=== block 1 ===
File: config.mk
export PLATFORM = sky130hd
export DESIGN_NAME = gpioemu_bus_master
export DESIGN_NICKNAME = d
export VERILOG_FILES = /design/src/rtl/gpioemu_bus_master.sv
export SDC_FILE = /design/constraint.sdc
export NUM_CORES = 1
export LEC_CHECK = 0
export CORE_UTILIZATION = 35
export CTS_BUF_LIST = sky130_fd_sc_hd__clkbuf_4
export DETAILED_ROUTE_END_ITERATION = 7
export GPL_TIMING_DRIVEN = 0
export MAX_ROUTING_LAYER = met4
export PLACE_DENSITY = 0.58
export SYNTH_ARGS = -nofsm -noshare
export SYNTH_HDL_FRONTEND = slang
export SYNTH_SLANG_ARGS = --single-unit
File: constraint.sdc
create_clock -name clk -period 4.61 [get_ports clk]
set_clock_uncertainty 0.1 [all_clocks]
set_input_delay 0.922 -clock clk [delete_from_list [all_inputs] [get_ports clk]]
set_output_delay 0.922 -clock clk [all_outputs]
set_load 0.01 [all_outputs]
File: src/rtl/gpioemu_bus_master.sv
// Strobe-bus initiator for the GPIO emulator peripheral: timed setup/strobe/hold
// transactions for host commands plus an optional autonomous INT poll-and-clear.
module gpioemu_bus_master #(
  parameter int          SETUP_CYC    = 2,
  parameter int          STROBE_CYC   = 4,
  parameter int          HOLD_CYC     = 2,
  parameter int          POLL_PERIOD  = 1000,
  parameter logic [15:0] INT_ADDR     = 16'h0178,
  parameter logic [15:0] INT_CLR_ADDR = 16'h017C,
  parameter int          INT_BIT      = 6
) (
  input  logic        clk,
  input  logic        n_reset,
  input  logic        cmd_valid,
  output logic        cmd_ready,
  input  logic        cmd_write,
  input  logic [15:0] cmd_addr,
  input  logic [31:0] cmd_wdata,
  output logic        rsp_valid,
  output logic [31:0] rsp_rdata,
  input  logic        poll_en,
  output logic        irq_pulse,
  output logic        busy,
  output logic [1:0]  dbg_state,
  output logic [15:0] saddress,
  output logic        srd,
  output logic        swr,
  output logic [31:0] sdata_wr,
  input  logic [31:0] sdata_rd
);

  typedef enum logic [1:0] {
    ST_IDLE   = 2'd0,
    ST_SETUP  = 2'd1,
    ST_STROBE = 2'd2,
    ST_HOLD   = 2'd3
  } state_t;

  localparam int          PW           = (POLL_PERIOD > 2) ? $clog2(POLL_PERIOD) : 1;
  localparam logic [PW-1:0] POLL_RELOAD = PW'(POLL_PERIOD - 1);
  localparam logic [15:0] SETUP_LAST   = 16'(SETUP_CYC - 1);
  localparam logic [15:0] STROBE_LAST  = 16'(STROBE_CYC - 1);
  localparam logic [15:0] HOLD_LAST    = 16'(HOLD_CYC - 1);
  localparam logic [31:0] INT_CLR_DATA = 32'd1 << INT_BIT;

  state_t        state;
  logic [15:0]   phase;
  logic [PW-1:0] poll_cnt;
  logic          poll_pending;
  logic          is_write;
  logic          is_poll;
  logic [31:0]   rd_cap;

  // Handshake: a command transfers on a rising edge where cmd_valid && cmd_ready;
  // a pending poll request blocks acceptance so it always wins arbitration in IDLE.
  assign cmd_ready = (state == ST_IDLE) && !poll_pending;
  assign busy      = (state != ST_IDLE);
  assign dbg_state = state;

  always_ff @(posedge clk or negedge n_reset) begin
    if (!n_reset) begin
      state        <= ST_IDLE;
      phase        <= '0;
      poll_cnt     <= POLL_RELOAD;
      poll_pending <= 1'b0;
      is_write     <= 1'b0;
      is_poll      <= 1'b0;
      rd_cap       <= '0;
      saddress     <= '0;
      sdata_wr     <= '0;
      srd          <= 1'b1;
      swr          <= 1'b1;
      rsp_valid    <= 1'b0;
      rsp_rdata    <= '0;
      irq_pulse    <= 1'b0;
    end else begin
      rsp_valid <= 1'b0;
      irq_pulse <= 1'b0;
      case (state)
        ST_IDLE: begin
          phase <= '0;
          if (poll_pending) begin
            state        <= ST_SETUP;
            poll_pending <= 1'b0;
            is_poll      <= 1'b1;
            is_write     <= 1'b0;
            saddress     <= INT_ADDR;
            sdata_wr     <= '0;
          end else if (cmd_valid) begin
            state    <= ST_SETUP;
            is_poll  <= 1'b0;
            is_write <= cmd_write;
            saddress <= cmd_addr;
            sdata_wr <= cmd_write ? cmd_wdata : 32'h0;
          end
        end
        ST_SETUP: begin
          if (phase == SETUP_LAST) begin
            state <= ST_STROBE;
            phase <= '0;
            srd   <= is_write;
            swr   <= !is_write;
          end else begin
            phase <= phase + 16'd1;
          end
        end
        ST_STROBE: begin
          if (phase == STROBE_LAST) begin
            state <= ST_HOLD;
            phase <= '0;
            srd   <= 1'b1;
            swr   <= 1'b1;
            // Read data is taken on the same edge the strobe is released.
            if (!is_write) rd_cap <= sdata_rd;
          end else begin
            phase <= phase + 16'd1;
          end
        end
        ST_HOLD: begin
          if (phase == HOLD_LAST) begin
            phase <= '0;
            if (is_poll && !is_write && rd_cap[INT_BIT]) begin
              state    <= ST_SETUP;
              is_write <= 1'b1;
              saddress <= INT_CLR_ADDR;
              sdata_wr <= INT_CLR_DATA;
            end else begin
              state <= ST_IDLE;
              if (is_poll) begin
                irq_pulse <= is_write;
              end else begin
                rsp_valid <= 1'b1;
                rsp_rdata <= is_write ? 32'h0 : rd_cap;
              end
            end
          end else begin
            phase <= phase + 16'd1;
          end
        end
        default: state <= ST_IDLE;
      endcase

      // Placed after the FSM so a new poll request overrides the clear on poll start.
      if (!poll_en) begin
        poll_cnt     <= POLL_RELOAD;
        poll_pending <= 1'b0;
      end else if (poll_cnt == '0) begin
        poll_cnt     <= POLL_RELOAD;
        poll_pending <= 1'b1;
      end else begin
        poll_cnt <= poll_cnt - PW'(1);
      end
    end
  end

endmodule

Fig. 1: block 1, signal wires on met1
Bar = 50 um. Supply wires on this layer in gray.
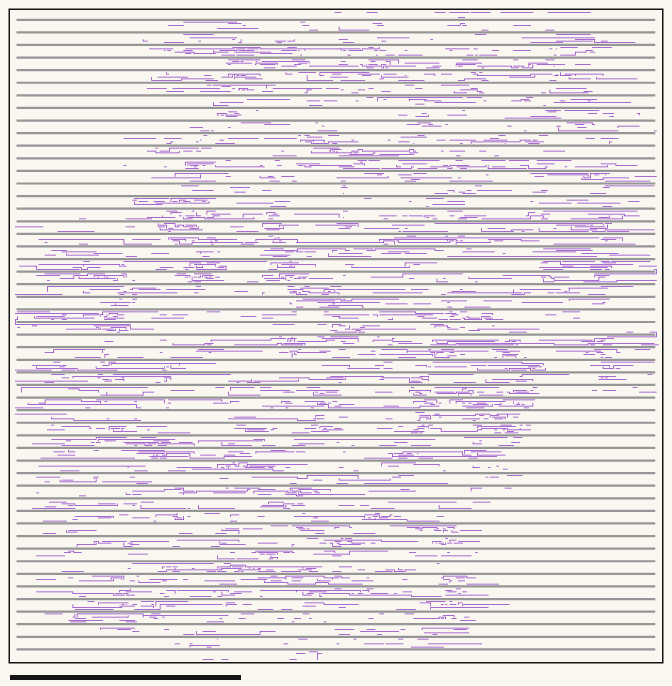
longest straight run: 44.2 um
wire length on this layer: 7000 um

Fig. 2: block 1, M2 wires
Cells faint in the background.
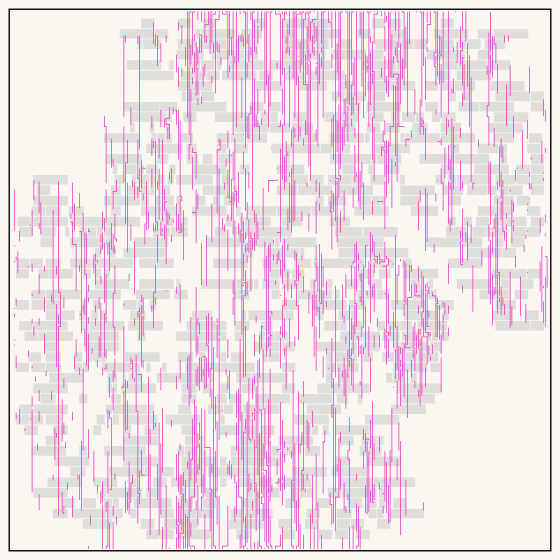
wire length on this layer: 8530 um
nets with wire on the layer: 745
Global Route met2 Usage: 0.2996
Routed WL: 16.46 mm

==> reports/results.ini <==
[outcome]
status=finished clean

[logic_synthesis]
syn_nets=655
yosysSeqAreaShare=0.5471

[clock_network]
cts-resized-gates=0
holdBufCountCts=0
cts_buffers=17

[flow_run]
tool_warnings=31

[sta]
period_used_share=0.7007

[cells_and_area]
finalNonFillerCells=1002
drive_gt1_frac=0.1578
comb_area_share=0.3041
n_all_buffers=207
ff_count=147

[critical_path]
cp_slowest_stage_delay_ns=0.57
worstReg2RegEnd=sdata_wr[7]$_DFFE_PN0P_
r2r_setup_slack_ns=1.96

[power]
cellLeakagePower_nw=3.948

[detailed_routing]
avgRoutedWirePerCell_um=16.43

Fig. 3: block 1, metal 3
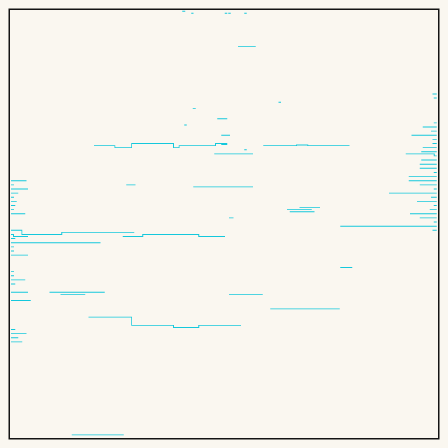
longest straight run: 31.5 um
nets with wire on the layer: 71
share of all routed wire: 3.7%
via count: 4910
met3 Usage GRT: 0.03974

-- placed cells by master, fill, tap and decap left out, types with 12 or more instances in the layout --
master / n
nand2b_1: 34
clkbuf_4: 18
clkdlybuf4s50_1: 171
nand2_1: 28
dfrtp_1: 137
and3_1: 32
mux2_4: 30
mux2i_1: 12
mux2_2: 27
o21ai_0: 68
clkbuf_1: 23
mux2_1: 12
nor3_1: 19
inv_1: 19
-- per-stage QoR --
stage / hold slack, ns / area (um2) / setup WS (ns) / utilization
floorplan: 0.3287 / 6746 / 2.208 / -
global placement: 0.3394 / 8761 / -3.362 / 0.4668
detailed placement: 0.3477 / 8790 / 1.493 / 0.4683
CTS: 0.2523 / 9077 / 1.331 / 0.4837
global route: 0.2488 / 9080 / 1.190 / 0.4838
finish: 0.2616 / 9080 / 1.380 / 0.4838
-- registers in the layout, summed over array words and instances (netlist names) --
signal and count:
dbg_state 2, irq_pulse 1, is_poll 1, is_write 1, phase 16, poll_cnt 10
poll_pending 1, rd_cap 32, rsp_rdata 32, rsp_valid 1, saddress 16, sdata_wr 32
srd 1, swr 1

=== block 2 ===
[src/rtl/ram32_scan_reader_pkg.sv]
// ram32_scan_reader_pkg
//   Shared definitions for the RAM32 scan reader: RAM geometry constants
//   and the reader state type.
package ram32_scan_reader_pkg;

    localparam int unsigned RAM32_AW    = 5;
    localparam int unsigned RAM32_DEPTH = 32;

    typedef enum logic [1:0] {
        IDLE = 2'd0,
        SCAN = 2'd1,
        DONE = 2'd2
    } state_t;

endpackage

[src/rtl/ram32_scan_reader_if.sv]
// ram32_scan_reader_if
//   Bundles the scan request, RAM address/data and result handshake.
//   slave  : the scan reader (drives ADR/SEL/BUSY/DOUT/DVALID)
//   master : the requester / RAM side (drives START/BASE/LEN/RAM_O/DREADY)
//   START  - scan request, taken only when the reader is idle
//   BASE   - first RAM address of the scan
//   LEN    - bit count 1..32, 0 means 32
//   BUSY   - reader is scanning or holding a result
//   SEL    - reader owns the RAM address lines
//   ADR    - registered RAM address
//   RAM_O  - combinational RAM read data
//   DOUT   - packed result word
//   DVALID - result valid
//   DREADY - consumer accepts the result
interface ram32_scan_reader_if;
    import ram32_scan_reader_pkg::*;

    logic                       START;
    logic [RAM32_AW-1:0]        BASE;
    logic [RAM32_AW:0]          LEN;
    logic                       BUSY;
    logic                       SEL;
    logic [RAM32_AW-1:0]        ADR;
    logic                       RAM_O;
    logic [RAM32_DEPTH-1:0]     DOUT;
    logic                       DVALID;
    logic                       DREADY;

    modport slave (
        input  START, BASE, LEN, RAM_O, DREADY,
        output BUSY, SEL, ADR, DOUT, DVALID
    );

    modport master (
        output START, BASE, LEN, RAM_O, DREADY,
        input  BUSY, SEL, ADR, DOUT, DVALID
    );

endinterface

[src/rtl/ram32_scan_reader.sv]
// ram32_scan_reader
//   Sweeps a RAM32x1 address range starting at BASE for LEN bits, samples
//   the combinational RAM output once per cycle and packs the bits into a
//   32-bit word delivered on a valid/ready handshake.
//   Parameter MSB_FIRST: 0 = bit at offset k lands in DOUT[k],
//                        1 = it lands in DOUT[LEN-1-k].
//   Ports:
//     CLK  - clock, rising edge
//     RSTN - asynchronous active-low reset
//     bus  - scan/RAM/result signals (slave modport)
module ram32_scan_reader
    import ram32_scan_reader_pkg::*;
#(
    parameter bit MSB_FIRST = 1'b0
) (
    input  logic                CLK,
    input  logic                RSTN,
    ram32_scan_reader_if.slave  bus
);

    state_t                 r_state;
    logic [RAM32_AW-1:0]    r_adr;
    logic [RAM32_AW:0]      r_cnt;
    logic [RAM32_AW:0]      r_len;
    logic [RAM32_DEPTH-1:0] r_dout;
    logic                   r_dvalid;

    logic [RAM32_AW:0]      w_len_eff;
    logic [RAM32_AW-1:0]    w_rev;
    logic [RAM32_AW-1:0]    w_bitpos;
    logic                   w_last;

    // LEN of 0 encodes a full 32-bit sweep.
    assign w_len_eff = (bus.LEN == '0) ? 6'd32 : bus.LEN;

    // Reversed position computed modulo 32: for LEN=32 the low bits of
    // r_len are 0, so 0-1-cnt wraps to 31-cnt as required.
    assign w_rev    = r_len[RAM32_AW-1:0] - 5'd1 - r_cnt[RAM32_AW-1:0];
    assign w_bitpos = MSB_FIRST ? w_rev : r_cnt[RAM32_AW-1:0];
    assign w_last   = (r_cnt == (r_len - 6'd1));

    always_ff @(posedge CLK or negedge RSTN) begin
        if (!RSTN) begin
            r_state  <= IDLE;
            r_adr    <= '0;
            r_cnt    <= '0;
            r_len    <= '0;
            r_dout   <= '0;
            r_dvalid <= 1'b0;
        end else begin
            case (r_state)
                IDLE: begin
                    if (bus.START) begin
                        r_adr   <= bus.BASE;
                        r_cnt   <= '0;
                        r_len   <= w_len_eff;
                        r_dout  <= '0;
                        r_state <= SCAN;
                    end
                end
                SCAN: begin
                    r_dout[w_bitpos] <= bus.RAM_O;
                    r_adr            <= r_adr + 5'd1;
                    r_cnt            <= r_cnt + 6'd1;
                    if (w_last) begin
                        r_state  <= DONE;
                        r_dvalid <= 1'b1;
                    end
                end
                DONE: begin
                    if (r_dvalid && bus.DREADY) begin
                        r_dvalid <= 1'b0;
                        r_state  <= IDLE;
                    end
                end
                default: r_state <= IDLE;
            endcase
        end
    end

    assign bus.ADR    = r_adr;
    assign bus.SEL    = (r_state == SCAN);
    assign bus.BUSY   = (r_state != IDLE);
    assign bus.DOUT   = r_dout;
    assign bus.DVALID = r_dvalid;

endmodule

[src/flat_wrapper.sv]
// flat-port wrapper written by rule: the top's interface ports become plain ports
module ram32_scan_reader_flat import ram32_scan_reader_pkg::*;
#(
    parameter bit MSB_FIRST = 1'b0
)
  (CLK, RSTN, bus_START, bus_BASE, bus_LEN, bus_RAM_O, bus_DREADY, bus_BUSY, bus_SEL, bus_ADR, bus_DOUT, bus_DVALID);
  ram32_scan_reader_if bus_i ();
  input  logic CLK;
  input  logic RSTN;
  input wire logic [$bits(bus_i.START)-1:0] bus_START;
  input wire logic [$bits(bus_i.BASE)-1:0] bus_BASE;
  input wire logic [$bits(bus_i.LEN)-1:0] bus_LEN;
  input wire logic [$bits(bus_i.RAM_O)-1:0] bus_RAM_O;
  input wire logic [$bits(bus_i.DREADY)-1:0] bus_DREADY;
  output wire logic [$bits(bus_i.BUSY)-1:0] bus_BUSY;
  output wire logic [$bits(bus_i.SEL)-1:0] bus_SEL;
  output wire logic [$bits(bus_i.ADR)-1:0] bus_ADR;
  output wire logic [$bits(bus_i.DOUT)-1:0] bus_DOUT;
  output wire logic [$bits(bus_i.DVALID)-1:0] bus_DVALID;
  assign bus_i.START = bus_START;
  assign bus_i.BASE = bus_BASE;
  assign bus_i.LEN = bus_LEN;
  assign bus_i.RAM_O = bus_RAM_O;
  assign bus_i.DREADY = bus_DREADY;
  assign bus_BUSY = bus_i.BUSY;
  assign bus_SEL = bus_i.SEL;
  assign bus_ADR = bus_i.ADR;
  assign bus_DOUT = bus_i.DOUT;
  assign bus_DVALID = bus_i.DVALID;
  ram32_scan_reader #(.MSB_FIRST(MSB_FIRST)) u_core (.CLK(CLK), .RSTN(RSTN), .bus(bus_i));
endmodule
[config.mk]
export PLATFORM = sky130hd
export DESIGN_NAME = ram32_scan_reader_flat
export DESIGN_NICKNAME = d
export VERILOG_FILES = /design/src/rtl/ram32_scan_reader_pkg.sv /design/src/rtl/ram32_scan_reader_if.sv /design/src/rtl/ram32_scan_reader.sv /design/src/flat_wrapper.sv
export SDC_FILE = /design/constraint.sdc
export NUM_CORES = 1
export LEC_CHECK = 0
export CORE_UTILIZATION = 50
export CTS_CLUSTER_DIAMETER = 40
export DETAILED_ROUTE_END_ITERATION = 7
export GPL_TIMING_DRIVEN = 0
export PLACE_DENSITY_LB_ADDON = 0.2
export RECOVER_POWER = 50
export SLEW_MARGIN = 20
export SYNTH_ARGS = -nofsm -noshare
export SYNTH_HDL_FRONTEND = slang
export SYNTH_SLANG_ARGS = --single-unit
[constraint.sdc]
create_clock -name CLK -period 4.6 [get_ports CLK]
set_input_delay 0.92 -clock CLK [delete_from_list [all_inputs] [get_ports CLK]]
set_output_delay 0.92 -clock CLK [all_outputs]
set_load 0.1 [all_outputs]
Fig. 4: block 2, signal wires on met1
Bar = 20 um. Supply wires on this layer in gray.
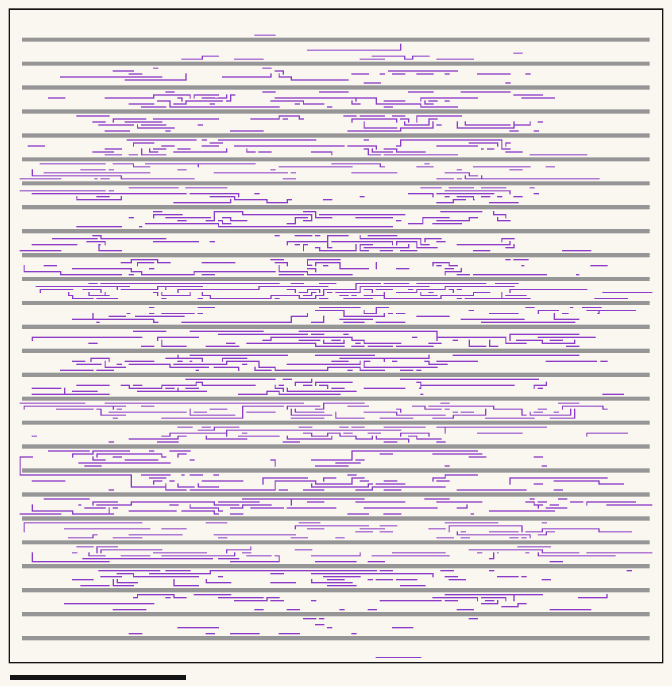
nets with wire on the layer: 307
longest straight run: 22.5 um
wire length on this layer: 2910 um
share of all routed wire: 46%
main direction: horizontal
M1 GR Usage: 0.3451
via count: 2244
Routed WL: 6.276 mm

==> reports/results.ini <==
[outcome]
status=finished with violations
violations=max-capacitance violations, max-slew violations

[logic_synthesis]
yosysTopAreaCellShare=0.5007
syn_avg_cell_area_um2=9.957
synthesis.area_mm2=0.002599

[cells_and_area]
area_growth_pct=28.41
comb_area_share=0.3397
drive_gt1_frac=0.07716
flop_area_mm2=0.001301
largest_reg_flops=32

[die]
fp_util=0.5360

[placement]
dp.final_hpwl_mm=4.355

[clock_network]
cts-resized-gates=0

[sta]
slew_viol_final=53
clock.fmax_mhz=286.9
tightest_slew_ns=2.778
period_needed_ns=3.485
whs_ns=0.5128

[hold_path]
holdPathStages=2

[critical_path]
critical_path_class=reg -> out
reg2reg_depth=5
crit_path_max_fanout=10
crit_path_end=bus_SEL

[flow_run]
drv_cap=1

Fig. 5: block 2, M2 wires
Cells faint in the background.
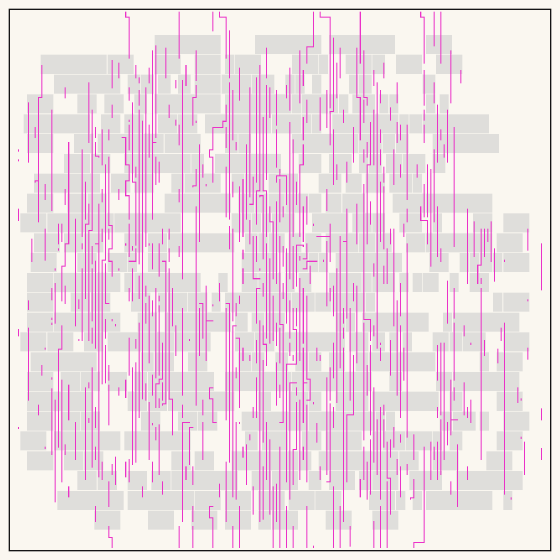
longest straight run: 38.1 um
share of all routed wire: 47%
nets with wire on the layer: 289

kinds of logic after synthesis:
family | Yosys count | share of synthesized area
DFF | 52 | 0.5007
AOI/OAI and AO/OA | 96 | 0.2504
muxes | 1 | 0.003852
and+or+nand+nor | 67 | 0.1305
buffers and inverters | 31 | 0.05874
adders and majority gates | 6 | 0.02889
xor gates and xnor gates | 8 | 0.02696
metal layers:
| metal | vias to the layer above | global-route usage | wire length, um |
|---|---|---|---|
| met5 | - | 0 | 0 |
| met3 | 13 | 0.04201 | 294 |
| met4 | 0 | 0.07479 | 105 |
| met1 | 1083 | 0.3451 | 2905 |
| met2 | 68 | 0.4061 | 2970 |
| li1 | 1080 | - | - |
metrics by stage:
step	cells	util	area [um2]	worst slack (ns)
after detailed placement	383	0.6663	3231	1.429
final	391	0.6883	3337	1.115
after global routing	391	0.6883	3337	0.9133
after global placement	383	0.6668	3233	1.069
after floorplan	261	-	2599	2.431
after CTS	391	0.6914	3352	1.079
worst max-delay path: stages (launching register included):
cell and delay (ns):
dfrtp_1 0.43, nand2b_1 0.21, inv_2 0.18, buf_2 0.27
clkdlybuf4s50_1 1.17

=== block 3 ===
Fig. 6: block 3, signal wires on met1
Bar = 20 um. Supply wires on this layer in gray.
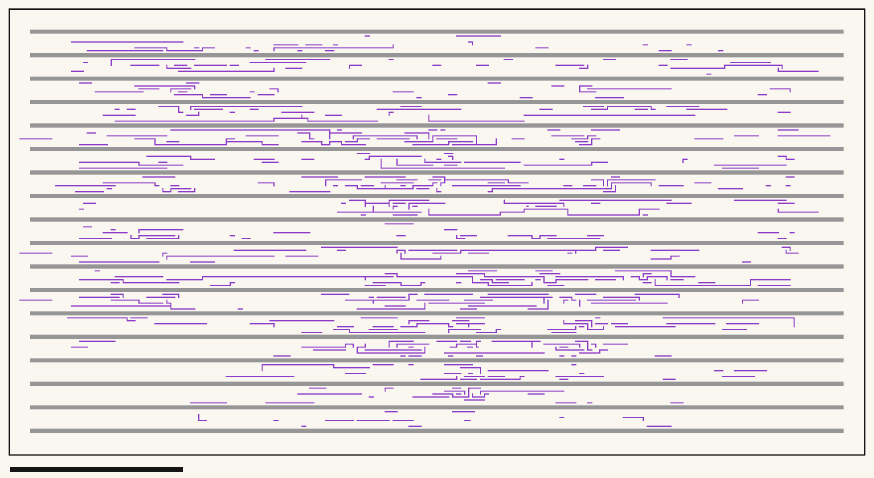
## config.mk

```make
export PLATFORM = sky130hd
export DESIGN_NAME = sm83_alu_seq
export DESIGN_NICKNAME = d
export VERILOG_FILES = /design/src/rtl/sm83_alu_seq.sv
export SDC_FILE = /design/constraint.sdc
export NUM_CORES = 1
export LEC_CHECK = 0
export CORE_ASPECT_RATIO = 0.5
export CORE_MARGIN = 2
export CORE_UTILIZATION = 44
export DETAILED_ROUTE_END_ITERATION = 8
export PLACE_DENSITY = 0.77
export SLEW_MARGIN = 20
export SYNTH_ARGS = -nofsm -noshare
export SYNTH_HDL_FRONTEND = slang
export SYNTH_SLANG_ARGS = --single-unit
```

## constraint.sdc

```tcl
create_clock -name clk -period 2 [get_ports clk]
set_clock_uncertainty 0.1 [all_clocks]
set_input_delay 0.2 -clock clk [delete_from_list [all_inputs] [get_ports clk]]
set_output_delay 0.2 -clock clk [all_outputs]
set_load 0.02 [all_outputs]
```

## src/rtl/sm83_alu_seq.sv

```systemverilog
// sm83_alu_seq: drives an external nibble-serial SM83 ALU through load A, load B, low and high nibble passes, then reports result and flags.
// Latency: start-to-done 5 cycles; logic ops (AND/XOR/OR) take 1 cycle and return err when SM83_ALU_SEQ_LOGIC_EN is undefined.
// Backpressure: none; start is accepted only in IDLE and ignored while busy; done pulses for exactly one cycle.
module sm83_alu_seq #(
  parameter bit LOGIC_OPS_DEFAULT_ERR = 1'b1
) (
  input  logic       clk,
  input  logic       reset_n,
  input  logic       start,
  input  logic [2:0] op,
  input  logic [7:0] a,
  input  logic [7:0] b,
  input  logic       c_in,
  output logic       busy,
  output logic       done,
  output logic       err,
  output logic [7:0] result,
  output logic       flag_z,
  output logic       flag_n,
  output logic       flag_h,
  output logic       flag_c,
  output logic [7:0] alu_din,
  output logic       alu_load_a,
  output logic       alu_load_b,
  output logic       alu_shift_oe,
  output logic       alu_result_oe,
  output logic       alu_op_low,
  output logic       alu_op_b_high,
  output logic       alu_negate,
  output logic       alu_carry_in,
  output logic       alu_no_carry_out,
  output logic       alu_force_carry,
  output logic       alu_ignore_carry,
  input  logic [7:0] alu_dout,
  input  logic       alu_carry,
  input  logic       alu_zero
);

  localparam logic [2:0] OP_ADD = 3'd0;
  localparam logic [2:0] OP_ADC = 3'd1;
  localparam logic [2:0] OP_SUB = 3'd2;
  localparam logic [2:0] OP_SBC = 3'd3;
  localparam logic [2:0] OP_AND = 3'd4;
  localparam logic [2:0] OP_XOR = 3'd5;
  localparam logic [2:0] OP_OR  = 3'd6;
  localparam logic [2:0] OP_CP  = 3'd7;

  typedef enum logic [2:0] {
    S_IDLE = 3'd0,
    S_LDA  = 3'd1,
    S_LDB  = 3'd2,
    S_LO   = 3'd3,
    S_HI   = 3'd4,
    S_DONE = 3'd5
  } state_t;

  state_t     state_q, state_d;
  logic [2:0] op_q, op_d;
  logic [7:0] a_q, a_d;
  logic [7:0] b_q, b_d;
  logic       cin_q, cin_d;
  logic       hc_q, hc_d;
  logic       busy_q, busy_d;
  logic       done_q, done_d;
  logic       err_q, err_d;
  logic [7:0] result_q, result_d;
  logic       z_q, z_d, n_q, n_d, h_q, h_d, c_q, c_d;
  logic [7:0] din_q, din_d;
  logic       load_a_q, load_a_d, load_b_q, load_b_d;
  logic       shift_oe_q, shift_oe_d, result_oe_q, result_oe_d;
  logic       op_low_q, op_low_d, op_b_high_q, op_b_high_d;
  logic       negate_q, negate_d, carry_in_q, carry_in_d;
  logic       r_q, r_d, s_q, s_d, v_q, v_d;

  // {R, S, V, negate} ALU mode bits for an opcode; CP shares SUB's datapath.
  function automatic logic [3:0] op_mode(input logic [2:0] o);
    case (o)
      OP_SUB, OP_SBC, OP_CP: op_mode = 4'b0001;
      OP_AND:                op_mode = 4'b0100;
      OP_XOR:                op_mode = 4'b1000;
      OP_OR:                 op_mode = 4'b1010;
      default:               op_mode = 4'b0000;
    endcase
  endfunction

  // Carry into the low-nibble pass; subtraction is A + ~B + 1, with borrow-in inverting that carry.
  function automatic logic lo_cin(input logic [2:0] o, input logic c);
    case (o)
      OP_ADC:                lo_cin = c;
      OP_SUB, OP_CP, OP_AND: lo_cin = 1'b1;
      OP_SBC:                lo_cin = ~c;
      default:               lo_cin = 1'b0;
    endcase
  endfunction

  // Carry into the high-nibble pass; arithmetic ops chain the half-carry from the low pass.
  function automatic logic hi_cin(input logic [2:0] o, input logic hc);
    case (o)
      OP_AND:        hi_cin = 1'b1;
      OP_XOR, OP_OR: hi_cin = 1'b0;
      default:       hi_cin = hc;
    endcase
  endfunction

  // Next-state, datapath capture and registered control outputs for the state being entered.
  always_comb begin
    state_d  = state_q;
    op_d     = op_q;
    a_d      = a_q;
    b_d      = b_q;
    cin_d    = cin_q;
    hc_d     = hc_q;
    err_d    = err_q;
    result_d = result_q;
    z_d      = z_q;
    n_d      = n_q;
    h_d      = h_q;
    c_d      = c_q;

    case (state_q)
      S_IDLE: begin
        if (start) begin
          op_d  = op;
          a_d   = a;
          b_d   = b;
          cin_d = c_in;
`ifdef SM83_ALU_SEQ_LOGIC_EN
          state_d = S_LDA;
`else
          // Without logic-op support these complete at once, leaving result and flags untouched.
          if (op == OP_AND || op == OP_XOR || op == OP_OR) begin
            state_d = S_DONE;
            err_d   = LOGIC_OPS_DEFAULT_ERR;
          end else begin
            state_d = S_LDA;
          end
`endif
        end
      end
      S_LDA: state_d = S_LDB;
      S_LDB: state_d = S_LO;
      S_LO: begin
        hc_d    = alu_carry;
        state_d = S_HI;
      end
      S_HI: begin
        state_d = S_DONE;
        err_d   = 1'b0;
        z_d     = alu_zero;
        if (op_q != OP_CP) result_d = alu_dout;
        case (op_q)
          OP_ADD, OP_ADC: begin
            n_d = 1'b0; h_d = hc_q;  c_d = alu_carry;
          end
          OP_SUB, OP_SBC, OP_CP: begin
            n_d = 1'b1; h_d = ~hc_q; c_d = ~alu_carry;
          end
          OP_AND: begin
            n_d = 1'b0; h_d = 1'b1;  c_d = 1'b0;
          end
          default: begin
            n_d = 1'b0; h_d = 1'b0;  c_d = 1'b0;
          end
        endcase
      end
      S_DONE:  state_d = S_IDLE;
      default: state_d = S_IDLE;
    endcase

    busy_d      = (state_d != S_IDLE);
    done_d      = (state_d == S_DONE);
    din_d       = 8'h00;
    load_a_d    = 1'b0;
    load_b_d    = 1'b0;
    shift_oe_d  = 1'b0;
    result_oe_d = 1'b0;
    op_low_d    = 1'b0;
    op_b_high_d = 1'b0;
    negate_d    = 1'b0;
    carry_in_d  = 1'b0;
    r_d         = 1'b0;
    s_d         = 1'b0;
    v_d         = 1'b0;

    case (state_d)
      S_LDA: begin
        din_d = a_d; shift_oe_d = 1'b1; load_a_d = 1'b1;
      end
      S_LDB: begin
        din_d = b_q; shift_oe_d = 1'b1; load_b_d = 1'b1;
      end
      S_LO: begin
        result_oe_d = 1'b1;
        op_low_d    = 1'b1;
        {r_d, s_d, v_d, negate_d} = op_mode(op_q);
        carry_in_d  = lo_cin(op_q, cin_q);
      end
      S_HI: begin
        result_oe_d = 1'b1;
        op_b_high_d = 1'b1;
        {r_d, s_d, v_d, negate_d} = op_mode(op_q);
        // hc_d is the carry being latched on this edge, so HI sees it in its first cycle.
        carry_in_d  = hi_cin(op_q, hc_d);
      end
      default: ;
    endcase
  end

  // State, datapath and output registers; reset aborts any operation in flight.
  always_ff @(posedge clk or negedge reset_n) begin
    if (!reset_n) begin
      state_q     <= S_IDLE;
      op_q        <= 3'd0;
      a_q         <= 8'h00;
      b_q         <= 8'h00;
      cin_q       <= 1'b0;
      hc_q        <= 1'b0;
      busy_q      <= 1'b0;
      done_q      <= 1'b0;
      err_q       <= 1'b0;
      result_q    <= 8'h00;
      z_q         <= 1'b0;
      n_q         <= 1'b0;
      h_q         <= 1'b0;
      c_q         <= 1'b0;
      din_q       <= 8'h00;
      load_a_q    <= 1'b0;
      load_b_q    <= 1'b0;
      shift_oe_q  <= 1'b0;
      result_oe_q <= 1'b0;
      op_low_q    <= 1'b0;
      op_b_high_q <= 1'b0;
      negate_q    <= 1'b0;
      carry_in_q  <= 1'b0;
      r_q         <= 1'b0;
      s_q         <= 1'b0;
      v_q         <= 1'b0;
    end else begin
      state_q     <= state_d;
      op_q        <= op_d;
      a_q         <= a_d;
      b_q         <= b_d;
      cin_q       <= cin_d;
      hc_q        <= hc_d;
      busy_q      <= busy_d;
      done_q      <= done_d;
      err_q       <= err_d;
      result_q    <= result_d;
      z_q         <= z_d;
      n_q         <= n_d;
      h_q         <= h_d;
      c_q         <= c_d;
      din_q       <= din_d;
      load_a_q    <= load_a_d;
      load_b_q    <= load_b_d;
      shift_oe_q  <= shift_oe_d;
      result_oe_q <= result_oe_d;
      op_low_q    <= op_low_d;
      op_b_high_q <= op_b_high_d;
      negate_q    <= negate_d;
      carry_in_q  <= carry_in_d;
      r_q         <= r_d;
      s_q         <= s_d;
      v_q         <= v_d;
    end
  end

  assign busy             = busy_q;
  assign done             = done_q;
  assign err              = err_q;
  assign result           = result_q;
  assign flag_z           = z_q;
  assign flag_n           = n_q;
  assign flag_h           = h_q;
  assign flag_c           = c_q;
  assign alu_din          = din_q;
  assign alu_load_a       = load_a_q;
  assign alu_load_b       = load_b_q;
  assign alu_shift_oe     = shift_oe_q;
  assign alu_result_oe    = result_oe_q;
  assign alu_op_low       = op_low_q;
  assign alu_op_b_high    = op_b_high_q;
  assign alu_negate       = negate_q;
  assign alu_carry_in     = carry_in_q;
  assign alu_no_carry_out = r_q;
  assign alu_force_carry  = s_q;
  assign alu_ignore_carry = v_q;

endmodule

```

==> reports/results.ini <==
[logic_synthesis]
syn_nets=181
common_cells=dfrtp_1, mux2_2, nand2_1, nor2_1, a22o_1

[placement]
placed_area_mm2=0.002718

[sta]
setup_violations=0
slew_viol_final=0

[cells_and_area]
fillers=343
area_growth_pct=41.70
largest_class=sequential cells
diodes=0

[outcome]
status=finished clean

[critical_path]
cp_slowest_stage_delay_ns=0.55
critPathLaunchType=flop

[global_route]
antenna_found_initial=0

[clock_network]
root_buffer=clkbuf_8
clock_latency_ns=0.29

## Picture notes: Fig. 6
main direction: horizontal
wire length on this layer: 1690 um
nets with wire on the layer: 223
Routed WL: 3.810 mm
M1 GR Usage: 0.2052

## worst paths after layout
| check | end | start | slack, ns |
|---|---|---|---|
| max in group asynchronous | alu_negate$_DFF_PN0_ | reset_n | 1.26 |
| worst max-delay path | alu_din[7]$_DFF_PN0_ | state_q[2]$_DFF_PN0_ | 0.21 |
| worst min-delay path | cin_q$_DFFE_PN0P_ | reset_n | 0.32 |
| worst min register to register | flag_z$_DFFE_PN0P_ | flag_z$_DFFE_PN0P_ | 0.38 |
| min in group clk | flag_z$_DFFE_PN0P_ | alu_zero | 0.33 |
| worst max register to register | alu_din[7]$_DFF_PN0_ | state_q[2]$_DFF_PN0_ | 0.21 |
## registers in the layout, indices dropped and copies added, names as in the netlist, 3 cells and up
signal / cells
op_q: 3
b_q: 8
state_q: 3
result: 8
alu_din: 8
## cell families (layout without fill, tap and decap cells)
group | count (synthesis) | in the layout
flops | 50 | 50
simple gates | 40 | 40
mux | 21 | 21
compound gates | 22 | 22
xor+xnor | 3 | 3
buf+inv | 12 | 83
## timing repair
action / 4_1_cts / 5_1_grt
endpoints found under the hold margin: 50 / 0
hold buffers: 1 / 0
gates resized: 0 / 0

=== block 4 ===
Fig. 7: block 4, signal wires on met1
Bar = 20 um. Supply wires on this layer in gray.
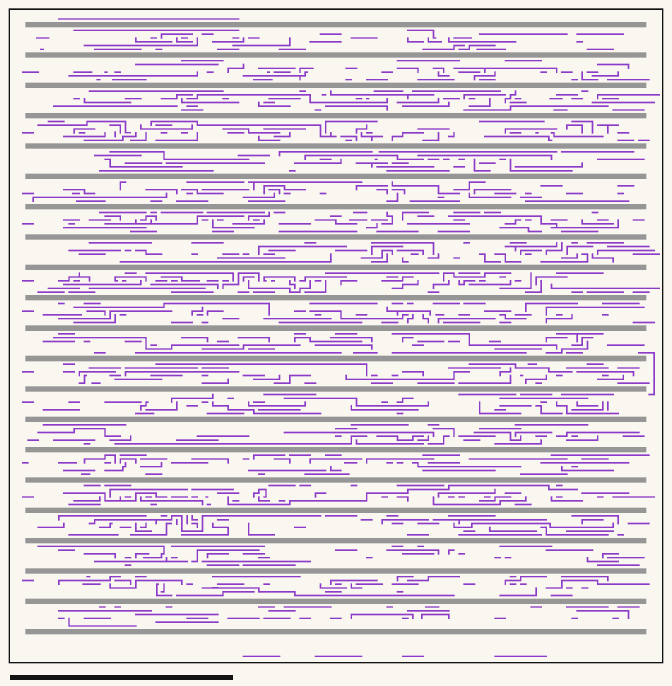
===== config.mk =====
export PLATFORM = sky130hd
export DESIGN_NAME = connect4_line_detect
export DESIGN_NICKNAME = d
export VERILOG_FILES = /design/src/rtl/connect4_win_checker_pkg.sv /design/src/rtl/connect4_line_detect.sv
export SDC_FILE = /design/constraint.sdc
export NUM_CORES = 1
export LEC_CHECK = 0
export ABC_AREA = 1
export CORE_UTILIZATION = 44
export DETAILED_ROUTE_END_ITERATION = 12
export PLACE_DENSITY_LB_ADDON = 0.12
export SLEW_MARGIN = 20
export SYNTH_ARGS = -nofsm -noshare
export SYNTH_HDL_FRONTEND = slang
export SYNTH_SLANG_ARGS = --single-unit

===== constraint.sdc =====
create_clock -name vclk -period 2.4
set_clock_uncertainty 0.05 [all_clocks]
set_input_delay 0.36 -clock vclk [all_inputs]
set_output_delay 0.36 -clock vclk [all_outputs]
set_load 0.005 [all_outputs]

===== src/rtl/connect4_win_checker_pkg.sv =====
// rtl/connect4_win_checker_pkg.sv - shared codes, defaults and state encoding for the win checker
package connect4_win_checker_pkg;

    localparam int DEF_ROWS = 6;
    localparam int DEF_COLS = 7;
    localparam int DEF_RAW  = 3;

    typedef enum logic [1:0] {
        CELL_EMPTY = 2'b00,
        CELL_P1    = 2'b01,
        CELL_P2    = 2'b10
    } cell_t;

    typedef enum logic [1:0] {
        DIR_H  = 2'b00,
        DIR_V  = 2'b01,
        DIR_UR = 2'b10,
        DIR_UL = 2'b11
    } dir_t;

    typedef enum logic [1:0] {
        IDLE = 2'b00,
        SCAN = 2'b01,
        DONE = 2'b10
    } state_t;

    function automatic logic [1:0] player_code(input logic player);
        return player ? CELL_P2 : CELL_P1;
    endfunction

endpackage


===== src/rtl/connect4_line_detect.sv =====
// rtl/connect4_line_detect.sv - combinational four-in-a-row search over three stored rows plus the incoming row
module connect4_line_detect
    import connect4_win_checker_pkg::*;
#(
    parameter int COLS = DEF_COLS
) (
    input  logic [2:0][2*COLS-1:0] window,
    input  logic [2*COLS-1:0]      row_in,
    input  logic                   full,
    input  logic [1:0]             code,
    output logic                   hit,
    output logic [2:0]             col,
    output logic [1:0]             row_back,
    output logic [1:0]             dir
);
    // rows[0] is the oldest (r-3), rows[3] the incoming row r
    logic [3:0][2*COLS-1:0] rows;
    logic [3:0][COLS-1:0]   match;

    assign rows = {row_in, window};

    always_comb begin
        match = '0;
        for (int k = 0; k < 4; k++) begin
            for (int c = 0; c < COLS; c++) begin
                match[k][c] = (rows[k][2*c +: 2] == code);
            end
        end
    end

    // Scan lowest priority first and highest column first so the last write
    // is the highest-priority direction at its lowest column.
    always_comb begin
        hit      = 1'b0;
        col      = 3'd0;
        row_back = 2'd0;
        dir      = DIR_H;
        if (full) begin
            for (int c = COLS - 4; c >= 0; c--) begin
                if (match[0][c+3] && match[1][c+2] && match[2][c+1] && match[3][c]) begin
                    hit      = 1'b1;
                    col      = 3'(c + 3);
                    row_back = 2'd3;
                    dir      = DIR_UL;
                end
            end
            for (int c = COLS - 4; c >= 0; c--) begin
                if (match[0][c] && match[1][c+1] && match[2][c+2] && match[3][c+3]) begin
                    hit      = 1'b1;
                    col      = 3'(c);
                    row_back = 2'd3;
                    dir      = DIR_UR;
                end
            end
            for (int c = COLS - 1; c >= 0; c--) begin
                if (match[0][c] && match[1][c] && match[2][c] && match[3][c]) begin
                    hit      = 1'b1;
                    col      = 3'(c);
                    row_back = 2'd3;
                    dir      = DIR_V;
                end
            end
        end
        for (int c = COLS - 4; c >= 0; c--) begin
            if (match[3][c] && match[3][c+1] && match[3][c+2] && match[3][c+3]) begin
                hit      = 1'b1;
                col      = 3'(c);
                row_back = 2'd0;
                dir      = DIR_H;
            end
        end
    end

endmodule


==> reports/results.ini <==
[outcome]
status=finished with violations
violations=negative setup slack

[logic_synthesis]
ys_sh_aoi=0.06339
mux_share=0
yosysSeqAreaShare=0

[hold_path]
worstHoldPathType=in -> out

[power]
comb_cell_power_mw=0.496
p_int_mw=0.2331
clockPowerShare=0
irDropWorstVdd_uv=122.2

[cells_and_area]
finalNonFillerCells=441
fillers=140
fin_util=0.9165
layout_top_cell=nand2_1

[sta]
final.setup.worst_slack_ns=-0.2653
slew_viol_final=0
hold_violations=0
setup_violations=8
relSlewSlack=0.8420

[global_route]
grt_use_met3=0.02418

[critical_path]
crit_arrival_ns=2.26
crit_path_max_fanout=2
cp.buffers_inverters=4

[clock_network]
holdBufCountCts=0
cts-resized-gates=141

[placement]
io_buffers=67
gp_congestion=0.9255

[die]
core_area_mm2=0.003028

[detailed_routing]
dr.pass1.iters=5

## Picture notes: Fig. 7
nets with wire on the layer: 424
main direction: horizontal
longest straight run: 21.2 um
wire length on this layer: 2550 um
via count: 2459
M1 GR Usage: 0.3811

[worst paths after layout]
check	from	endpoint	cells after the start
setup / recovery	window[34]	hit	16
hold / removal	full	row_back[0]	4
[stage by stage]
stage	power, mW	instance area, um2	hold WS [ns]
global placement	0.3466	2217	1.687
global route	0.5240	2775	1.426
CTS	0.4007	2531	1.382
detailed placement	0.3517	2217	1.688
floorplan	0.1802	1401	0.7750
finish	0.4959	2775	1.410
[synth_stat cells (all sizes together)]
cell | count | area share
o21ai | 3 | 0.011
nor4 | 1 | 0.0089
nand3b | 1 | 0.0054
nand2 | 120 | 0.34
xor2 | 2 | 0.013
a31oi | 1 | 0.0045
or3 | 1 | 0.0045
buf | 10 | 0.073
a21boi | 2 | 0.011
nand3 | 17 | 0.068
and3 | 1 | 0.0045
xnor2 | 11 | 0.069
nor2 | 44 | 0.14
inv | 43 | 0.12
nor3 | 6 | 0.025
a21oi | 9 | 0.037
or2 | 12 | 0.054
nand4 | 3 | 0.013
[area by class of cell]
class / instances / area, um2 / area share
Multi-Input combinational cell: 234 / 1465 / 0.5280
Timing Repair Buffer: 120 / 1079 / 0.3886
Inverter: 43 / 176.4 / 0.06357
Tap cell: 44 / 55.05 / 0.01984

=== block 5 ===
`config.mk`:
```
export PLATFORM = sky130hd
export DESIGN_NAME = port_tx_rsp_arb
export DESIGN_NICKNAME = d
export VERILOG_FILES = /design/src/rtl/port_tx_rsp_arb.sv
export SDC_FILE = /design/constraint.sdc
export NUM_CORES = 1
export LEC_CHECK = 0
export CORE_AREA = 2 2 710 712
export DETAILED_ROUTE_END_ITERATION = 10
export DIE_AREA = 0 0 712 714
export PLACE_DENSITY_LB_ADDON = 0.12
export SYNTH_ARGS = -nofsm -noshare
export SYNTH_HDL_FRONTEND = slang
export SYNTH_SLANG_ARGS = --single-unit
```
`constraint.sdc`:
```
create_clock -name clk -period 46.6 [get_ports clk]
set_clock_uncertainty 0.2 [all_clocks]
set_input_delay 9.32 -clock clk [delete_from_list [all_inputs] [get_ports clk]]
set_output_delay 9.32 -clock clk [all_outputs]
set_load 0.05 [all_outputs]
```
`src/rtl/port_tx_rsp_arb.sv`:
```
// ---------------------------------------------------------------------------
// port_tx_rsp_arb
//
// Packet-atomic 2:1 arbiter that sits directly after the AFU TX
// store-and-forward FIFO. It merges the AFU TX stream and the port MMIO
// read-response stream onto one upstream AXI-S TX link. Beats of different
// packets are never interleaved. A 2-entry skid buffer registers the merged
// stream.
//
// MMIO responses win in IDLE when:
//   - the AFU path is not valid, or
//   - the AFU FIFO reports idle (i_sel_mmio_rsp), or
//   - STARVE_LIMIT AFU packets have started while an MMIO response waited.
//
// Ports
//   clk, rst_n                  clock, synchronous active-low reset
//   i_afu_t*/o_afu_tready       AFU TX FIFO output stream
//   i_sel_mmio_rsp              AFU FIFO empty and nothing in flight (advisory)
//   i_mmio_t*/o_mmio_tready     MMIO read-response stream
//   o_tx_t*/i_tx_tready         merged upstream stream (1-cycle latency)
//   o_afu_pkt_cnt               AFU packets forwarded, wraps
//   o_mmio_pkt_cnt              MMIO packets forwarded, wraps
//   o_busy                      packet locked or skid buffer non-empty
//
// state       | meaning
// ------------+---------------------------------------------------------
// ST_IDLE     | between packets; grant decided combinationally on SOP
// ST_AFU_PKT  | AFU packet in progress; MMIO held off until AFU tlast
// ST_MMIO_PKT | MMIO packet in progress; AFU held off until MMIO tlast
// ---------------------------------------------------------------------------
module port_tx_rsp_arb #(
    parameter int DATA_W       = 512,
    parameter int USER_W       = 10,
    parameter int KEEP_W       = DATA_W / 8,
    parameter int STARVE_LIMIT = 4,
    parameter int CNT_W        = 16
) (
    input  logic              clk,
    input  logic              rst_n,

    input  logic              i_afu_tvalid,
    output logic              o_afu_tready,
    input  logic [DATA_W-1:0] i_afu_tdata,
    input  logic [KEEP_W-1:0] i_afu_tkeep,
    input  logic [USER_W-1:0] i_afu_tuser,
    input  logic              i_afu_tlast,

    input  logic              i_sel_mmio_rsp,

    input  logic              i_mmio_tvalid,
    output logic              o_mmio_tready,
    input  logic [DATA_W-1:0] i_mmio_tdata,
    input  logic [KEEP_W-1:0] i_mmio_tkeep,
    input  logic [USER_W-1:0] i_mmio_tuser,
    input  logic              i_mmio_tlast,

    output logic              o_tx_tvalid,
    input  logic              i_tx_tready,
    output logic [DATA_W-1:0] o_tx_tdata,
    output logic [KEEP_W-1:0] o_tx_tkeep,
    output logic [USER_W-1:0] o_tx_tuser,
    output logic              o_tx_tlast,

    output logic [CNT_W-1:0]  o_afu_pkt_cnt,
    output logic [CNT_W-1:0]  o_mmio_pkt_cnt,
    output logic              o_busy
);

    localparam int BEAT_W = DATA_W + KEEP_W + USER_W + 1;
    localparam int SC_W   = $clog2(STARVE_LIMIT + 1);
    localparam logic [SC_W-1:0] STARVE_MAX = SC_W'(STARVE_LIMIT);

    typedef enum logic [1:0] {
        ST_IDLE     = 2'd0,
        ST_AFU_PKT  = 2'd1,
        ST_MMIO_PKT = 2'd2
    } state_t;

    state_t            state_q, state_d;
    logic [SC_W-1:0]   starve_cnt_q, starve_cnt_d;
    logic [CNT_W-1:0]  afu_cnt_q, afu_cnt_d;
    logic [CNT_W-1:0]  mmio_cnt_q, mmio_cnt_d;

    logic [BEAT_W-1:0] skid_mem_q [2];
    logic [BEAT_W-1:0] skid_mem_d [2];
    logic              skid_wr_ptr_q, skid_wr_ptr_d;
    logic              skid_rd_ptr_q, skid_rd_ptr_d;
    logic [1:0]        skid_cnt_q, skid_cnt_d;

    logic              in_idle;
    logic              skid_ready;
    logic              mmio_grant;
    logic              afu_grant;
    logic              afu_sel;
    logic              mmio_sel;
    logic              afu_fire;
    logic              mmio_fire;
    logic              push;
    logic              pop;
    logic [BEAT_W-1:0] push_beat;

    // ------------------------------------------------------------------
    // Arbitration and ready qualification
    // ------------------------------------------------------------------
    // skid_ready depends only on registered occupancy, so neither
    // o_*_tready has a combinational path from i_tx_tready.
    assign in_idle    = (state_q == ST_IDLE);
    assign skid_ready = (skid_cnt_q != 2'd2);

    // i_sel_mmio_rsp only matters here, i.e. only while IDLE.
    assign mmio_grant = in_idle & i_mmio_tvalid &
                        (~i_afu_tvalid | i_sel_mmio_rsp | (starve_cnt_q == STARVE_MAX));
    assign afu_grant  = in_idle & ~mmio_grant & i_afu_tvalid;

    // The two selects are mutually exclusive, so at most one ready is high.
    assign afu_sel    = (state_q == ST_AFU_PKT)  | afu_grant;
    assign mmio_sel   = (state_q == ST_MMIO_PKT) | mmio_grant;

    assign o_afu_tready  = skid_ready & afu_sel;
    assign o_mmio_tready = skid_ready & mmio_sel;

    assign afu_fire  = o_afu_tready  & i_afu_tvalid;
    assign mmio_fire = o_mmio_tready & i_mmio_tvalid;

    // ------------------------------------------------------------------
    // FSM, starvation counter, packet statistics
    // ------------------------------------------------------------------
    always_comb begin
        state_d      = state_q;
        starve_cnt_d = starve_cnt_q;
        afu_cnt_d    = afu_cnt_q;
        mmio_cnt_d   = mmio_cnt_q;

        case (state_q)
            ST_IDLE: begin
                // Single-beat packets never leave IDLE.
                if (afu_fire && !i_afu_tlast) begin
                    state_d = ST_AFU_PKT;
                end else if (mmio_fire && !i_mmio_tlast) begin
                    state_d = ST_MMIO_PKT;
                end
            end
            ST_AFU_PKT: begin
                if (afu_fire && i_afu_tlast) begin
                    state_d = ST_IDLE;
                end
            end
            ST_MMIO_PKT: begin
                if (mmio_fire && i_mmio_tlast) begin
                    state_d = ST_IDLE;
                end
            end
            default: begin
                state_d = ST_IDLE;
            end
        endcase

        // Only SOP beats (accepted in IDLE) move the starvation counter.
        if (in_idle && afu_fire && i_mmio_tvalid && (starve_cnt_q != STARVE_MAX)) begin
            starve_cnt_d = starve_cnt_q + SC_W'(1);
        end
        if (in_idle && mmio_fire) begin
            starve_cnt_d = '0;
        end

        if (afu_fire && i_afu_tlast) begin
            afu_cnt_d = afu_cnt_q + CNT_W'(1);
        end
        if (mmio_fire && i_mmio_tlast) begin
            mmio_cnt_d = mmio_cnt_q + CNT_W'(1);
        end
    end

    // ------------------------------------------------------------------
    // 2-entry skid buffer (circular, head drives o_tx_*)
    // ------------------------------------------------------------------
    assign push      = afu_fire | mmio_fire;
    assign pop       = (skid_cnt_q != 2'd0) & i_tx_tready;
    assign push_beat = afu_sel ? {i_afu_tdata,  i_afu_tkeep,  i_afu_tuser,  i_afu_tlast}
                               : {i_mmio_tdata, i_mmio_tkeep, i_mmio_tuser, i_mmio_tlast};

    always_comb begin
        skid_mem_d    = skid_mem_q;
        skid_wr_ptr_d = skid_wr_ptr_q;
        skid_rd_ptr_d = skid_rd_ptr_q;
        skid_cnt_d    = skid_cnt_q;

        if (push) begin
            skid_mem_d[skid_wr_ptr_q] = push_beat;
            skid_wr_ptr_d             = ~skid_wr_ptr_q;
        end
        if (pop) begin
            skid_rd_ptr_d = ~skid_rd_ptr_q;
        end

        // Push never happens when full, pop never when empty.
        case ({push, pop})
            2'b10:   skid_cnt_d = skid_cnt_q + 2'd1;
            2'b01:   skid_cnt_d = skid_cnt_q - 2'd1;
            default: skid_cnt_d = skid_cnt_q;
        endcase
    end

    // ------------------------------------------------------------------
    // Registers
    // ------------------------------------------------------------------
    always_ff @(posedge clk) begin
        if (!rst_n) begin
            state_q       <= ST_IDLE;
            starve_cnt_q  <= '0;
            afu_cnt_q     <= '0;
            mmio_cnt_q    <= '0;
            skid_wr_ptr_q <= 1'b0;
            skid_rd_ptr_q <= 1'b0;
            skid_cnt_q    <= 2'd0;
        end else begin
            state_q       <= state_d;
            starve_cnt_q  <= starve_cnt_d;
            afu_cnt_q     <= afu_cnt_d;
            mmio_cnt_q    <= mmio_cnt_d;
            skid_wr_ptr_q <= skid_wr_ptr_d;
            skid_rd_ptr_q <= skid_rd_ptr_d;
            skid_cnt_q    <= skid_cnt_d;
        end
    end

    // Payload storage needs no reset; it is qualified by skid_cnt_q.
    always_ff @(posedge clk) begin
        skid_mem_q <= skid_mem_d;
    end

    // ------------------------------------------------------------------
    // Outputs
    // ------------------------------------------------------------------
    assign o_tx_tvalid = (skid_cnt_q != 2'd0);
    assign {o_tx_tdata, o_tx_tkeep, o_tx_tuser, o_tx_tlast} = skid_mem_q[skid_rd_ptr_q];

    assign o_afu_pkt_cnt  = afu_cnt_q;
    assign o_mmio_pkt_cnt = mmio_cnt_q;
    assign o_busy         = ~in_idle | (skid_cnt_q != 2'd0);

endmodule
```
Fig. 8: block 5, signal wires on met1
Bar = 200 um. Supply wires on this layer in gray.
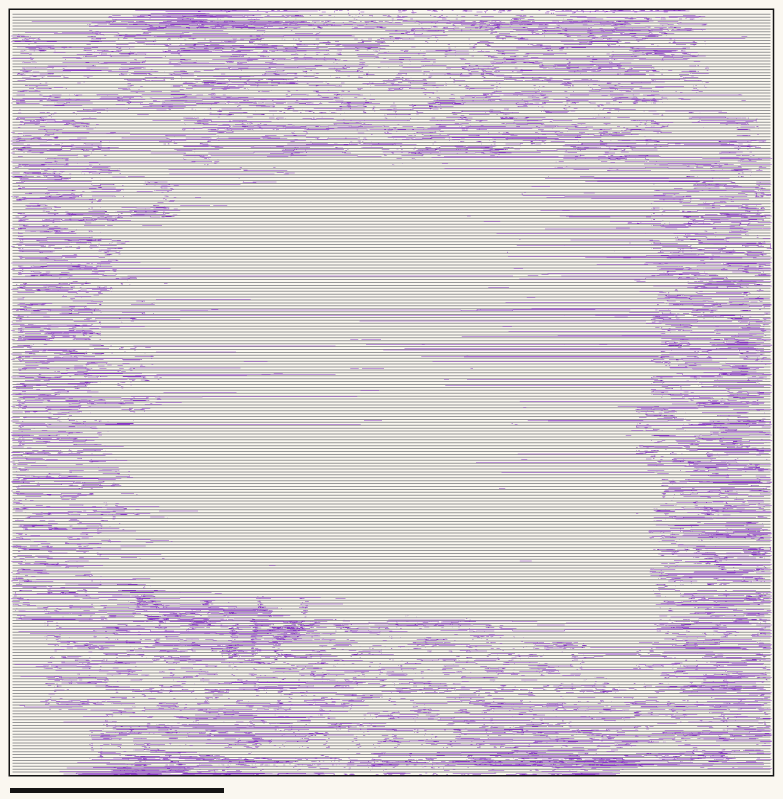
main direction: horizontal
nets with wire on the layer: 5305
share of all routed wire: 36%

Fig. 9: block 5, M2 wires
Cells faint in the background.
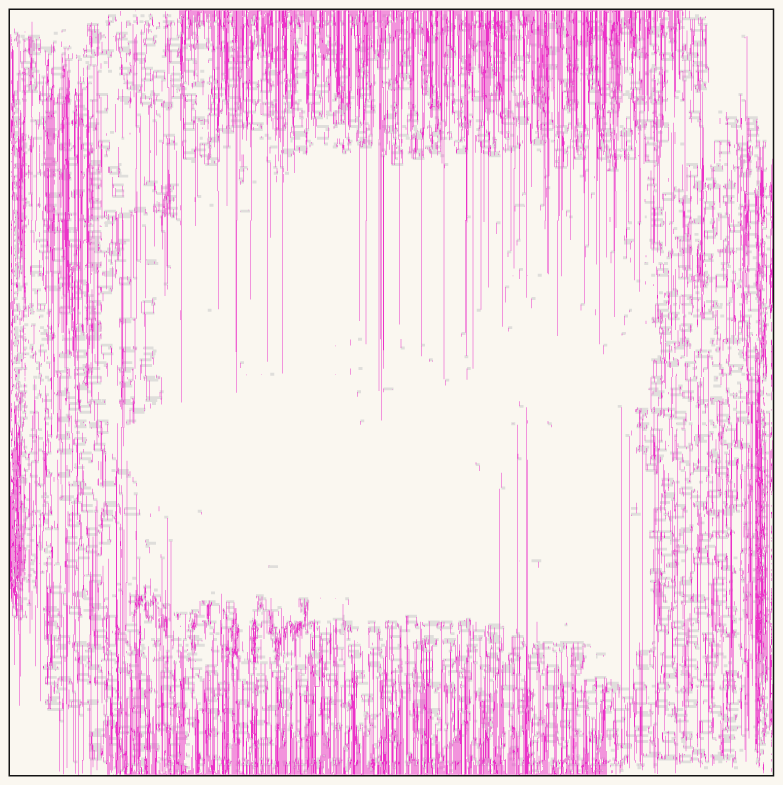
longest straight run: 383 um
share of all routed wire: 52%
main direction: vertical
nets with wire on the layer: 5398
wire length on this layer: 156 mm

Fig. 10: block 5, metal 3
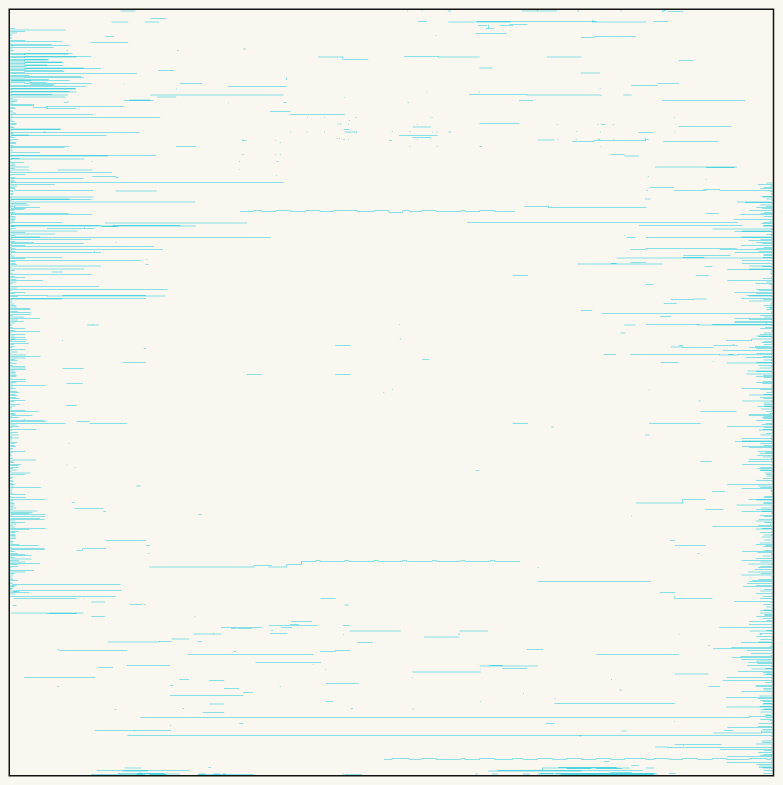
nets with wire on the layer: 944
main direction: horizontal
wire length on this layer: 24.0 mm
via count: 32690
met3 Usage GRT: 0.04080
Routed WL: 298.0 mm

==> reports/results.ini <==
[outcome]
status=finished clean

[sta]
fin_setup_tns_ns=0
slew_viol_final=0
setup_violations=0
rsz0062_at_grt=no

[detailed_routing]
route.top_layer_used=met5
met3_length_mm=24.04

[cells_and_area]
diodes=23
largest_class=sequential cells
n_clock_buffer=199
n_all_buffers=1850
fillers=54930
fin_util=0.1652
ff_count=1215
inv_count=7

[power]
pwr-share-seq=0.281
clockPowerShare=0.192
comb_cell_power_mw=3.43
p_clk_mw=1.25
p_seq_mw=1.82

[clock_network]
clk_pin_slew_worst_paths_ns=0.05
cts_setup_buffers=0
cts-htree-levels=4
cts_buffers=168
clockBufferDepth=4

[die]
die-area_mm2=0.5084
rows=260
fp_util=0.1024

[critical_path]
end_kind=output port
critPathLaunchType=input pin
critical_path_class=in -> out
crit_chain=clkdlybuf4s50_1 -> a21boi_0 -> nor2_1 -> nor3_1 -> clkdlybuf4s50_1
r2r_setup_slack_ns=40.05

[hold_path]
hp-start=o_afu_pkt_cnt[15]$_SDFFE_PN0P_

[logic_synthesis]
yosys.cell_types.count=42
ys_sh_aoi=0.004394
yosysSeqAreaShare=0.7038
ys_cells=2733

[placement]
pre_cts_ws_ns=24.63
io_buffers=1802

[global_route]
grt_pass1_wl_mm=371.8
met2_usage=0.2087

[flow_run]
tool_warnings=37

## worst max-delay path by stage
| stage | from | endpoint | slack (ns) | depth (start not counted) |
|---|---|---|---|---|
| finish | i_afu_tvalid | o_mmio_tready | 24.85 | 5 |
| global route | i_afu_tvalid | o_mmio_tready | 24.59 | 5 |
| CTS | i_afu_tvalid | o_mmio_tready | 24.63 | 5 |
| detailed placement | i_afu_tvalid | o_mmio_tready | 24.63 | 5 |
| floorplan | i_afu_tvalid | skid_mem_q[0]$_DFFE_PP_ | 10.67 | 3 |
| global placement | i_afu_tvalid | o_mmio_tready | 24.39 | 5 |
## worst max-delay path: cells and delay by family
kind                   cells  cell delay [ns]
buffers and inverters      2             1.70
AOI/OAI and AO/OA          1             0.63
and+or+nand+nor            2             0.56
## per-stage QoR
step                hold slack [ns]  power (mW)
floorplan                    0.2751       4.146
global placement             0.2600       5.424
detailed placement           0.2862       5.426
CTS                          0.2939       6.734
global route                 0.3229       6.809
finish                       0.2854       6.500
## flip-flops by register name, indices dropped and copies added (netlist names)
signal,flops
skid_rd_ptr_q,1
skid_cnt_q,2
starve_cnt_q,3
o_afu_pkt_cnt,16
skid_wr_ptr_q,1
o_mmio_pkt_cnt,16
state_q,2
skid_mem_q,1174

=== block 6 ===
Fig. 11: block 6, signal wires on met1
Bar = 20 um. Supply wires on this layer in gray.
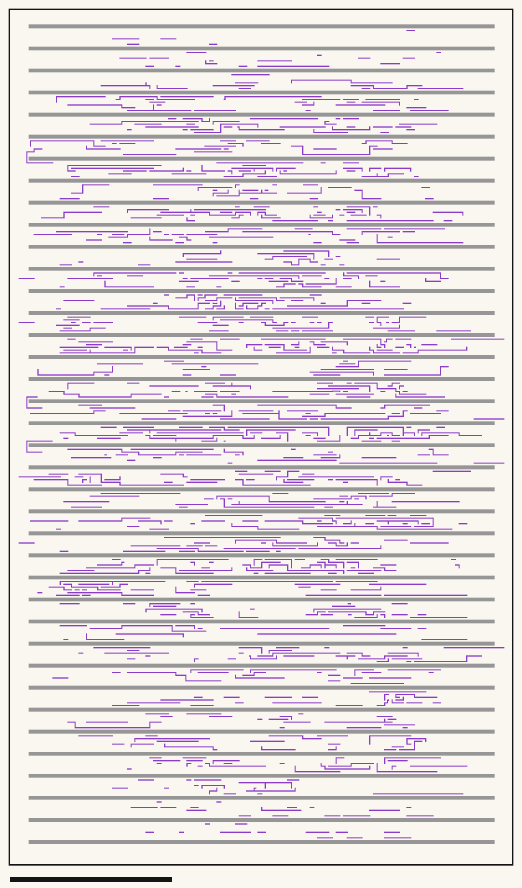
Fig. 12: block 6, M2 wires
Cells faint in the background.
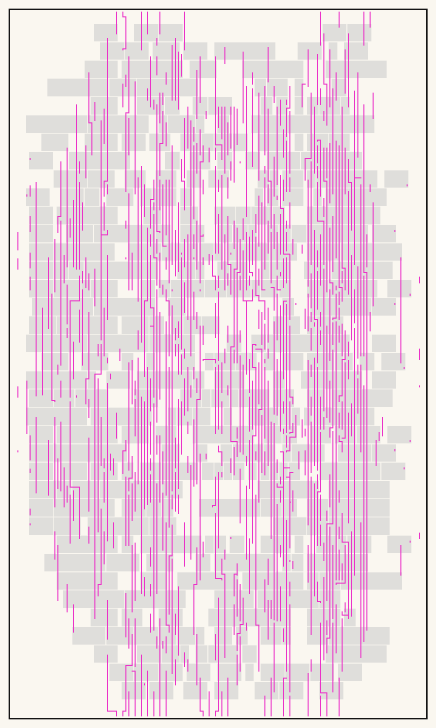
$ cat config.mk
export PLATFORM = sky130hd
export DESIGN_NAME = twos_comp_seq
export DESIGN_NICKNAME = d
export VERILOG_FILES = /design/src/rtl/twos_comp_seq.sv
export SDC_FILE = /design/constraint.sdc
export NUM_CORES = 1
export LEC_CHECK = 0
export CORE_ASPECT_RATIO = 1.75
export CORE_MARGIN = 2
export CORE_UTILIZATION = 54
export CTS_BUF_LIST = sky130_fd_sc_hd__clkbuf_8
export DETAILED_ROUTE_END_ITERATION = 7
export PLACE_DENSITY = 0.83
export SLEW_MARGIN = 20
export SYNTH_ARGS = -nofsm -noshare
export SYNTH_HDL_FRONTEND = slang
export SYNTH_SLANG_ARGS = --single-unit
$ cat constraint.sdc
create_clock -name clk -period 3.4 [get_ports clk]
set_clock_uncertainty 0.05 [all_clocks]
set_input_delay 0.34 -clock clk [delete_from_list [all_inputs] [get_ports clk]]
set_output_delay 0.34 -clock clk [all_outputs]
set_load 0.02 [all_outputs]
$ cat src/rtl/twos_comp_seq.sv
// twos_comp_seq: multi-cycle two's-complement unit (pass / negate / abs /
// conditional negate) for the floating-point adder datapath. The operand is
// processed CHUNK bits per cycle through one narrow incrementer with a
// registered carry between chunks.
//
// Optional feature: define TWOS_COMP_SAT_EN to saturate the negated
// most-negative operand to the max positive value instead of wrapping.
module twos_comp_seq #(
  parameter int WIDTH = 25,
  parameter int CHUNK = 5
) (
  input  logic             clk,
  input  logic             rst,
  input  logic             in_valid,
  output logic             in_ready,
  input  logic [WIDTH-1:0] in_a,
  input  logic [1:0]       in_mode,
  input  logic             in_neg,
  output logic             out_valid,
  input  logic             out_ready,
  output logic [WIDTH-1:0] out_s,
  output logic             out_ovf,
  output logic             out_zero
);

  localparam int NCHUNK = (WIDTH + CHUNK - 1) / CHUNK;
  // Operand padded to a whole number of chunks so the last partial chunk
  // can be sliced like any other; padding bits never reach out_s.
  localparam int PAD_W  = NCHUNK * CHUNK;
  localparam int IDX_W  = (NCHUNK > 1) ? $clog2(NCHUNK) : 1;

  localparam logic [IDX_W-1:0] LAST_IDX   = IDX_W'(NCHUNK - 1);
  localparam logic [WIDTH-1:0] MOST_NEG   = {1'b1, {(WIDTH-1){1'b0}}};
  localparam logic [PAD_W-1:0] CHUNK_MASK = PAD_W'({CHUNK{1'b1}});
`ifdef TWOS_COMP_SAT_EN
  localparam logic [WIDTH-1:0] MAX_POS    = {1'b0, {(WIDTH-1){1'b1}}};
`endif

  typedef enum logic [1:0] {
    IDLE = 2'd0,
    RUN  = 2'd1,
    DONE = 2'd2
  } state_e;

  state_e             state_q, state_d;
  logic [WIDTH-1:0]   a_q, a_d;
  logic               inv_q, inv_d;
  logic               carry_q, carry_d;
  logic [IDX_W-1:0]   idx_q, idx_d;
  logic [WIDTH-1:0]   s_q, s_d;
  logic               ovf_q, ovf_d;
  logic               zero_q, zero_d;

  logic [CHUNK-1:0]   chunk;
  logic [CHUNK:0]     sum;
  int                 sh;

  // State register and datapath flops; reset discards any in-flight operand.
  // NOTE: sequential state uses non-blocking assignments so every flop
  // samples the pre-edge value of its *_d input, independent of block order.
  always_ff @(posedge clk or posedge rst) begin
    if (rst) begin
      state_q <= IDLE;
      a_q     <= '0;
      inv_q   <= 1'b0;
      carry_q <= 1'b0;
      idx_q   <= '0;
      s_q     <= '0;
      ovf_q   <= 1'b0;
      zero_q  <= 1'b0;
    end else begin
      state_q <= state_d;
      a_q     <= a_d;
      inv_q   <= inv_d;
      carry_q <= carry_d;
      idx_q   <= idx_d;
      s_q     <= s_d;
      ovf_q   <= ovf_d;
      zero_q  <= zero_d;
    end
  end

  // Next-state logic: accept in IDLE, one chunk per RUN cycle, hold in DONE.
  always_comb begin
    // NOTE: every variable gets a default before the case so no path leaves
    // one unassigned, which would otherwise infer a latch.
    state_d = state_q;
    a_d     = a_q;
    inv_d   = inv_q;
    carry_d = carry_q;
    idx_d   = idx_q;
    s_d     = s_q;
    ovf_d   = ovf_q;
    zero_d  = zero_q;
    sh      = int'(idx_q) * CHUNK;
    chunk   = '0;
    sum     = '0;

    case (state_q)
      IDLE: begin
        if (in_valid) begin
          a_d     = in_a;
          inv_d   = (in_mode == 2'b01)
                  | ((in_mode == 2'b10) & in_a[WIDTH-1])
                  | ((in_mode == 2'b11) & in_neg);
          carry_d = inv_d;
          idx_d   = '0;
          ovf_d   = inv_d & (in_a == MOST_NEG);
          state_d = RUN;
        end
      end

      RUN: begin
        chunk   = CHUNK'(PAD_W'(a_q) >> sh);
        sum     = {1'b0, (inv_q ? ~chunk : chunk)} + {{CHUNK{1'b0}}, carry_q};
        carry_d = sum[CHUNK];
        // Merge this chunk into the result; bits past WIDTH are dropped.
        s_d     = WIDTH'((PAD_W'(s_q) & ~(CHUNK_MASK << sh))
                       | (PAD_W'(sum[CHUNK-1:0]) << sh));
        if (idx_q == LAST_IDX) begin
`ifdef TWOS_COMP_SAT_EN
          if (ovf_q) s_d = MAX_POS;
`endif
          zero_d  = (s_d == '0);
          state_d = DONE;
        end else begin
          idx_d = idx_q + 1'b1;
        end
      end

      DONE: begin
        if (out_ready) state_d = IDLE;
      end

      default: state_d = IDLE;
    endcase
  end

  // Handshake outputs decode the state; result and flags come from flops.
  always_comb begin
    in_ready  = (state_q == IDLE) & ~rst;
    out_valid = (state_q == DONE);
    out_s     = s_q;
    out_ovf   = ovf_q;
    out_zero  = zero_q;
  end

endmodule

==> reports/results.ini <==
[cells_and_area]
logic_gates=220
n_all_buffers=67
area_growth_pct=29.43
fillers=431
inv_count=9
layout_top_cells=clkdlybuf4s50_1, dfrtp_1, nand2_1, mux2_2
flop_area_mm2=0.001476
final_cell_area_mm2=0.004105
buffer_area_frac=0.1591

[placement]
dp.final_hpwl_mm=5.924
pre_cts_ws_ns=0.4748

[clock_network]
cts_tree=done

[sta]
slew_viol_final=0
whs_ns=0.4476
fin_setup_tns_ns=0
period_needed_ns=3.042
relSlewSlack=0.5055
final.setup.worst_slack_ns=0.3584

[critical_path]
cp.buffers_inverters=0
crit_path_end=out_zero$_DFFE_PP0P_
critPathTopFamily=adder cells
cp_slowest_stage_delay_ns=0.63
worst_path_max_delay_cell=dfrtp_1

[detailed_routing]
drt_iter0_drc=179
detail-route-antenna-nets=0
dr.pass1.iters=4

[logic_synthesis]
common_cells=dfrtp_1, nand2_1, mux2_2
syn_inst=302
syn_avg_cell_area_um2=10.50
async_flop_share=1.000
yosysSeqAreaShare=0.4655

[hold_path]
holdPathStages=2

[outcome]
status=finished clean

[die]
die_x_um=61.94
core_area_mm2=0.005787

## Picture notes: Fig. 11
share of all routed wire: 37%
wire length on this layer: 3050 um
main direction: horizontal
nets with wire on the layer: 361
longest straight run: 17.0 um

## Picture notes: Fig. 12
main direction: vertical
nets with wire on the layer: 359
longest straight run: 53.2 um
wire length on this layer: 4470 um
Global Route met2 Usage: 0.4474
via count: 2667

## registers in the layout, indices dropped and copies added, names as in the netlist
| register | cells |
|---|---|
| state_q | 2 |
| carry_q | 1 |
| idx_q | 3 |
| inv_q | 1 |
| out_s | 25 |
| out_ovf | 1 |
| out_zero | 1 |
| a_q | 25 |
## kinds of logic after synthesis
kind of cell | after synthesis | synth area share
compound gates | 79 | 0.1791
xor+xnor | 5 | 0.01381
fa+ha+maj | 7 | 0.02761
buf+inv | 23 | 0.03669
flops | 59 | 0.4655
mux | 34 | 0.1219
simple gates | 95 | 0.1554
## per-layer routing
| metal | up-vias | wire (um) | track usage |
|---|---|---|---|
| met1 | 1289 | 3053 | 0.3037 |
| met2 | 95 | 4472 | 0.4474 |
| met5 | - | 0 | 0 |
| met4 | 0 | 355 | 0.1581 |
| li1 | 1256 | - | - |
| met3 | 27 | 290 | 0.07117 |
## where the power goes
group | total [mW] | switching (mW) | internal (mW)
clock network | 0.813 | 0.267 | 0.545
logic | 2.40 | 1.31 | 1.09
registers | 1.38 | 0.346 | 1.03

=== block 7 ===
Fig. 13: block 7, signal wires on met1
Bar = 50 um. Supply wires on this layer in gray.
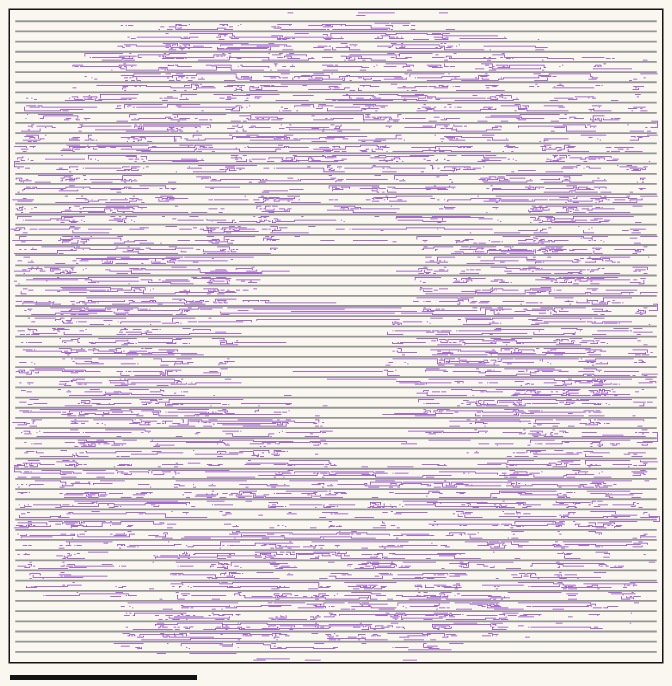
Fig. 14: block 7, M2 wires
Cells faint in the background.
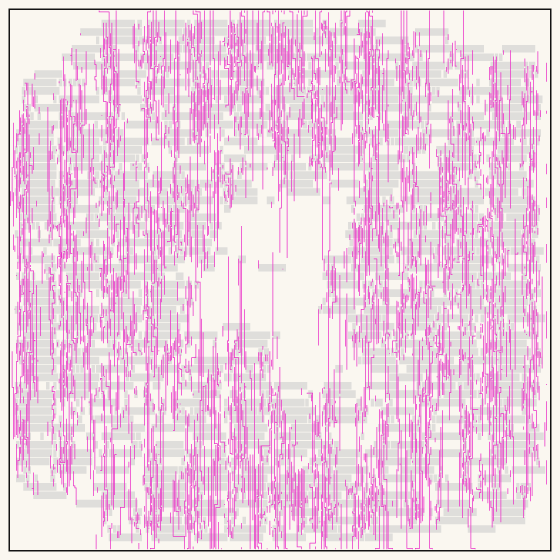
[config.mk]
export PLATFORM = sky130hd
export DESIGN_NAME = fetch_queue
export DESIGN_NICKNAME = d
export VERILOG_FILES = /design/src/rtl/fetch_queue.sv
export SDC_FILE = /design/constraint.sdc
export NUM_CORES = 1
export LEC_CHECK = 0
export ABC_AREA = 1
export CORE_UTILIZATION = 57
export CTS_CLUSTER_SIZE = 8
export DETAILED_ROUTE_END_ITERATION = 8
export DONT_BUFFER_PORTS = 1
export PLACE_DENSITY = 0.75
export SYNTH_ARGS = -nofsm -noshare
export SYNTH_HDL_FRONTEND = slang
export SYNTH_SLANG_ARGS = --single-unit
[constraint.sdc]
create_clock -name clk -period 9.3 [get_ports clk]
set_input_delay 1.395 -clock clk [delete_from_list [all_inputs] [get_ports clk]]
set_output_delay 1.395 -clock clk [all_outputs]
set_load 0.03 [all_outputs]
[src/rtl/fetch_queue.sv]
// fetch_queue: instruction fetch queue between the IFU and decode.
// Buffers {instr, pc, pc4} entries in a circular buffer and presents them in order
// with a valid/ready handshake. in_ready drives the IFU pc_en, so a full queue stalls fetch.
// Optional feature: define FETCH_QUEUE_BYPASS_EN for zero-latency pass-through when empty.
module fetch_queue #(
    parameter int unsigned DW    = 32,
    parameter int unsigned DEPTH = 4,
    parameter int unsigned CW    = $clog2(DEPTH) + 1
) (
    input  logic          clk,
    input  logic          rst,
    input  logic          flush,
    input  logic          in_valid,
    input  logic [DW-1:0] in_instr,
    input  logic [DW-1:0] in_pc,
    input  logic [DW-1:0] in_pc4,
    output logic          in_ready,
    output logic          out_valid,
    output logic [DW-1:0] out_instr,
    output logic [DW-1:0] out_pc,
    output logic [DW-1:0] out_pc4,
    input  logic          out_ready,
    output logic [CW-1:0] count
);

    localparam int unsigned AW = (DEPTH > 1) ? $clog2(DEPTH) : 1;
    localparam logic [CW-1:0] CountFull = CW'(DEPTH);

    logic [DW-1:0] instr_q [DEPTH];
    logic [DW-1:0] pc_q    [DEPTH];
    logic [DW-1:0] pc4_q   [DEPTH];

    logic [AW-1:0] wr_ptr_q, wr_ptr_d;
    logic [AW-1:0] rd_ptr_q, rd_ptr_d;
    logic [CW-1:0] count_q, count_d;

    logic fifo_valid;
    logic push;
    logic pop;

    assign fifo_valid = (count_q != '0);
    // Deliberately independent of a same-cycle pop to keep pc_en off the decode path.
    assign in_ready   = (count_q != CountFull);
    assign count      = count_q;
    assign pop        = fifo_valid && out_ready && !flush;

`ifdef FETCH_QUEUE_BYPASS_EN
    logic bypass;
    assign bypass = !fifo_valid && in_valid && !flush;

    // Head is the stored entry, or the incoming word when the queue is empty.
    always_comb begin
        out_valid = fifo_valid || bypass;
        out_instr = instr_q[rd_ptr_q];
        out_pc    = pc_q[rd_ptr_q];
        out_pc4   = pc4_q[rd_ptr_q];
        if (bypass) begin
            out_instr = in_instr;
            out_pc    = in_pc;
            out_pc4   = in_pc4;
        end
    end

    // A bypassed word taken by decode in the same cycle is never stored.
    assign push = in_valid && in_ready && !flush && !(bypass && out_ready);
`else
    // Head is always the stored entry at rd_ptr.
    always_comb begin
        out_valid = fifo_valid;
        out_instr = instr_q[rd_ptr_q];
        out_pc    = pc_q[rd_ptr_q];
        out_pc4   = pc4_q[rd_ptr_q];
    end

    assign push = in_valid && in_ready && !flush;
`endif

    // Pointer and occupancy next state; flush overrides everything.
    always_comb begin
        wr_ptr_d = wr_ptr_q;
        rd_ptr_d = rd_ptr_q;
        count_d  = count_q;
        if (push) begin
            wr_ptr_d = wr_ptr_q + AW'(1);
        end
        if (pop) begin
            rd_ptr_d = rd_ptr_q + AW'(1);
        end
        if (push && !pop) begin
            count_d = count_q + CW'(1);
        end else if (pop && !push) begin
            count_d = count_q - CW'(1);
        end
        if (flush) begin
            wr_ptr_d = '0;
            rd_ptr_d = '0;
            count_d  = '0;
        end
    end

    // Pointer and occupancy registers.
    always_ff @(posedge clk) begin
        if (rst) begin
            wr_ptr_q <= '0;
            rd_ptr_q <= '0;
            count_q  <= '0;
        end else begin
            wr_ptr_q <= wr_ptr_d;
            rd_ptr_q <= rd_ptr_d;
            count_q  <= count_d;
        end
    end

    // Entry storage; reset zeroes it, flush leaves contents untouched.
    always_ff @(posedge clk) begin
        if (rst) begin
            for (int i = 0; i < int'(DEPTH); i++) begin
                instr_q[i] <= '0;
                pc_q[i]    <= '0;
                pc4_q[i]   <= '0;
            end
        end else if (push) begin
            instr_q[wr_ptr_q] <= in_instr;
            pc_q[wr_ptr_q]    <= in_pc;
            pc4_q[wr_ptr_q]   <= in_pc4;
        end
    end

endmodule

==> reports/results.ini <==
[sta]
relSlewSlack=0.2336
period_needed_ns=4.891
final.setup.worst_slack_ns=4.409
hold_violations=0

[flow_run]
drv_cap=0

[logic_synthesis]
yosys.cell_types.count=17
ys_sh_aoi=0.09516
simple_gate_share=0.1373

[detailed_routing]
route.detailed.drc=0
drt_iter0_drc=976

[die]
rows=62

[critical_path]
worstReg2RegEnd=pc4_q[0][7]$_SDFFCE_PN0P_
critPathLaunchType=flop

[cells_and_area]
final_cell_area_mm2=0.01862
n_clock_buffer=69

[power]
switching_share=0.2204
clockPowerShare=0.432

[clock_network]
clock_latency_ns=0.56

[outcome]
status=finished clean

Notes on Fig. 13 above:
longest straight run: 46.5 um
wire length on this layer: 14500 um
nets with wire on the layer: 1637

Notes on Fig. 14 above:
wire length on this layer: 19200 um
nets with wire on the layer: 1354
share of all routed wire: 49%
via count: 11310
Routed WL: 39.12 mm

==> worst min-delay path by stage <==
| stage | to | slack (ns) | depth (start not counted) |
|---|---|---|---|
| after global placement | flop | 0.47 | 2 |
| after detailed placement | flop | 0.48 | 2 |
| after global routing | flop | 0.50 | 2 |
| after floorplan | flop | 0.47 | 2 |
| final | flop | 0.49 | 2 |
| after CTS | flop | 0.49 | 2 |
==> worst max-delay path, stage by stage (launching register included) <==
cell and delay (ns):
dfxtp_4 0.49, inv_6 0.51, buf_4 0.94, o21ai_0 0.25
o22ai_1 0.65
==> metal layers <==
| metal | up-vias | share of wire | GRT usage |
|---|---|---|---|
| met4 | 0 | 0.024 | 0.09430 |
| met1 | 5413 | 0.37 | 0.3080 |
| met2 | 502 | 0.49 | 0.4366 |
| met3 | 71 | 0.11 | 0.07808 |
| li1 | 5321 | - | - |
| met5 | - | 0 | 0 |
==> Yosys cell counts <==
cell type  count
nor2_1       489
buf_4          4
nand2_2        3
clkbuf_1      59
fa_1           1
buf_6          5
inv_1        207
edfxtp_1     384
nand2_1      117
nor2_4         1
o22ai_1       96
buf_2         34
nand3_1        4
o21ai_0      196
ha_1           1
dfxtp_1        9
a21oi_1        6

=== block 8 ===
$ cat config.mk
export PLATFORM = sky130hd
export DESIGN_NAME = wasm_run_monitor
export DESIGN_NICKNAME = d
export VERILOG_FILES = /design/src/rtl/wasm_run_monitor.sv
export SDC_FILE = /design/constraint.sdc
export NUM_CORES = 1
export LEC_CHECK = 0
export ABC_CLOCK_PERIOD_IN_PS = 3800
export CORE_MARGIN = 2
export CORE_UTILIZATION = 45
export DETAILED_ROUTE_END_ITERATION = 12
export GPL_TIMING_DRIVEN = 0
export PLACE_DENSITY_LB_ADDON = 0.1
export SYNTH_ARGS = -nofsm -noshare
export SYNTH_HDL_FRONTEND = slang
export SYNTH_SLANG_ARGS = --single-unit
$ cat constraint.sdc
create_clock -name clk -period 3.8 [get_ports clk]
set_input_delay 0.95 -clock clk [delete_from_list [all_inputs] [get_ports clk]]
set_output_delay 0.95 -clock clk [all_outputs]
set_load 0.02 [all_outputs]
$ cat src/rtl/wasm_run_monitor.sv
// Run supervisor for the WASM core: run enable, cycle count,
// error capture and watchdog with latched end-of-run status.
module wasm_run_monitor #(
  parameter int CNT_W       = 32,
  parameter int TIMEOUT     = 500,
  parameter int N_ERR       = 3,
  parameter bit STOP_ON_ERR = 1'b1,
  parameter int ERR_ID_W    = (N_ERR > 1) ? $clog2(N_ERR) : 1
) (
  input  logic                clk,
  input  logic                rst_n,
  input  logic                i_start,
  input  logic                i_clr,
  input  logic                i_finish,
  input  logic [N_ERR-1:0]    i_err,
  output logic                o_run,
  output logic                o_done,
  output logic                o_done_pulse,
  output logic [1:0]          o_status,
  output logic [CNT_W-1:0]    o_cycles,
  output logic [N_ERR-1:0]    o_err_vec,
  output logic [ERR_ID_W-1:0] o_err_id,
  output logic                o_err_valid
);

  typedef enum logic [1:0] {
    S_IDLE,
    S_RUN,
    S_DONE
  } state_t;

  localparam logic [1:0] ST_NONE = 2'd0;
  localparam logic [1:0] ST_PASS = 2'd1;
  localparam logic [1:0] ST_ERR  = 2'd2;
  localparam logic [1:0] ST_TMO  = 2'd3;

  localparam logic [CNT_W:0] TMO_V = (CNT_W+1)'(TIMEOUT);
  localparam logic [CNT_W:0] ONE_V = (CNT_W+1)'(1);

  state_t              r_state;
  logic                r_run;
  logic                r_done;
  logic                r_pulse;
  logic [1:0]          r_status;
  logic [CNT_W-1:0]    r_cycles;
  logic [N_ERR-1:0]    r_err_vec;
  logic [ERR_ID_W-1:0] r_err_id;
  logic                r_err_val;

  logic [CNT_W:0]      w_cyc_inc;
  logic [CNT_W-1:0]    w_cyc_nx;
  logic                w_err_any;
  logic                w_tmo_hit;
  logic [ERR_ID_W-1:0] w_first_id;
  logic                w_end;
  logic [1:0]          w_end_st;

  // extra top bit detects the all-ones wrap so the count saturates
  assign w_cyc_inc = {1'b0, r_cycles} + ONE_V;
  assign w_cyc_nx  = w_cyc_inc[CNT_W] ? r_cycles
                                      : w_cyc_inc[CNT_W-1:0];
  assign w_err_any = |i_err;
  assign w_tmo_hit = (TIMEOUT != 0) && (w_cyc_inc == TMO_V);

  always_comb begin
    w_first_id = '0;
    for (int i = N_ERR - 1; i >= 0; i--) begin
      if (i_err[i]) w_first_id = ERR_ID_W'(i);
    end
  end

  always_comb begin
    w_end    = 1'b0;
    w_end_st = ST_NONE;
    if (STOP_ON_ERR && w_err_any) begin
      w_end    = 1'b1;
      w_end_st = ST_ERR;
    end else if (i_finish) begin
      w_end    = 1'b1;
      w_end_st = ((r_err_vec | i_err) != '0) ? ST_ERR : ST_PASS;
    end else if (w_tmo_hit) begin
      w_end    = 1'b1;
      w_end_st = ST_TMO;
    end
  end

  always_ff @(posedge clk or negedge rst_n) begin
    if (!rst_n) begin
      r_state   <= S_IDLE;
      r_run     <= 1'b0;
      r_done    <= 1'b0;
      r_pulse   <= 1'b0;
      r_status  <= ST_NONE;
      r_cycles  <= '0;
      r_err_vec <= '0;
      r_err_id  <= '0;
      r_err_val <= 1'b0;
    end else begin
      r_pulse <= 1'b0;
      if (i_clr) begin
        r_state   <= S_IDLE;
        r_run     <= 1'b0;
        r_done    <= 1'b0;
        r_status  <= ST_NONE;
        r_cycles  <= '0;
        r_err_vec <= '0;
        r_err_id  <= '0;
        r_err_val <= 1'b0;
      end else begin
        unique case (r_state)
          S_IDLE, S_DONE: begin
            if (i_start) begin
              r_state   <= S_RUN;
              r_run     <= 1'b1;
              r_done    <= 1'b0;
              r_status  <= ST_NONE;
              r_cycles  <= '0;
              r_err_vec <= '0;
              r_err_id  <= '0;
              r_err_val <= 1'b0;
            end
          end
          S_RUN: begin
            r_cycles  <= w_cyc_nx;
            r_err_vec <= r_err_vec | i_err;
            if (w_err_any && !r_err_val) begin
              r_err_val <= 1'b1;
              r_err_id  <= w_first_id;
            end
            if (w_end) begin
              r_state  <= S_DONE;
              r_run    <= 1'b0;
              r_done   <= 1'b1;
              r_pulse  <= 1'b1;
              r_status <= w_end_st;
            end
          end
          default: begin
            r_state <= S_IDLE;
            r_run   <= 1'b0;
            r_done  <= 1'b0;
          end
        endcase
      end
    end
  end

  assign o_run        = r_run;
  assign o_done       = r_done;
  assign o_done_pulse = r_pulse;
  assign o_status     = r_status;
  assign o_cycles     = r_cycles;
  assign o_err_vec    = r_err_vec;
  assign o_err_id     = r_err_id;
  assign o_err_valid  = r_err_val;

endmodule

Fig. 15: block 8, placement by cell class
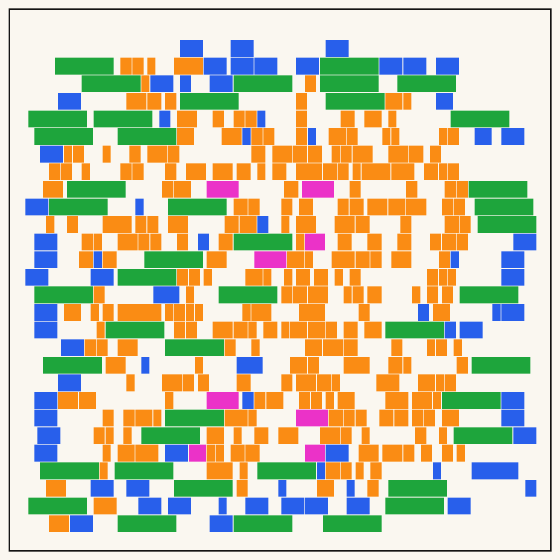
| color | class | cells | share of their area |
|---|---|---|---|
| blue | other buffers and delay cells | 75 | 18% |
| green | flip-flops | 44 | 32% |
| magenta | clock drivers and dummy loads | 8 | 2.7% |
| orange | all other logic | 272 | 47% |
Row Count: 28
sequential cell area share: 0.3101

Fig. 16: block 8, congestion heat map
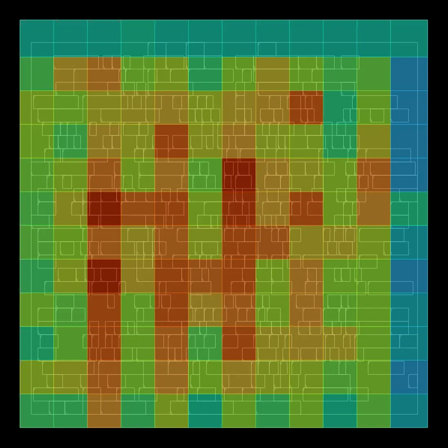
met3 Usage GRT: 0.02967
Wirelength per Cell: 16.63 um

==> reports/results.ini <==
[logic_synthesis]
yosysSeqAreaShare=0.3873
syn_inst=340
async_flop_share=1.000
synthAdderAreaFrac=0.004401
synth.largest_area_cell=dfrtp_1

[die]
die_h_um=83.48

[clock_network]
clockBufferDepth=2
cts_setup_buffers=0

[placement]
placedCellCount=466
gp_congestion=0.8804

[power]
switching_share=0.2792
power_density_mw_per_mm2=250.7
switching_power_mw=0.2485
comb_cell_power_mw=0.0876

[detailed_routing]
route.top_layer_used=met4
wirelength_mm=7.883

[sta]
setup_violations=0
period_used_share=0.8865

[critical_path]
required_ns=3.99

[cells_and_area]
finalNonFillerCells=474
mi_logic_area_mm2=0.001610

[outcome]
status=finished clean

-- cell type report --
cell class | count | share of cell area
flip-flops and latches | 44 | 0.3101
clock inverters | 3 | 0.007047
multi-input cells | 268 | 0.4535
repair buffers | 51 | 0.1452
plain buffers | 24 | 0.03418
clock buffers | 5 | 0.01938
inverters | 4 | 0.004228
well taps | 75 | 0.02643
-- final timing paths --
| kind | start | end | slack [ns] | cells past startpoint |
|---|---|---|---|---|
| setup reg to reg | o_cycles[19]$_DFFE_PN0P_ | o_cycles[9]$_DFFE_PN0P_ | 0.43 | 9 |
| min in group asynchronous | rst_n | o_cycles[6]$_DFFE_PN0P_ | 0.54 | 1 |
| hold reg to reg | o_err_id[0]$_DFFE_PN0P_ | o_err_id[0]$_DFFE_PN0P_ | 0.52 | 1 |
| setup / recovery | o_cycles[19]$_DFFE_PN0P_ | o_cycles[9]$_DFFE_PN0P_ | 0.43 | 9 |
| hold / removal | o_err_id[0]$_DFFE_PN0P_ | o_err_id[0]$_DFFE_PN0P_ | 0.52 | 1 |
| max in group asynchronous | rst_n | o_err_vec[2]$_DFFE_PN0P_ | 2.77 | 2 |

=== block 9 ===
## src/rtl/ctrl_mc.sv

```systemverilog
// ctrl_mc: multi-cycle RV32I control FSM with memory-ready stalls, extended branches and sticky illegal trap
module ctrl_mc #(
    parameter bit EXT_BRANCH    = 1'b1,
    parameter bit USE_MEM_READY = 1'b1
) (
    input  logic       clk,
    input  logic       rst_n,
    input  logic [6:0] op,
    input  logic [2:0] funct3,
    input  logic       funct7,
    input  logic       Zero,
    input  logic       Lt,
    input  logic       Ltu,
    input  logic       MemReady,
    output logic       PCWrite,
    output logic       AdrSrc,
    output logic       MemWrite,
    output logic       IRWrite,
    output logic       RegWrite,
    output logic [1:0] ResultSrc,
    output logic [1:0] ALUSrcA,
    output logic [1:0] ALUSrcB,
    output logic [1:0] ImmSrc,
    output logic [2:0] ALUControl,
    output logic       Illegal,
    output logic [3:0] State
);
    typedef enum logic [3:0] {
        FETCH    = 4'd0,
        DECODE   = 4'd1,
        MEMADR   = 4'd2,
        MEMREAD  = 4'd3,
        MEMWB    = 4'd4,
        MEMWRITE = 4'd5,
        EXECR    = 4'd6,
        ALUWB    = 4'd7,
        EXECI    = 4'd8,
        JAL      = 4'd9,
        BRANCH   = 4'd10,
        TRAP     = 4'd11
    } state_t;

    localparam logic [6:0] OP_LW = 7'b0000011;
    localparam logic [6:0] OP_SW = 7'b0100011;
    localparam logic [6:0] OP_R  = 7'b0110011;
    localparam logic [6:0] OP_I  = 7'b0010011;
    localparam logic [6:0] OP_J  = 7'b1101111;
    localparam logic [6:0] OP_B  = 7'b1100011;

    state_t     state_q, state_d;
    logic       ill_q;
    logic       ready, br_ok, taken;
    logic       pc_w, ir_w, mem_w, reg_w;
    logic [1:0] alu_op, imm;
    logic [2:0] alu_dec;

    assign ready   = USE_MEM_READY ? MemReady : 1'b1;
    assign br_ok   = EXT_BRANCH ? (funct3[2:1] != 2'b01) : (funct3 == 3'b000);
    assign taken   = funct3[2] ? ((funct3[1] ? Ltu : Lt) ^ funct3[0]) : (Zero ^ funct3[0]);
    assign alu_dec = (funct3 == 3'b000) ? {2'b00, op[5] & funct7} :
                     (funct3 == 3'b010) ? 3'b101 :
                     (funct3 == 3'b110) ? 3'b011 :
                     (funct3 == 3'b111) ? 3'b010 : 3'b000;
    assign imm     = (op == OP_SW) ? 2'b01 : (op == OP_B) ? 2'b10 : (op == OP_J) ? 2'b11 : 2'b00;

    assign ALUControl = (alu_op == 2'b10) ? alu_dec : (alu_op == 2'b01) ? 3'b001 : 3'b000;
    assign ImmSrc     = (state_q == TRAP) ? 2'b00 : imm;
    assign Illegal    = ill_q;
    assign State      = state_q;

    // Write enables are held low for as long as reset is asserted
    assign PCWrite  = pc_w & rst_n;
    assign IRWrite  = ir_w & rst_n;
    assign MemWrite = mem_w & rst_n;
    assign RegWrite = reg_w & rst_n;

    // Moore output decode and next-state selection
    always_comb begin
        state_d   = state_q;
        pc_w      = 1'b0;
        ir_w      = 1'b0;
        mem_w     = 1'b0;
        reg_w     = 1'b0;
        AdrSrc    = 1'b0;
        ResultSrc = 2'b00;
        ALUSrcA   = 2'b00;
        ALUSrcB   = 2'b00;
        alu_op    = 2'b00;
        case (state_q)
            FETCH: begin
                ALUSrcB   = 2'b10;
                ResultSrc = 2'b10;
                pc_w      = ready;
                ir_w      = ready;
                state_d   = ready ? DECODE : FETCH;
            end
            DECODE: begin
                ALUSrcA = 2'b01;
                ALUSrcB = 2'b01;
                state_d = (op == OP_LW || op == OP_SW) ? MEMADR :
                          (op == OP_R)           ? EXECR :
                          (op == OP_I)           ? EXECI :
                          (op == OP_J)           ? JAL :
                          (op == OP_B && br_ok)  ? BRANCH : TRAP;
            end
            MEMADR: begin
                ALUSrcA = 2'b10;
                ALUSrcB = 2'b01;
                state_d = op[5] ? MEMWRITE : MEMREAD;
            end
            MEMREAD: begin
                AdrSrc  = 1'b1;
                state_d = ready ? MEMWB : MEMREAD;
            end
            MEMWB: begin
                ResultSrc = 2'b01;
                reg_w     = 1'b1;
                state_d   = FETCH;
            end
            MEMWRITE: begin
                AdrSrc  = 1'b1;
                mem_w   = 1'b1;
                state_d = ready ? FETCH : MEMWRITE;
            end
            EXECR: begin
                ALUSrcA = 2'b10;
                alu_op  = 2'b10;
                state_d = ALUWB;
            end
            EXECI: begin
                ALUSrcA = 2'b10;
                ALUSrcB = 2'b01;
                alu_op  = 2'b10;
                state_d = ALUWB;
            end
            ALUWB: begin
                reg_w   = 1'b1;
                state_d = FETCH;
            end
            JAL: begin
                ALUSrcA = 2'b01;
                ALUSrcB = 2'b10;
                pc_w    = 1'b1;
                state_d = ALUWB;
            end
            BRANCH: begin
                ALUSrcA = 2'b10;
                alu_op  = 2'b01;
                pc_w    = taken;
                state_d = FETCH;
            end
            default: state_d = TRAP;
        endcase
    end

    // State register and sticky trap flag; only reset leaves TRAP
    always_ff @(posedge clk or negedge rst_n) begin
        if (!rst_n) begin
            state_q <= FETCH;
            ill_q   <= 1'b0;
        end else begin
            state_q <= state_d;
            ill_q   <= ill_q | (state_d == TRAP);
        end
    end
endmodule

```

## config.mk

```make
export PLATFORM = sky130hd
export DESIGN_NAME = ctrl_mc
export DESIGN_NICKNAME = d
export VERILOG_FILES = /design/src/rtl/ctrl_mc.sv
export SDC_FILE = /design/constraint.sdc
export NUM_CORES = 1
export LEC_CHECK = 0
export CORE_ASPECT_RATIO = 0.8
export CORE_MARGIN = 3
export CORE_UTILIZATION = 40
export DETAILED_ROUTE_END_ITERATION = 6
export MAX_ROUTING_LAYER = met4
export PLACE_DENSITY = 0.84
export SYNTH_ARGS = -nofsm -noshare
export SYNTH_HDL_FRONTEND = slang
export SYNTH_SLANG_ARGS = --single-unit
export TNS_END_PERCENT = 30
```

## constraint.sdc

```tcl
create_clock -name clk -period 2.65 [get_ports clk]
set_input_delay 0.6625 -clock clk [delete_from_list [all_inputs] [get_ports clk]]
set_output_delay 0.6625 -clock clk [all_outputs]
set_load 0.01 [all_outputs]
```

Fig. 17: block 9, signal wires on met1
Bar = 20 um. Supply wires on this layer in gray.
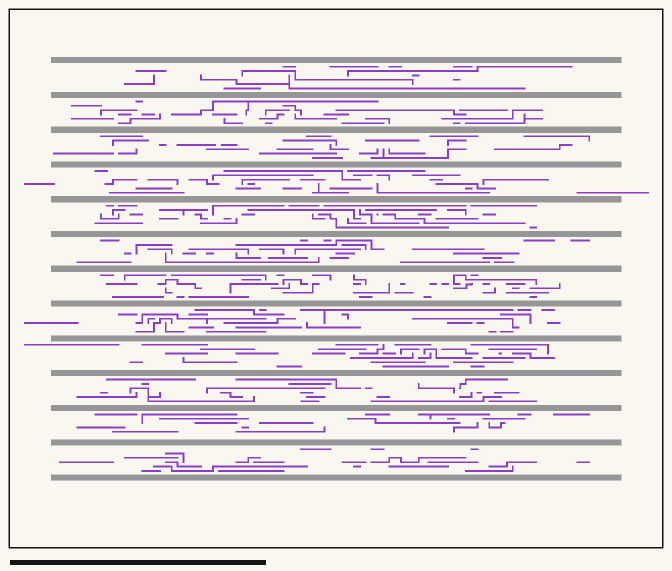
longest straight run: 18.4 um
main direction: horizontal
share of all routed wire: 40%

Fig. 18: block 9, M2 wires
Cells faint in the background.
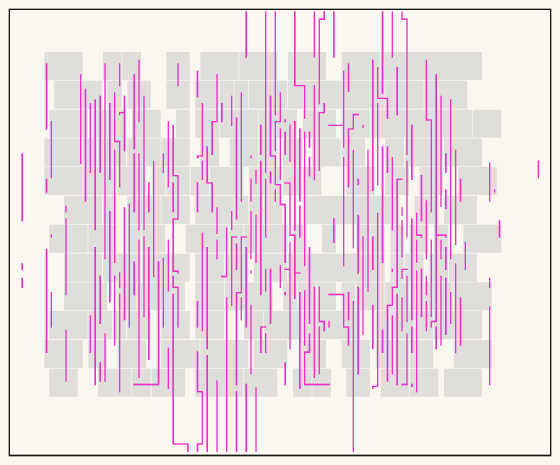
longest straight run: 23.3 um
main direction: vertical
wire length on this layer: 1280 um
share of all routed wire: 51%
via count: 957
Routed WL: 2.507 mm
Global Route met2 Usage: 0.4370

==> reports/results.ini <==
[clock_network]
cts_tree=done
clk_pin_slew_worst_paths_ns=0.05
cts_buffers=3

[logic_synthesis]
yosys_warnings=0
common_cells=a21oi_1, nand2_1, nor2_1
mux_share=0.03282
simple_gate_share=0.4015
syn_nets=114
synthesis.area_um2=648.1
edf_count=0
ys_area_um2=648.1

[critical_path]
crit-reg2reg-launch=State[1]$_DFF_PN0_
cp_slowest_stage_delay_ns=0.54

[global_route]
grt_use_met3=0.04626
grt_pass1_vias=943
grt_most_used_layer=met2

[hold_path]
holdPathEnd=Illegal$_DFF_PN0_

[cells_and_area]
finalNonFillerCells=172
layout_top_cell=clkdlybuf4s50_1
layout_top_cells=clkdlybuf4s50_1, buf_4, nand2_1, a21oi_1, nor2_1
final_cell_area_mm2=0.001192

[power]
power_density_mw_per_mm2=193.8
p_int_mw=0.1702

[die]
die-area_mm2=0.002142
ios=38
die_h_um=42.01

[outcome]
status=finished clean

[placement]
dp.final_hpwl_mm=1.908

[sta]
clock.fmax_mhz=386.3
slew_viol_final=0

[detailed_routing]
route.detailed.drc=0

==> registers in the layout, summed over array words and instances, names as in the netlist <==
register and count:
Illegal 1, State 4
==> power groups by stage <==
| stage | Clock (mW) | Combinational [mW] | Sequential (mW) |
|---|---|---|---|
| 2_1_floorplan | 0 | 0.0130 | 0.0778 |
| 3_3_place_gp | 0 | 0.0561 | 0.0777 |
| 3_5_place_dp | 0 | 0.0583 | 0.0777 |
| 4_1_cts | 0.0971 | 0.0580 | 0.0765 |
| 5_1_grt | 0.104 | 0.0638 | 0.0764 |
| 6_report | 0.0961 | 0.0584 | 0.0765 |
==> cell type report <==
| cell class | count | area (um2) | share of cell area |
|---|---|---|---|
| clock buffer | 4 | 26.28 | 0.02204 |
| multi-input combinational | 81 | 483.0 | 0.4050 |
| inverter | 5 | 18.77 | 0.01574 |
| sequential | 5 | 127.6 | 0.1070 |
| tap | 21 | 26.28 | 0.02204 |
| timing repair buffer | 56 | 510.5 | 0.4281 |
==> repair_timing <==
| item | 4_1_cts | 5_1_grt |
|---|---|---|
| endpoints found under the setup margin | 8 | 7 |
| pin swaps | 1 | 4 |
| gates resized | 13 | 13 |
| setup buffers | 0 | 0 |

=== block 10 ===
Fig. 19: block 10, signal wires on met1
Bar = 50 um. Supply wires on this layer in gray.
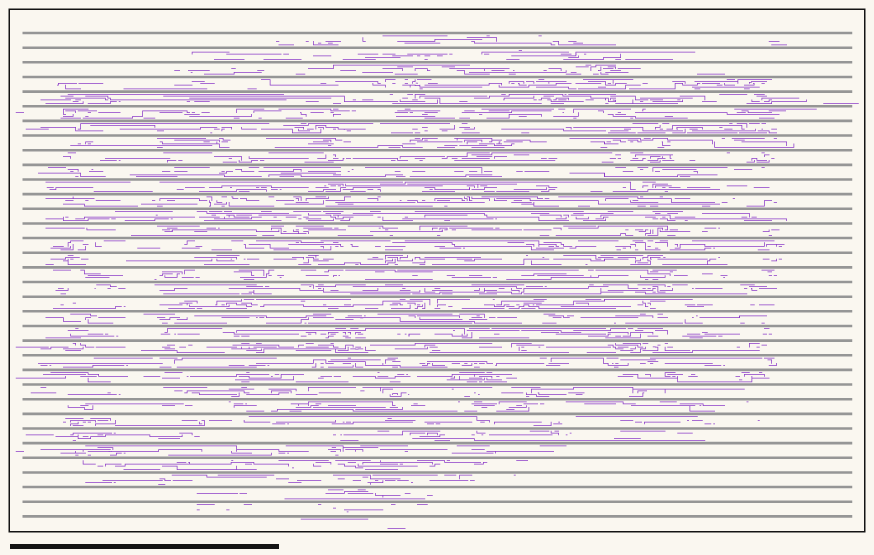
File: config.mk
export PLATFORM = sky130hd
export DESIGN_NAME = dcc_packet_sequencer_flat
export DESIGN_NICKNAME = d
export VERILOG_FILES = /design/src/rtl/dcc_pkg.sv /design/src/rtl/dcc_packet_sequencer_if.sv /design/src/rtl/dcc_pkt_buffer.sv /design/src/rtl/dcc_packet_sequencer.sv /design/src/flat_wrapper.sv
export SDC_FILE = /design/constraint.sdc
export NUM_CORES = 1
export LEC_CHECK = 0
export ABC_AREA = 1
export CORE_ASPECT_RATIO = 0.6
export CORE_MARGIN = 2
export CORE_UTILIZATION = 45
export DETAILED_ROUTE_END_ITERATION = 7
export PLACE_DENSITY = 0.67
export REMOVE_ABC_BUFFERS = 1
export SLEW_MARGIN = 30
export SYNTH_ARGS = -nofsm -noshare
export SYNTH_HDL_FRONTEND = slang
export SYNTH_SLANG_ARGS = --single-unit
File: constraint.sdc
create_clock -name clk -period 3.6 [get_ports clk]
set_clock_uncertainty 0.05 [all_clocks]
set_input_delay 0.72 -clock clk [delete_from_list [all_inputs] [get_ports clk]]
set_output_delay 0.72 -clock clk [all_outputs]
set_load 0.005 [all_outputs]
File: src/rtl/dcc_pkg.sv
// Shared types and constants for the DCC packet sequencer.
// Holds the FSM state enum, idle packet bytes and DCC protocol minimums.
package dcc_pkg;

    typedef enum logic [2:0] {
        FILL,
        PREAMBLE,
        SEP,
        DATA,
        END
    } state_t;

    localparam logic [7:0] DCC_IDLE_ADDR = 8'hFF;
    localparam logic [7:0] DCC_IDLE_DATA = 8'h00;

    localparam int DCC_MIN_PREAMBLE = 14;
    localparam int DCC_MIN_BYTES    = 2;

endpackage

File: src/rtl/dcc_packet_sequencer_if.sv
// Packet handshake bundle between a packet source and the sequencer.
// Ports: pkt_valid, pkt_ready, pkt_data (byte 0 in [7:0]), pkt_len.
interface dcc_packet_sequencer_if #(
    parameter int MAX_BYTES = 5
);
    logic                   pkt_valid;
    logic                   pkt_ready;
    logic [8*MAX_BYTES-1:0] pkt_data;
    logic [2:0]             pkt_len;

    modport master (
        output pkt_valid,
        output pkt_data,
        output pkt_len,
        input  pkt_ready
    );

    modport slave (
        input  pkt_valid,
        input  pkt_data,
        input  pkt_len,
        output pkt_ready
    );
endinterface

File: src/rtl/dcc_pkt_buffer.sv
// One-entry packet holding register with length check and XOR error byte.
// Ports: clk, reset, pkt (slave), load (release), full, data, len, err, len_err.
module dcc_pkt_buffer
    import dcc_pkg::*;
#(
    parameter int MAX_BYTES = 5
) (
    input  logic                   clk,
    input  logic                   reset,
    dcc_packet_sequencer_if.slave  pkt,
    input  logic                   load,
    output logic                   full,
    output logic [8*MAX_BYTES-1:0] data,
    output logic [2:0]             len,
    output logic [7:0]             err,
    output logic                   len_err
);

    logic       accept;
    logic       legal;
    logic [7:0] err_c;

    assign pkt.pkt_ready = ~full;
    assign accept = pkt.pkt_valid & ~full;
    assign legal  = (pkt.pkt_len >= 3'(DCC_MIN_BYTES)) &&
                    (pkt.pkt_len <= 3'(MAX_BYTES));

    always_comb begin
        err_c = '0;
        for (int i = 0; i < MAX_BYTES; i++) begin
            if (3'(i) < pkt.pkt_len) begin
                err_c = err_c ^ pkt.pkt_data[8*i +: 8];
            end
        end
    end

    always_ff @(posedge clk) begin
        if (reset) begin
            full    <= 1'b0;
            len_err <= 1'b0;
        end else begin
            len_err <= accept & ~legal;
            if (load) begin
                full <= 1'b0;
            end
            // a fresh accept wins over a same-cycle release
            if (accept & legal) begin
                full <= 1'b1;
            end
        end
    end

    always_ff @(posedge clk) begin
        if (accept & legal) begin
            data <= pkt.pkt_data;
            len  <= pkt.pkt_len;
            err  <= err_c;
        end
    end

endmodule

File: src/rtl/dcc_packet_sequencer.sv
// DCC bit scheduler: preamble, 0-separated MSB-first bytes, XOR byte, end bit.
// Ports: clk, reset, pkt (slave), enc_ack, next_bit, busy, len_err.
// Macro DCC_IDLE_PACKET_EN: send idle packets instead of a plain 1-bit filler.
module dcc_packet_sequencer
    import dcc_pkg::*;
#(
    parameter int MAX_BYTES     = 5,
    parameter int PREAMBLE_BITS = 14
) (
    input  logic                  clk,
    input  logic                  reset,
    dcc_packet_sequencer_if.slave pkt,
    input  logic                  enc_ack,
    output logic                  next_bit,
    output logic                  busy,
    output logic                  len_err
);

    localparam int PRE = (PREAMBLE_BITS < DCC_MIN_PREAMBLE) ?
                         DCC_MIN_PREAMBLE : PREAMBLE_BITS;
    localparam int PW  = $clog2(PRE + 1);

    state_t                 state;
    logic                   ack_d;
    logic                   adv;
    logic                   idle;
    logic                   load;
    logic                   load_buf;
    logic                   buf_full;
    logic [8*MAX_BYTES-1:0] buf_data;
    logic [2:0]             buf_len;
    logic [7:0]             buf_err;
    logic [PW-1:0]          pre_cnt;
    logic [2:0]             byte_idx;
    logic [2:0]             bit_idx;
    logic [2:0]             last_idx;
    logic [7:0]             sh_bytes [MAX_BYTES+1];
    logic [7:0]             cur_byte;

    dcc_pkt_buffer #(
        .MAX_BYTES (MAX_BYTES)
    ) u_buf (
        .clk     (clk),
        .reset   (reset),
        .pkt     (pkt),
        .load    (load_buf),
        .full    (buf_full),
        .data    (buf_data),
        .len     (buf_len),
        .err     (buf_err),
        .len_err (len_err)
    );

    // one step per rising edge of the ack level
    assign adv      = enc_ack & ~ack_d;
    assign load     = adv && (state == PREAMBLE) && (pre_cnt == PW'(PRE));
    assign load_buf = load & ~idle;
    assign cur_byte = sh_bytes[byte_idx];

    always_ff @(posedge clk) begin
        if (load) begin
            if (idle) begin
                sh_bytes[0] <= DCC_IDLE_ADDR;
                sh_bytes[1] <= DCC_IDLE_DATA;
                sh_bytes[2] <= DCC_IDLE_ADDR ^ DCC_IDLE_DATA;
                last_idx    <= 3'd2;
            end else begin
                for (int i = 0; i < MAX_BYTES; i++) begin
                    sh_bytes[i] <= buf_data[8*i +: 8];
                end
                // error byte sits right after the last data byte
                sh_bytes[buf_len] <= buf_err;
                last_idx          <= buf_len;
            end
        end
    end

    always_ff @(posedge clk) begin
        if (reset) begin
            state    <= FILL;
            next_bit <= 1'b1;
            busy     <= 1'b0;
            idle     <= 1'b0;
            ack_d    <= 1'b0;
            pre_cnt  <= '0;
            byte_idx <= '0;
            bit_idx  <= '0;
        end else begin
            ack_d <= enc_ack;
            if (adv) begin
                unique case (state)
                    FILL: begin
                        next_bit <= 1'b1;
                        if (buf_full) begin
                            state   <= PREAMBLE;
                            pre_cnt <= PW'(1);
                            busy    <= 1'b1;
                            idle    <= 1'b0;
                        end
`ifdef DCC_IDLE_PACKET_EN
                        else begin
                            state   <= PREAMBLE;
                            pre_cnt <= PW'(1);
                            busy    <= 1'b0;
                            idle    <= 1'b1;
                        end
`endif
                    end
                    PREAMBLE: begin
                        next_bit <= 1'b1;
                        if (pre_cnt == PW'(PRE)) begin
                            state    <= SEP;
                            next_bit <= 1'b0;
                            byte_idx <= '0;
                        end else begin
                            pre_cnt <= pre_cnt + PW'(1);
                        end
                    end
                    SEP: begin
                        state    <= DATA;
                        bit_idx  <= 3'd7;
                        next_bit <= cur_byte[7];
                    end
                    DATA: begin
                        if (bit_idx != 3'd0) begin
                            bit_idx  <= bit_idx - 3'd1;
                            next_bit <= cur_byte[bit_idx - 3'd1];
                        end else if (byte_idx != last_idx) begin
                            state    <= SEP;
                            next_bit <= 1'b0;
                            byte_idx <= byte_idx + 3'd1;
                        end else begin
                            state    <= END;
                            next_bit <= 1'b1;
                        end
                    end
                    END: begin
                        next_bit <= 1'b1;
                        if (buf_full) begin
                            // end bit doubles as preamble bit 1
                            state   <= PREAMBLE;
                            pre_cnt <= PW'(2);
                            busy    <= 1'b1;
                            idle    <= 1'b0;
                        end
`ifdef DCC_IDLE_PACKET_EN
                        else begin
                            state   <= PREAMBLE;
                            pre_cnt <= PW'(1);
                            busy    <= 1'b0;
                            idle    <= 1'b1;
                        end
`else
                        else begin
                            state <= FILL;
                            busy  <= 1'b0;
                        end
`endif
                    end
                    default: state <= FILL;
                endcase
            end
        end
    end

endmodule

File: src/flat_wrapper.sv
// flat-port wrapper written by rule: the top's interface ports become plain ports
module dcc_packet_sequencer_flat import dcc_pkg::*;
#(
    parameter int MAX_BYTES     = 5,
    parameter int PREAMBLE_BITS = 14
)
  (clk, reset, enc_ack, next_bit, busy, len_err, pkt_pkt_valid, pkt_pkt_data, pkt_pkt_len, pkt_pkt_ready);
  dcc_packet_sequencer_if #(.MAX_BYTES(MAX_BYTES)) pkt_i ();
  input  logic clk;
  input  logic reset;
  input  logic enc_ack;
  output logic next_bit;
  output logic busy;
  output logic len_err;
  input wire logic [$bits(pkt_i.pkt_valid)-1:0] pkt_pkt_valid;
  input wire logic [$bits(pkt_i.pkt_data)-1:0] pkt_pkt_data;
  input wire logic [$bits(pkt_i.pkt_len)-1:0] pkt_pkt_len;
  output wire logic [$bits(pkt_i.pkt_ready)-1:0] pkt_pkt_ready;
  assign pkt_i.pkt_valid = pkt_pkt_valid;
  assign pkt_i.pkt_data = pkt_pkt_data;
  assign pkt_i.pkt_len = pkt_pkt_len;
  assign pkt_pkt_ready = pkt_i.pkt_ready;
  dcc_packet_sequencer #(.MAX_BYTES(MAX_BYTES), .PREAMBLE_BITS(PREAMBLE_BITS)) u_core (.clk(clk), .reset(reset), .pkt(pkt_i), .enc_ack(enc_ack), .next_bit(next_bit), .busy(busy), .len_err(len_err));
endmodule
==> reports/results.ini <==
[sta]
period_needed_ns=2.621

[critical_path]
crit_arrival_ns=2.74
cp_slowest_stage_delay_ns=0.72
critPathLaunch=pkt_pkt_len[2]

[outcome]
status=finished clean

[global_route]
grt_max_degree=53
track_usage=0.2130

[flow_run]
drv_cap=0

[logic_synthesis]
synthesis.area_mm2=0.006452
ys.flops=139

[power]
pwr-share-seq=0.461
finalPower_mw=4.060
largestPowerGroup=registers

[detailed_routing]
drt_iter0_drc=426

[cells_and_area]
nNetsFinal=731
final_cell_area_mm2=0.007809

[placement]
pre_cts_ws_ns=0.5249

Notes on Fig. 19 above:
longest straight run: 45.1 um
main direction: horizontal
wire length on this layer: 7600 um
Routed WL: 15.38 mm
M1 GR Usage: 0.3272
via count: 4706

==> final timing paths <==
| path | endpoint | slack (ns) | depth (start not counted) |
|---|---|---|---|
| hold / removal | u_core.busy$_SDFFE_PP0P_ | 0.44 | 2 |
| setup / recovery | u_core.u_buf.err[6]$_DFFE_PP_ | 0.98 | 8 |
| hold reg to reg | u_core.busy$_SDFFE_PP0P_ | 0.44 | 2 |
| setup reg to reg | u_core.next_bit$_SDFFE_PP1P_ | 1.13 | 12 |
==> area by class of cell <==
class	count	area [um2]
clock buffer	17	425.4
clock inverter	14	196.4
fill	1168	6023
inverter	53	198.9
multi-input combinational	405	2173
sequential	139	3964
tap	192	240.2
timing repair buffer	63	610.6
==> routing by layer <==
layer  up-vias  share of wire  GRT usage
met2       176           0.42     0.3014
met1      2255           0.49     0.3272
met4         0          0.019    0.07623
met5         -              0          0
met3        19          0.064    0.03898
li1       2256              -          -
==> sequential cells by signal, summed over array words and instances, names as in the netlist, 3 cells and up, named ones only <==
register,count
u_core.bit_idx,3
u_core.u_buf.data,40
u_core.u_buf.len,3
u_core.pre_cnt,4
u_core.last_idx,3
u_core.state,3
u_core.byte_idx,3
u_core.sh_bytes,64
u_core.u_buf.err,8

=== block 11 ===
==> config.mk <==
export PLATFORM = sky130hd
export DESIGN_NAME = pipe_reg_elastic
export DESIGN_NICKNAME = d
export VERILOG_FILES = /design/src/rtl/pipe_reg_elastic.sv
export SDC_FILE = /design/constraint.sdc
export NUM_CORES = 1
export LEC_CHECK = 0
export ABC_AREA = 1
export CAP_MARGIN = 20
export CELL_PAD_IN_SITES_DETAIL_PLACEMENT = 0
export CELL_PAD_IN_SITES_GLOBAL_PLACEMENT = 1
export CORE_MARGIN = 4
export CORE_UTILIZATION = 37
export DETAILED_ROUTE_END_ITERATION = 10
export PLACE_DENSITY = 0.92
export SYNTH_ARGS = -nofsm -noshare
export SYNTH_HDL_FRONTEND = slang
export SYNTH_SLANG_ARGS = --single-unit
==> constraint.sdc <==
create_clock -name clk -period 3.3 [get_ports clk]
set_input_delay 0.495 -clock clk [delete_from_list [all_inputs] [get_ports clk]]
set_output_delay 0.495 -clock clk [all_outputs]
set_load 0.05 [all_outputs]
==> src/rtl/pipe_reg_elastic.sv <==
// Elastic pipeline register: DEPTH valid/data stages with a ready chain.
// Empty stages fill even while the output stalls, so bubbles collapse.
module pipe_reg_elastic #(
    parameter int WIDTH    = 8,
    parameter int DEPTH    = 2,
    parameter int CLR_DATA = 1
) (
    input  logic                       clk,
    input  logic                       reset,
    input  logic                       flush,
    input  logic                       in_valid,
    output logic                       in_ready,
    input  logic [WIDTH-1:0]           in_data,
    output logic                       out_valid,
    input  logic                       out_ready,
    output logic [WIDTH-1:0]           out_data,
    output logic [$clog2(DEPTH+1)-1:0] occupancy
);

    localparam int OW = $clog2(DEPTH + 1);

    logic [DEPTH-1:0] v;
    logic [WIDTH-1:0] d [DEPTH];
    logic [DEPTH-1:0] rdy;
    logic [DEPTH-1:0] uv;
    logic [WIDTH-1:0] ud [DEPTH];

    // A stage is ready if it or any stage downstream is empty,
    // or the output is being drained.
    always_comb begin
        logic r;
        rdy = '0;
        r   = out_ready;
        for (int i = DEPTH - 1; i >= 0; i--) begin
            r      = r | ~v[i];
            rdy[i] = r;
        end
    end

    always_comb begin
        uv    = '0;
        uv[0] = in_valid;
        ud[0] = in_data;
        for (int i = 1; i < DEPTH; i++) begin
            uv[i] = v[i-1];
            ud[i] = d[i-1];
        end
    end

    always_ff @(posedge clk) begin
        if (reset) begin
            v <= '0;
            for (int i = 0; i < DEPTH; i++) d[i] <= '0;
        end else if (flush) begin
            v <= '0;
            if (CLR_DATA != 0) begin
                for (int i = 0; i < DEPTH; i++) d[i] <= '0;
            end
        end else begin
            for (int i = 0; i < DEPTH; i++) begin
                if (rdy[i]) begin
                    v[i] <= uv[i];
                    if (uv[i]) d[i] <= ud[i];
                end
            end
        end
    end

    always_comb begin
        occupancy = '0;
        for (int i = 0; i < DEPTH; i++) begin
            occupancy = occupancy + OW'(v[i]);
        end
    end

    assign in_ready  = rdy[0] & ~flush;
    assign out_valid = v[DEPTH-1];
    assign out_data  = d[DEPTH-1];

endmodule
Fig. 20: block 11, signal wires on met1
Bar = 20 um. Supply wires on this layer in gray.
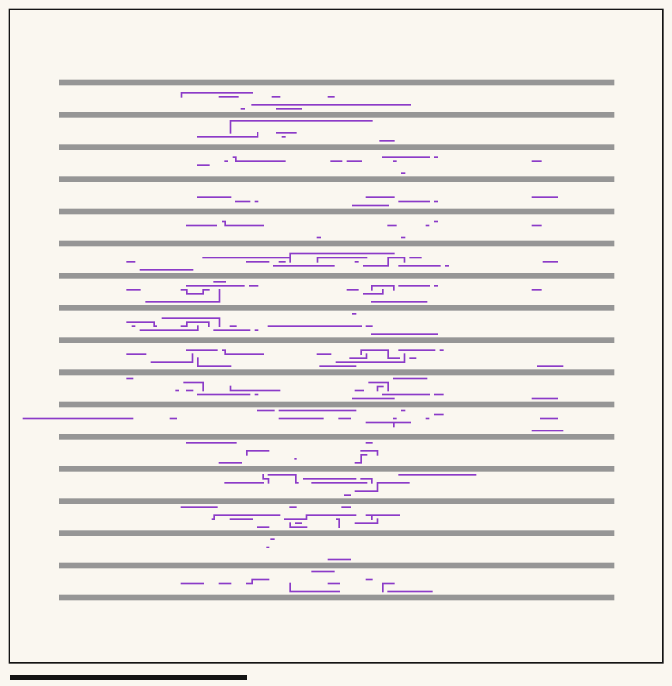
longest straight run: 13.3 um
nets with wire on the layer: 94
share of all routed wire: 35%
wire length on this layer: 378 um
main direction: horizontal

Fig. 21: block 11, M2 wires
Cells faint in the background.
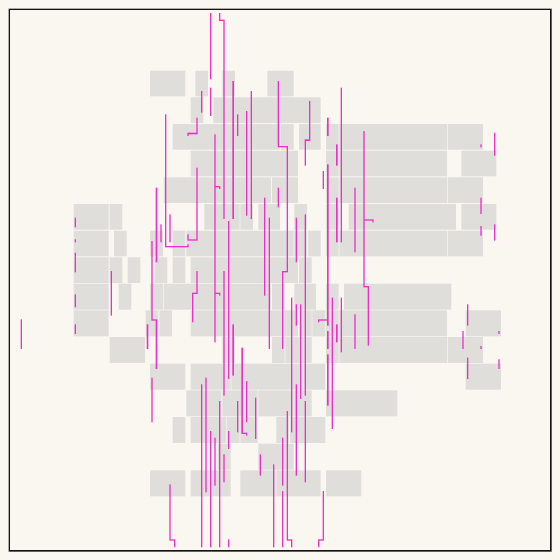
main direction: vertical
longest straight run: 21.1 um
share of all routed wire: 54%
nets with wire on the layer: 72
wire length on this layer: 580 um
Routed WL: 1.076 mm
Global Route met2 Usage: 0.1555
via count: 462

==> reports/results.ini <==
[power]
finalPower_mw=0.4386

[outcome]
status=finished clean

[logic_synthesis]
yosys.cell_types.count=14
topCellsByArea=edfxtp_1, inv_1, buf_4
synth.largest_area_cell=edfxtp_1
xor_area_frac=0
ys_cells=76
simple_gate_share=0.1601
ys.flop_type=edfxtp_1
synth.most_common_cell=inv_1

[critical_path]
crit_path_max_fanout=3
critical_path_class=in -> out
cp_slowest_stage_delay_ns=0.80

[cells_and_area]
ff_count=18
inv_count=20
nNetsFinal=110
clock_cell_area_share=0.02503
diodes=0
mi_logic_area_um2=153.9
largestRegisters=d: 16 flops, v: 2 flops

[placement]
gp_congestion=0.7042

[global_route]
track_usage=0.08895

[clock_network]
clock_latency_ns=0.28
cts_setup_buffers=0
cts_buffers=3

[detailed_routing]
detail-route-antenna-nets=0
met3_length_um=83

[sta]
slew_viol_final=0
hold_violations=0
clock.fmax_mhz=400.3

[die]
core_area_mm2=0.002042

[hold_path]
holdPathEnd=v[0]$_SDFFE_PP0N_

[flow_run]
tool_warnings=26

-- worst max-delay path: cells and delay by family --
kind                   cells  cell delay, ns
AND/OR/NAND/NOR            2            0.14
buffers and inverters      4            1.38
-- metrics by stage --
stage | hold slack (ns) | cell area, um2 | util | worst slack, ns | std cells
after floorplan | 0.5044 | 820.8 | - | 1.574 | 76
after global placement | 0.5229 | 1023 | 0.5012 | 0.8307 | 118
after detailed placement | 0.5370 | 1023 | 0.5012 | 0.7867 | 118
after CTS | 0.5546 | 1050 | 0.5141 | 0.7854 | 122
after global routing | 0.5696 | 1050 | 0.5141 | 0.7296 | 122
final | 0.5491 | 1050 | 0.5141 | 0.8017 | 122
-- power by group through the flow --
stage / Combinational (mW) / Clock [mW] / Sequential [mW]
floorplan: 0.0524 / 0 / 0.269
global placement: 0.0739 / 0 / 0.268
detailed placement: 0.0754 / 0 / 0.269
CTS: 0.0757 / 0.106 / 0.263
global route: 0.0801 / 0.120 / 0.264
finish: 0.0747 / 0.101 / 0.263


==> screenshots <==
M2 wires.
Cells faint in the background.
shot_01.png
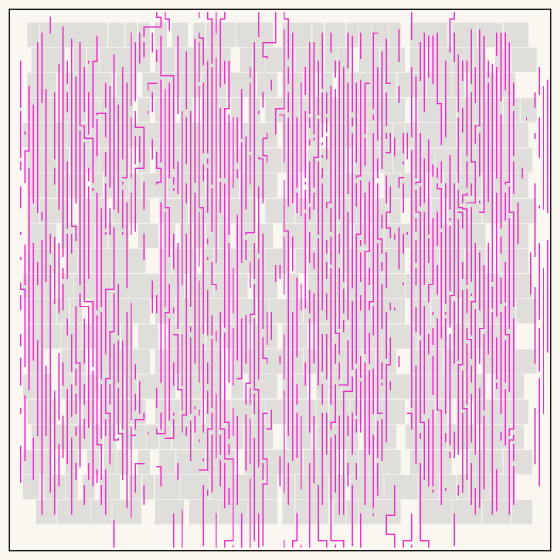
shot_02.png
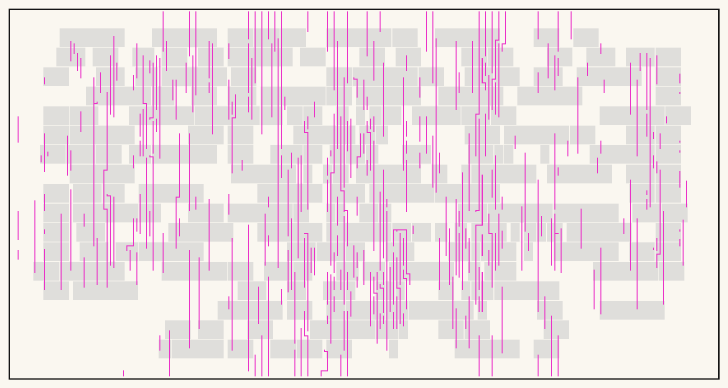
shot_03.png
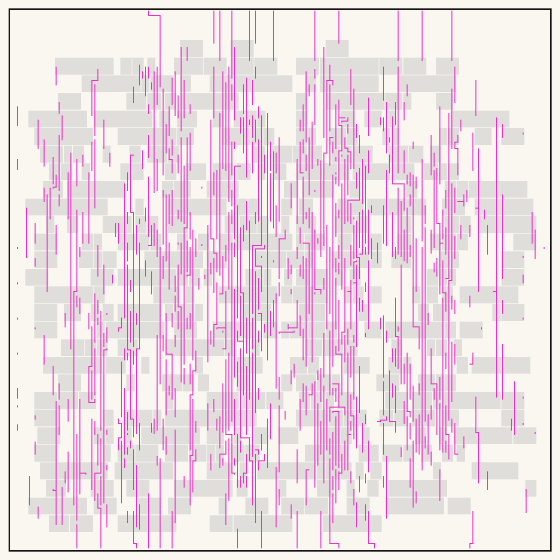
shot_04.png
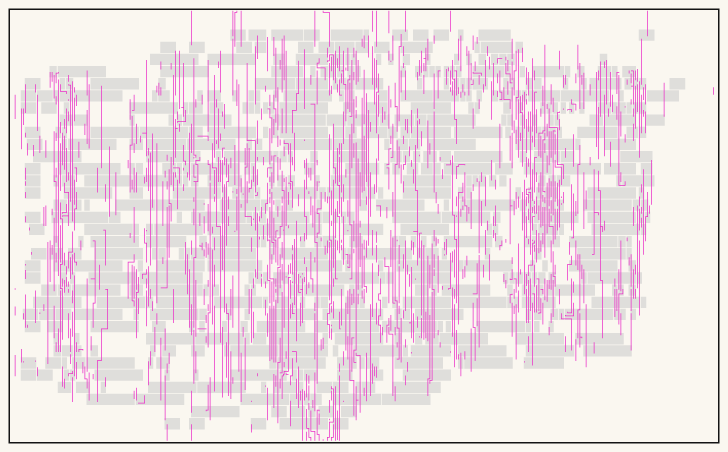
| from | picture |
|---|---|
| block 10 | shot_04.png |
| block 8 | shot_03.png |
| block 3 | shot_02.png |
| block 4 | shot_01.png |

Key to shot_04.png:
longest straight run: 64.3 um
nets with wire on the layer: 594
main direction: vertical
share of all routed wire: 42%


==> notes/layouts.md <==
Pictures saved along the way, in no particular order.

Placement by cell class.
picture 1
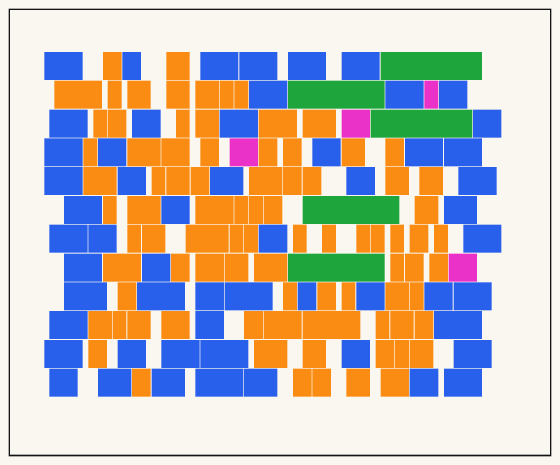
picture 2
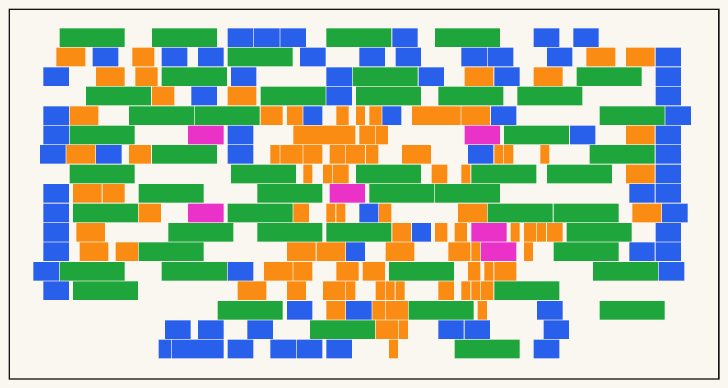
picture 3
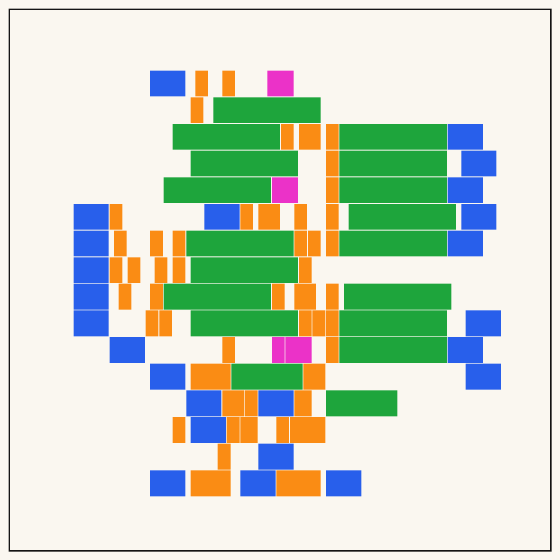
The one with the lowest utilization is picture 3.
picture 2 -> block 3
picture 1 -> block 9
picture 3 -> block 11

Key to picture 1:
| color | class | cells | share of their area |
|---|---|---|---|
| orange | all other logic | 86 | 43% |
| green | flip-flops | 5 | 11% |
| blue | other buffers and delay cells | 56 | 44% |
| magenta | clock drivers and dummy loads | 4 | 2.3% |

Power figures rest on the tool's default switching activity, not on a simulated workload.
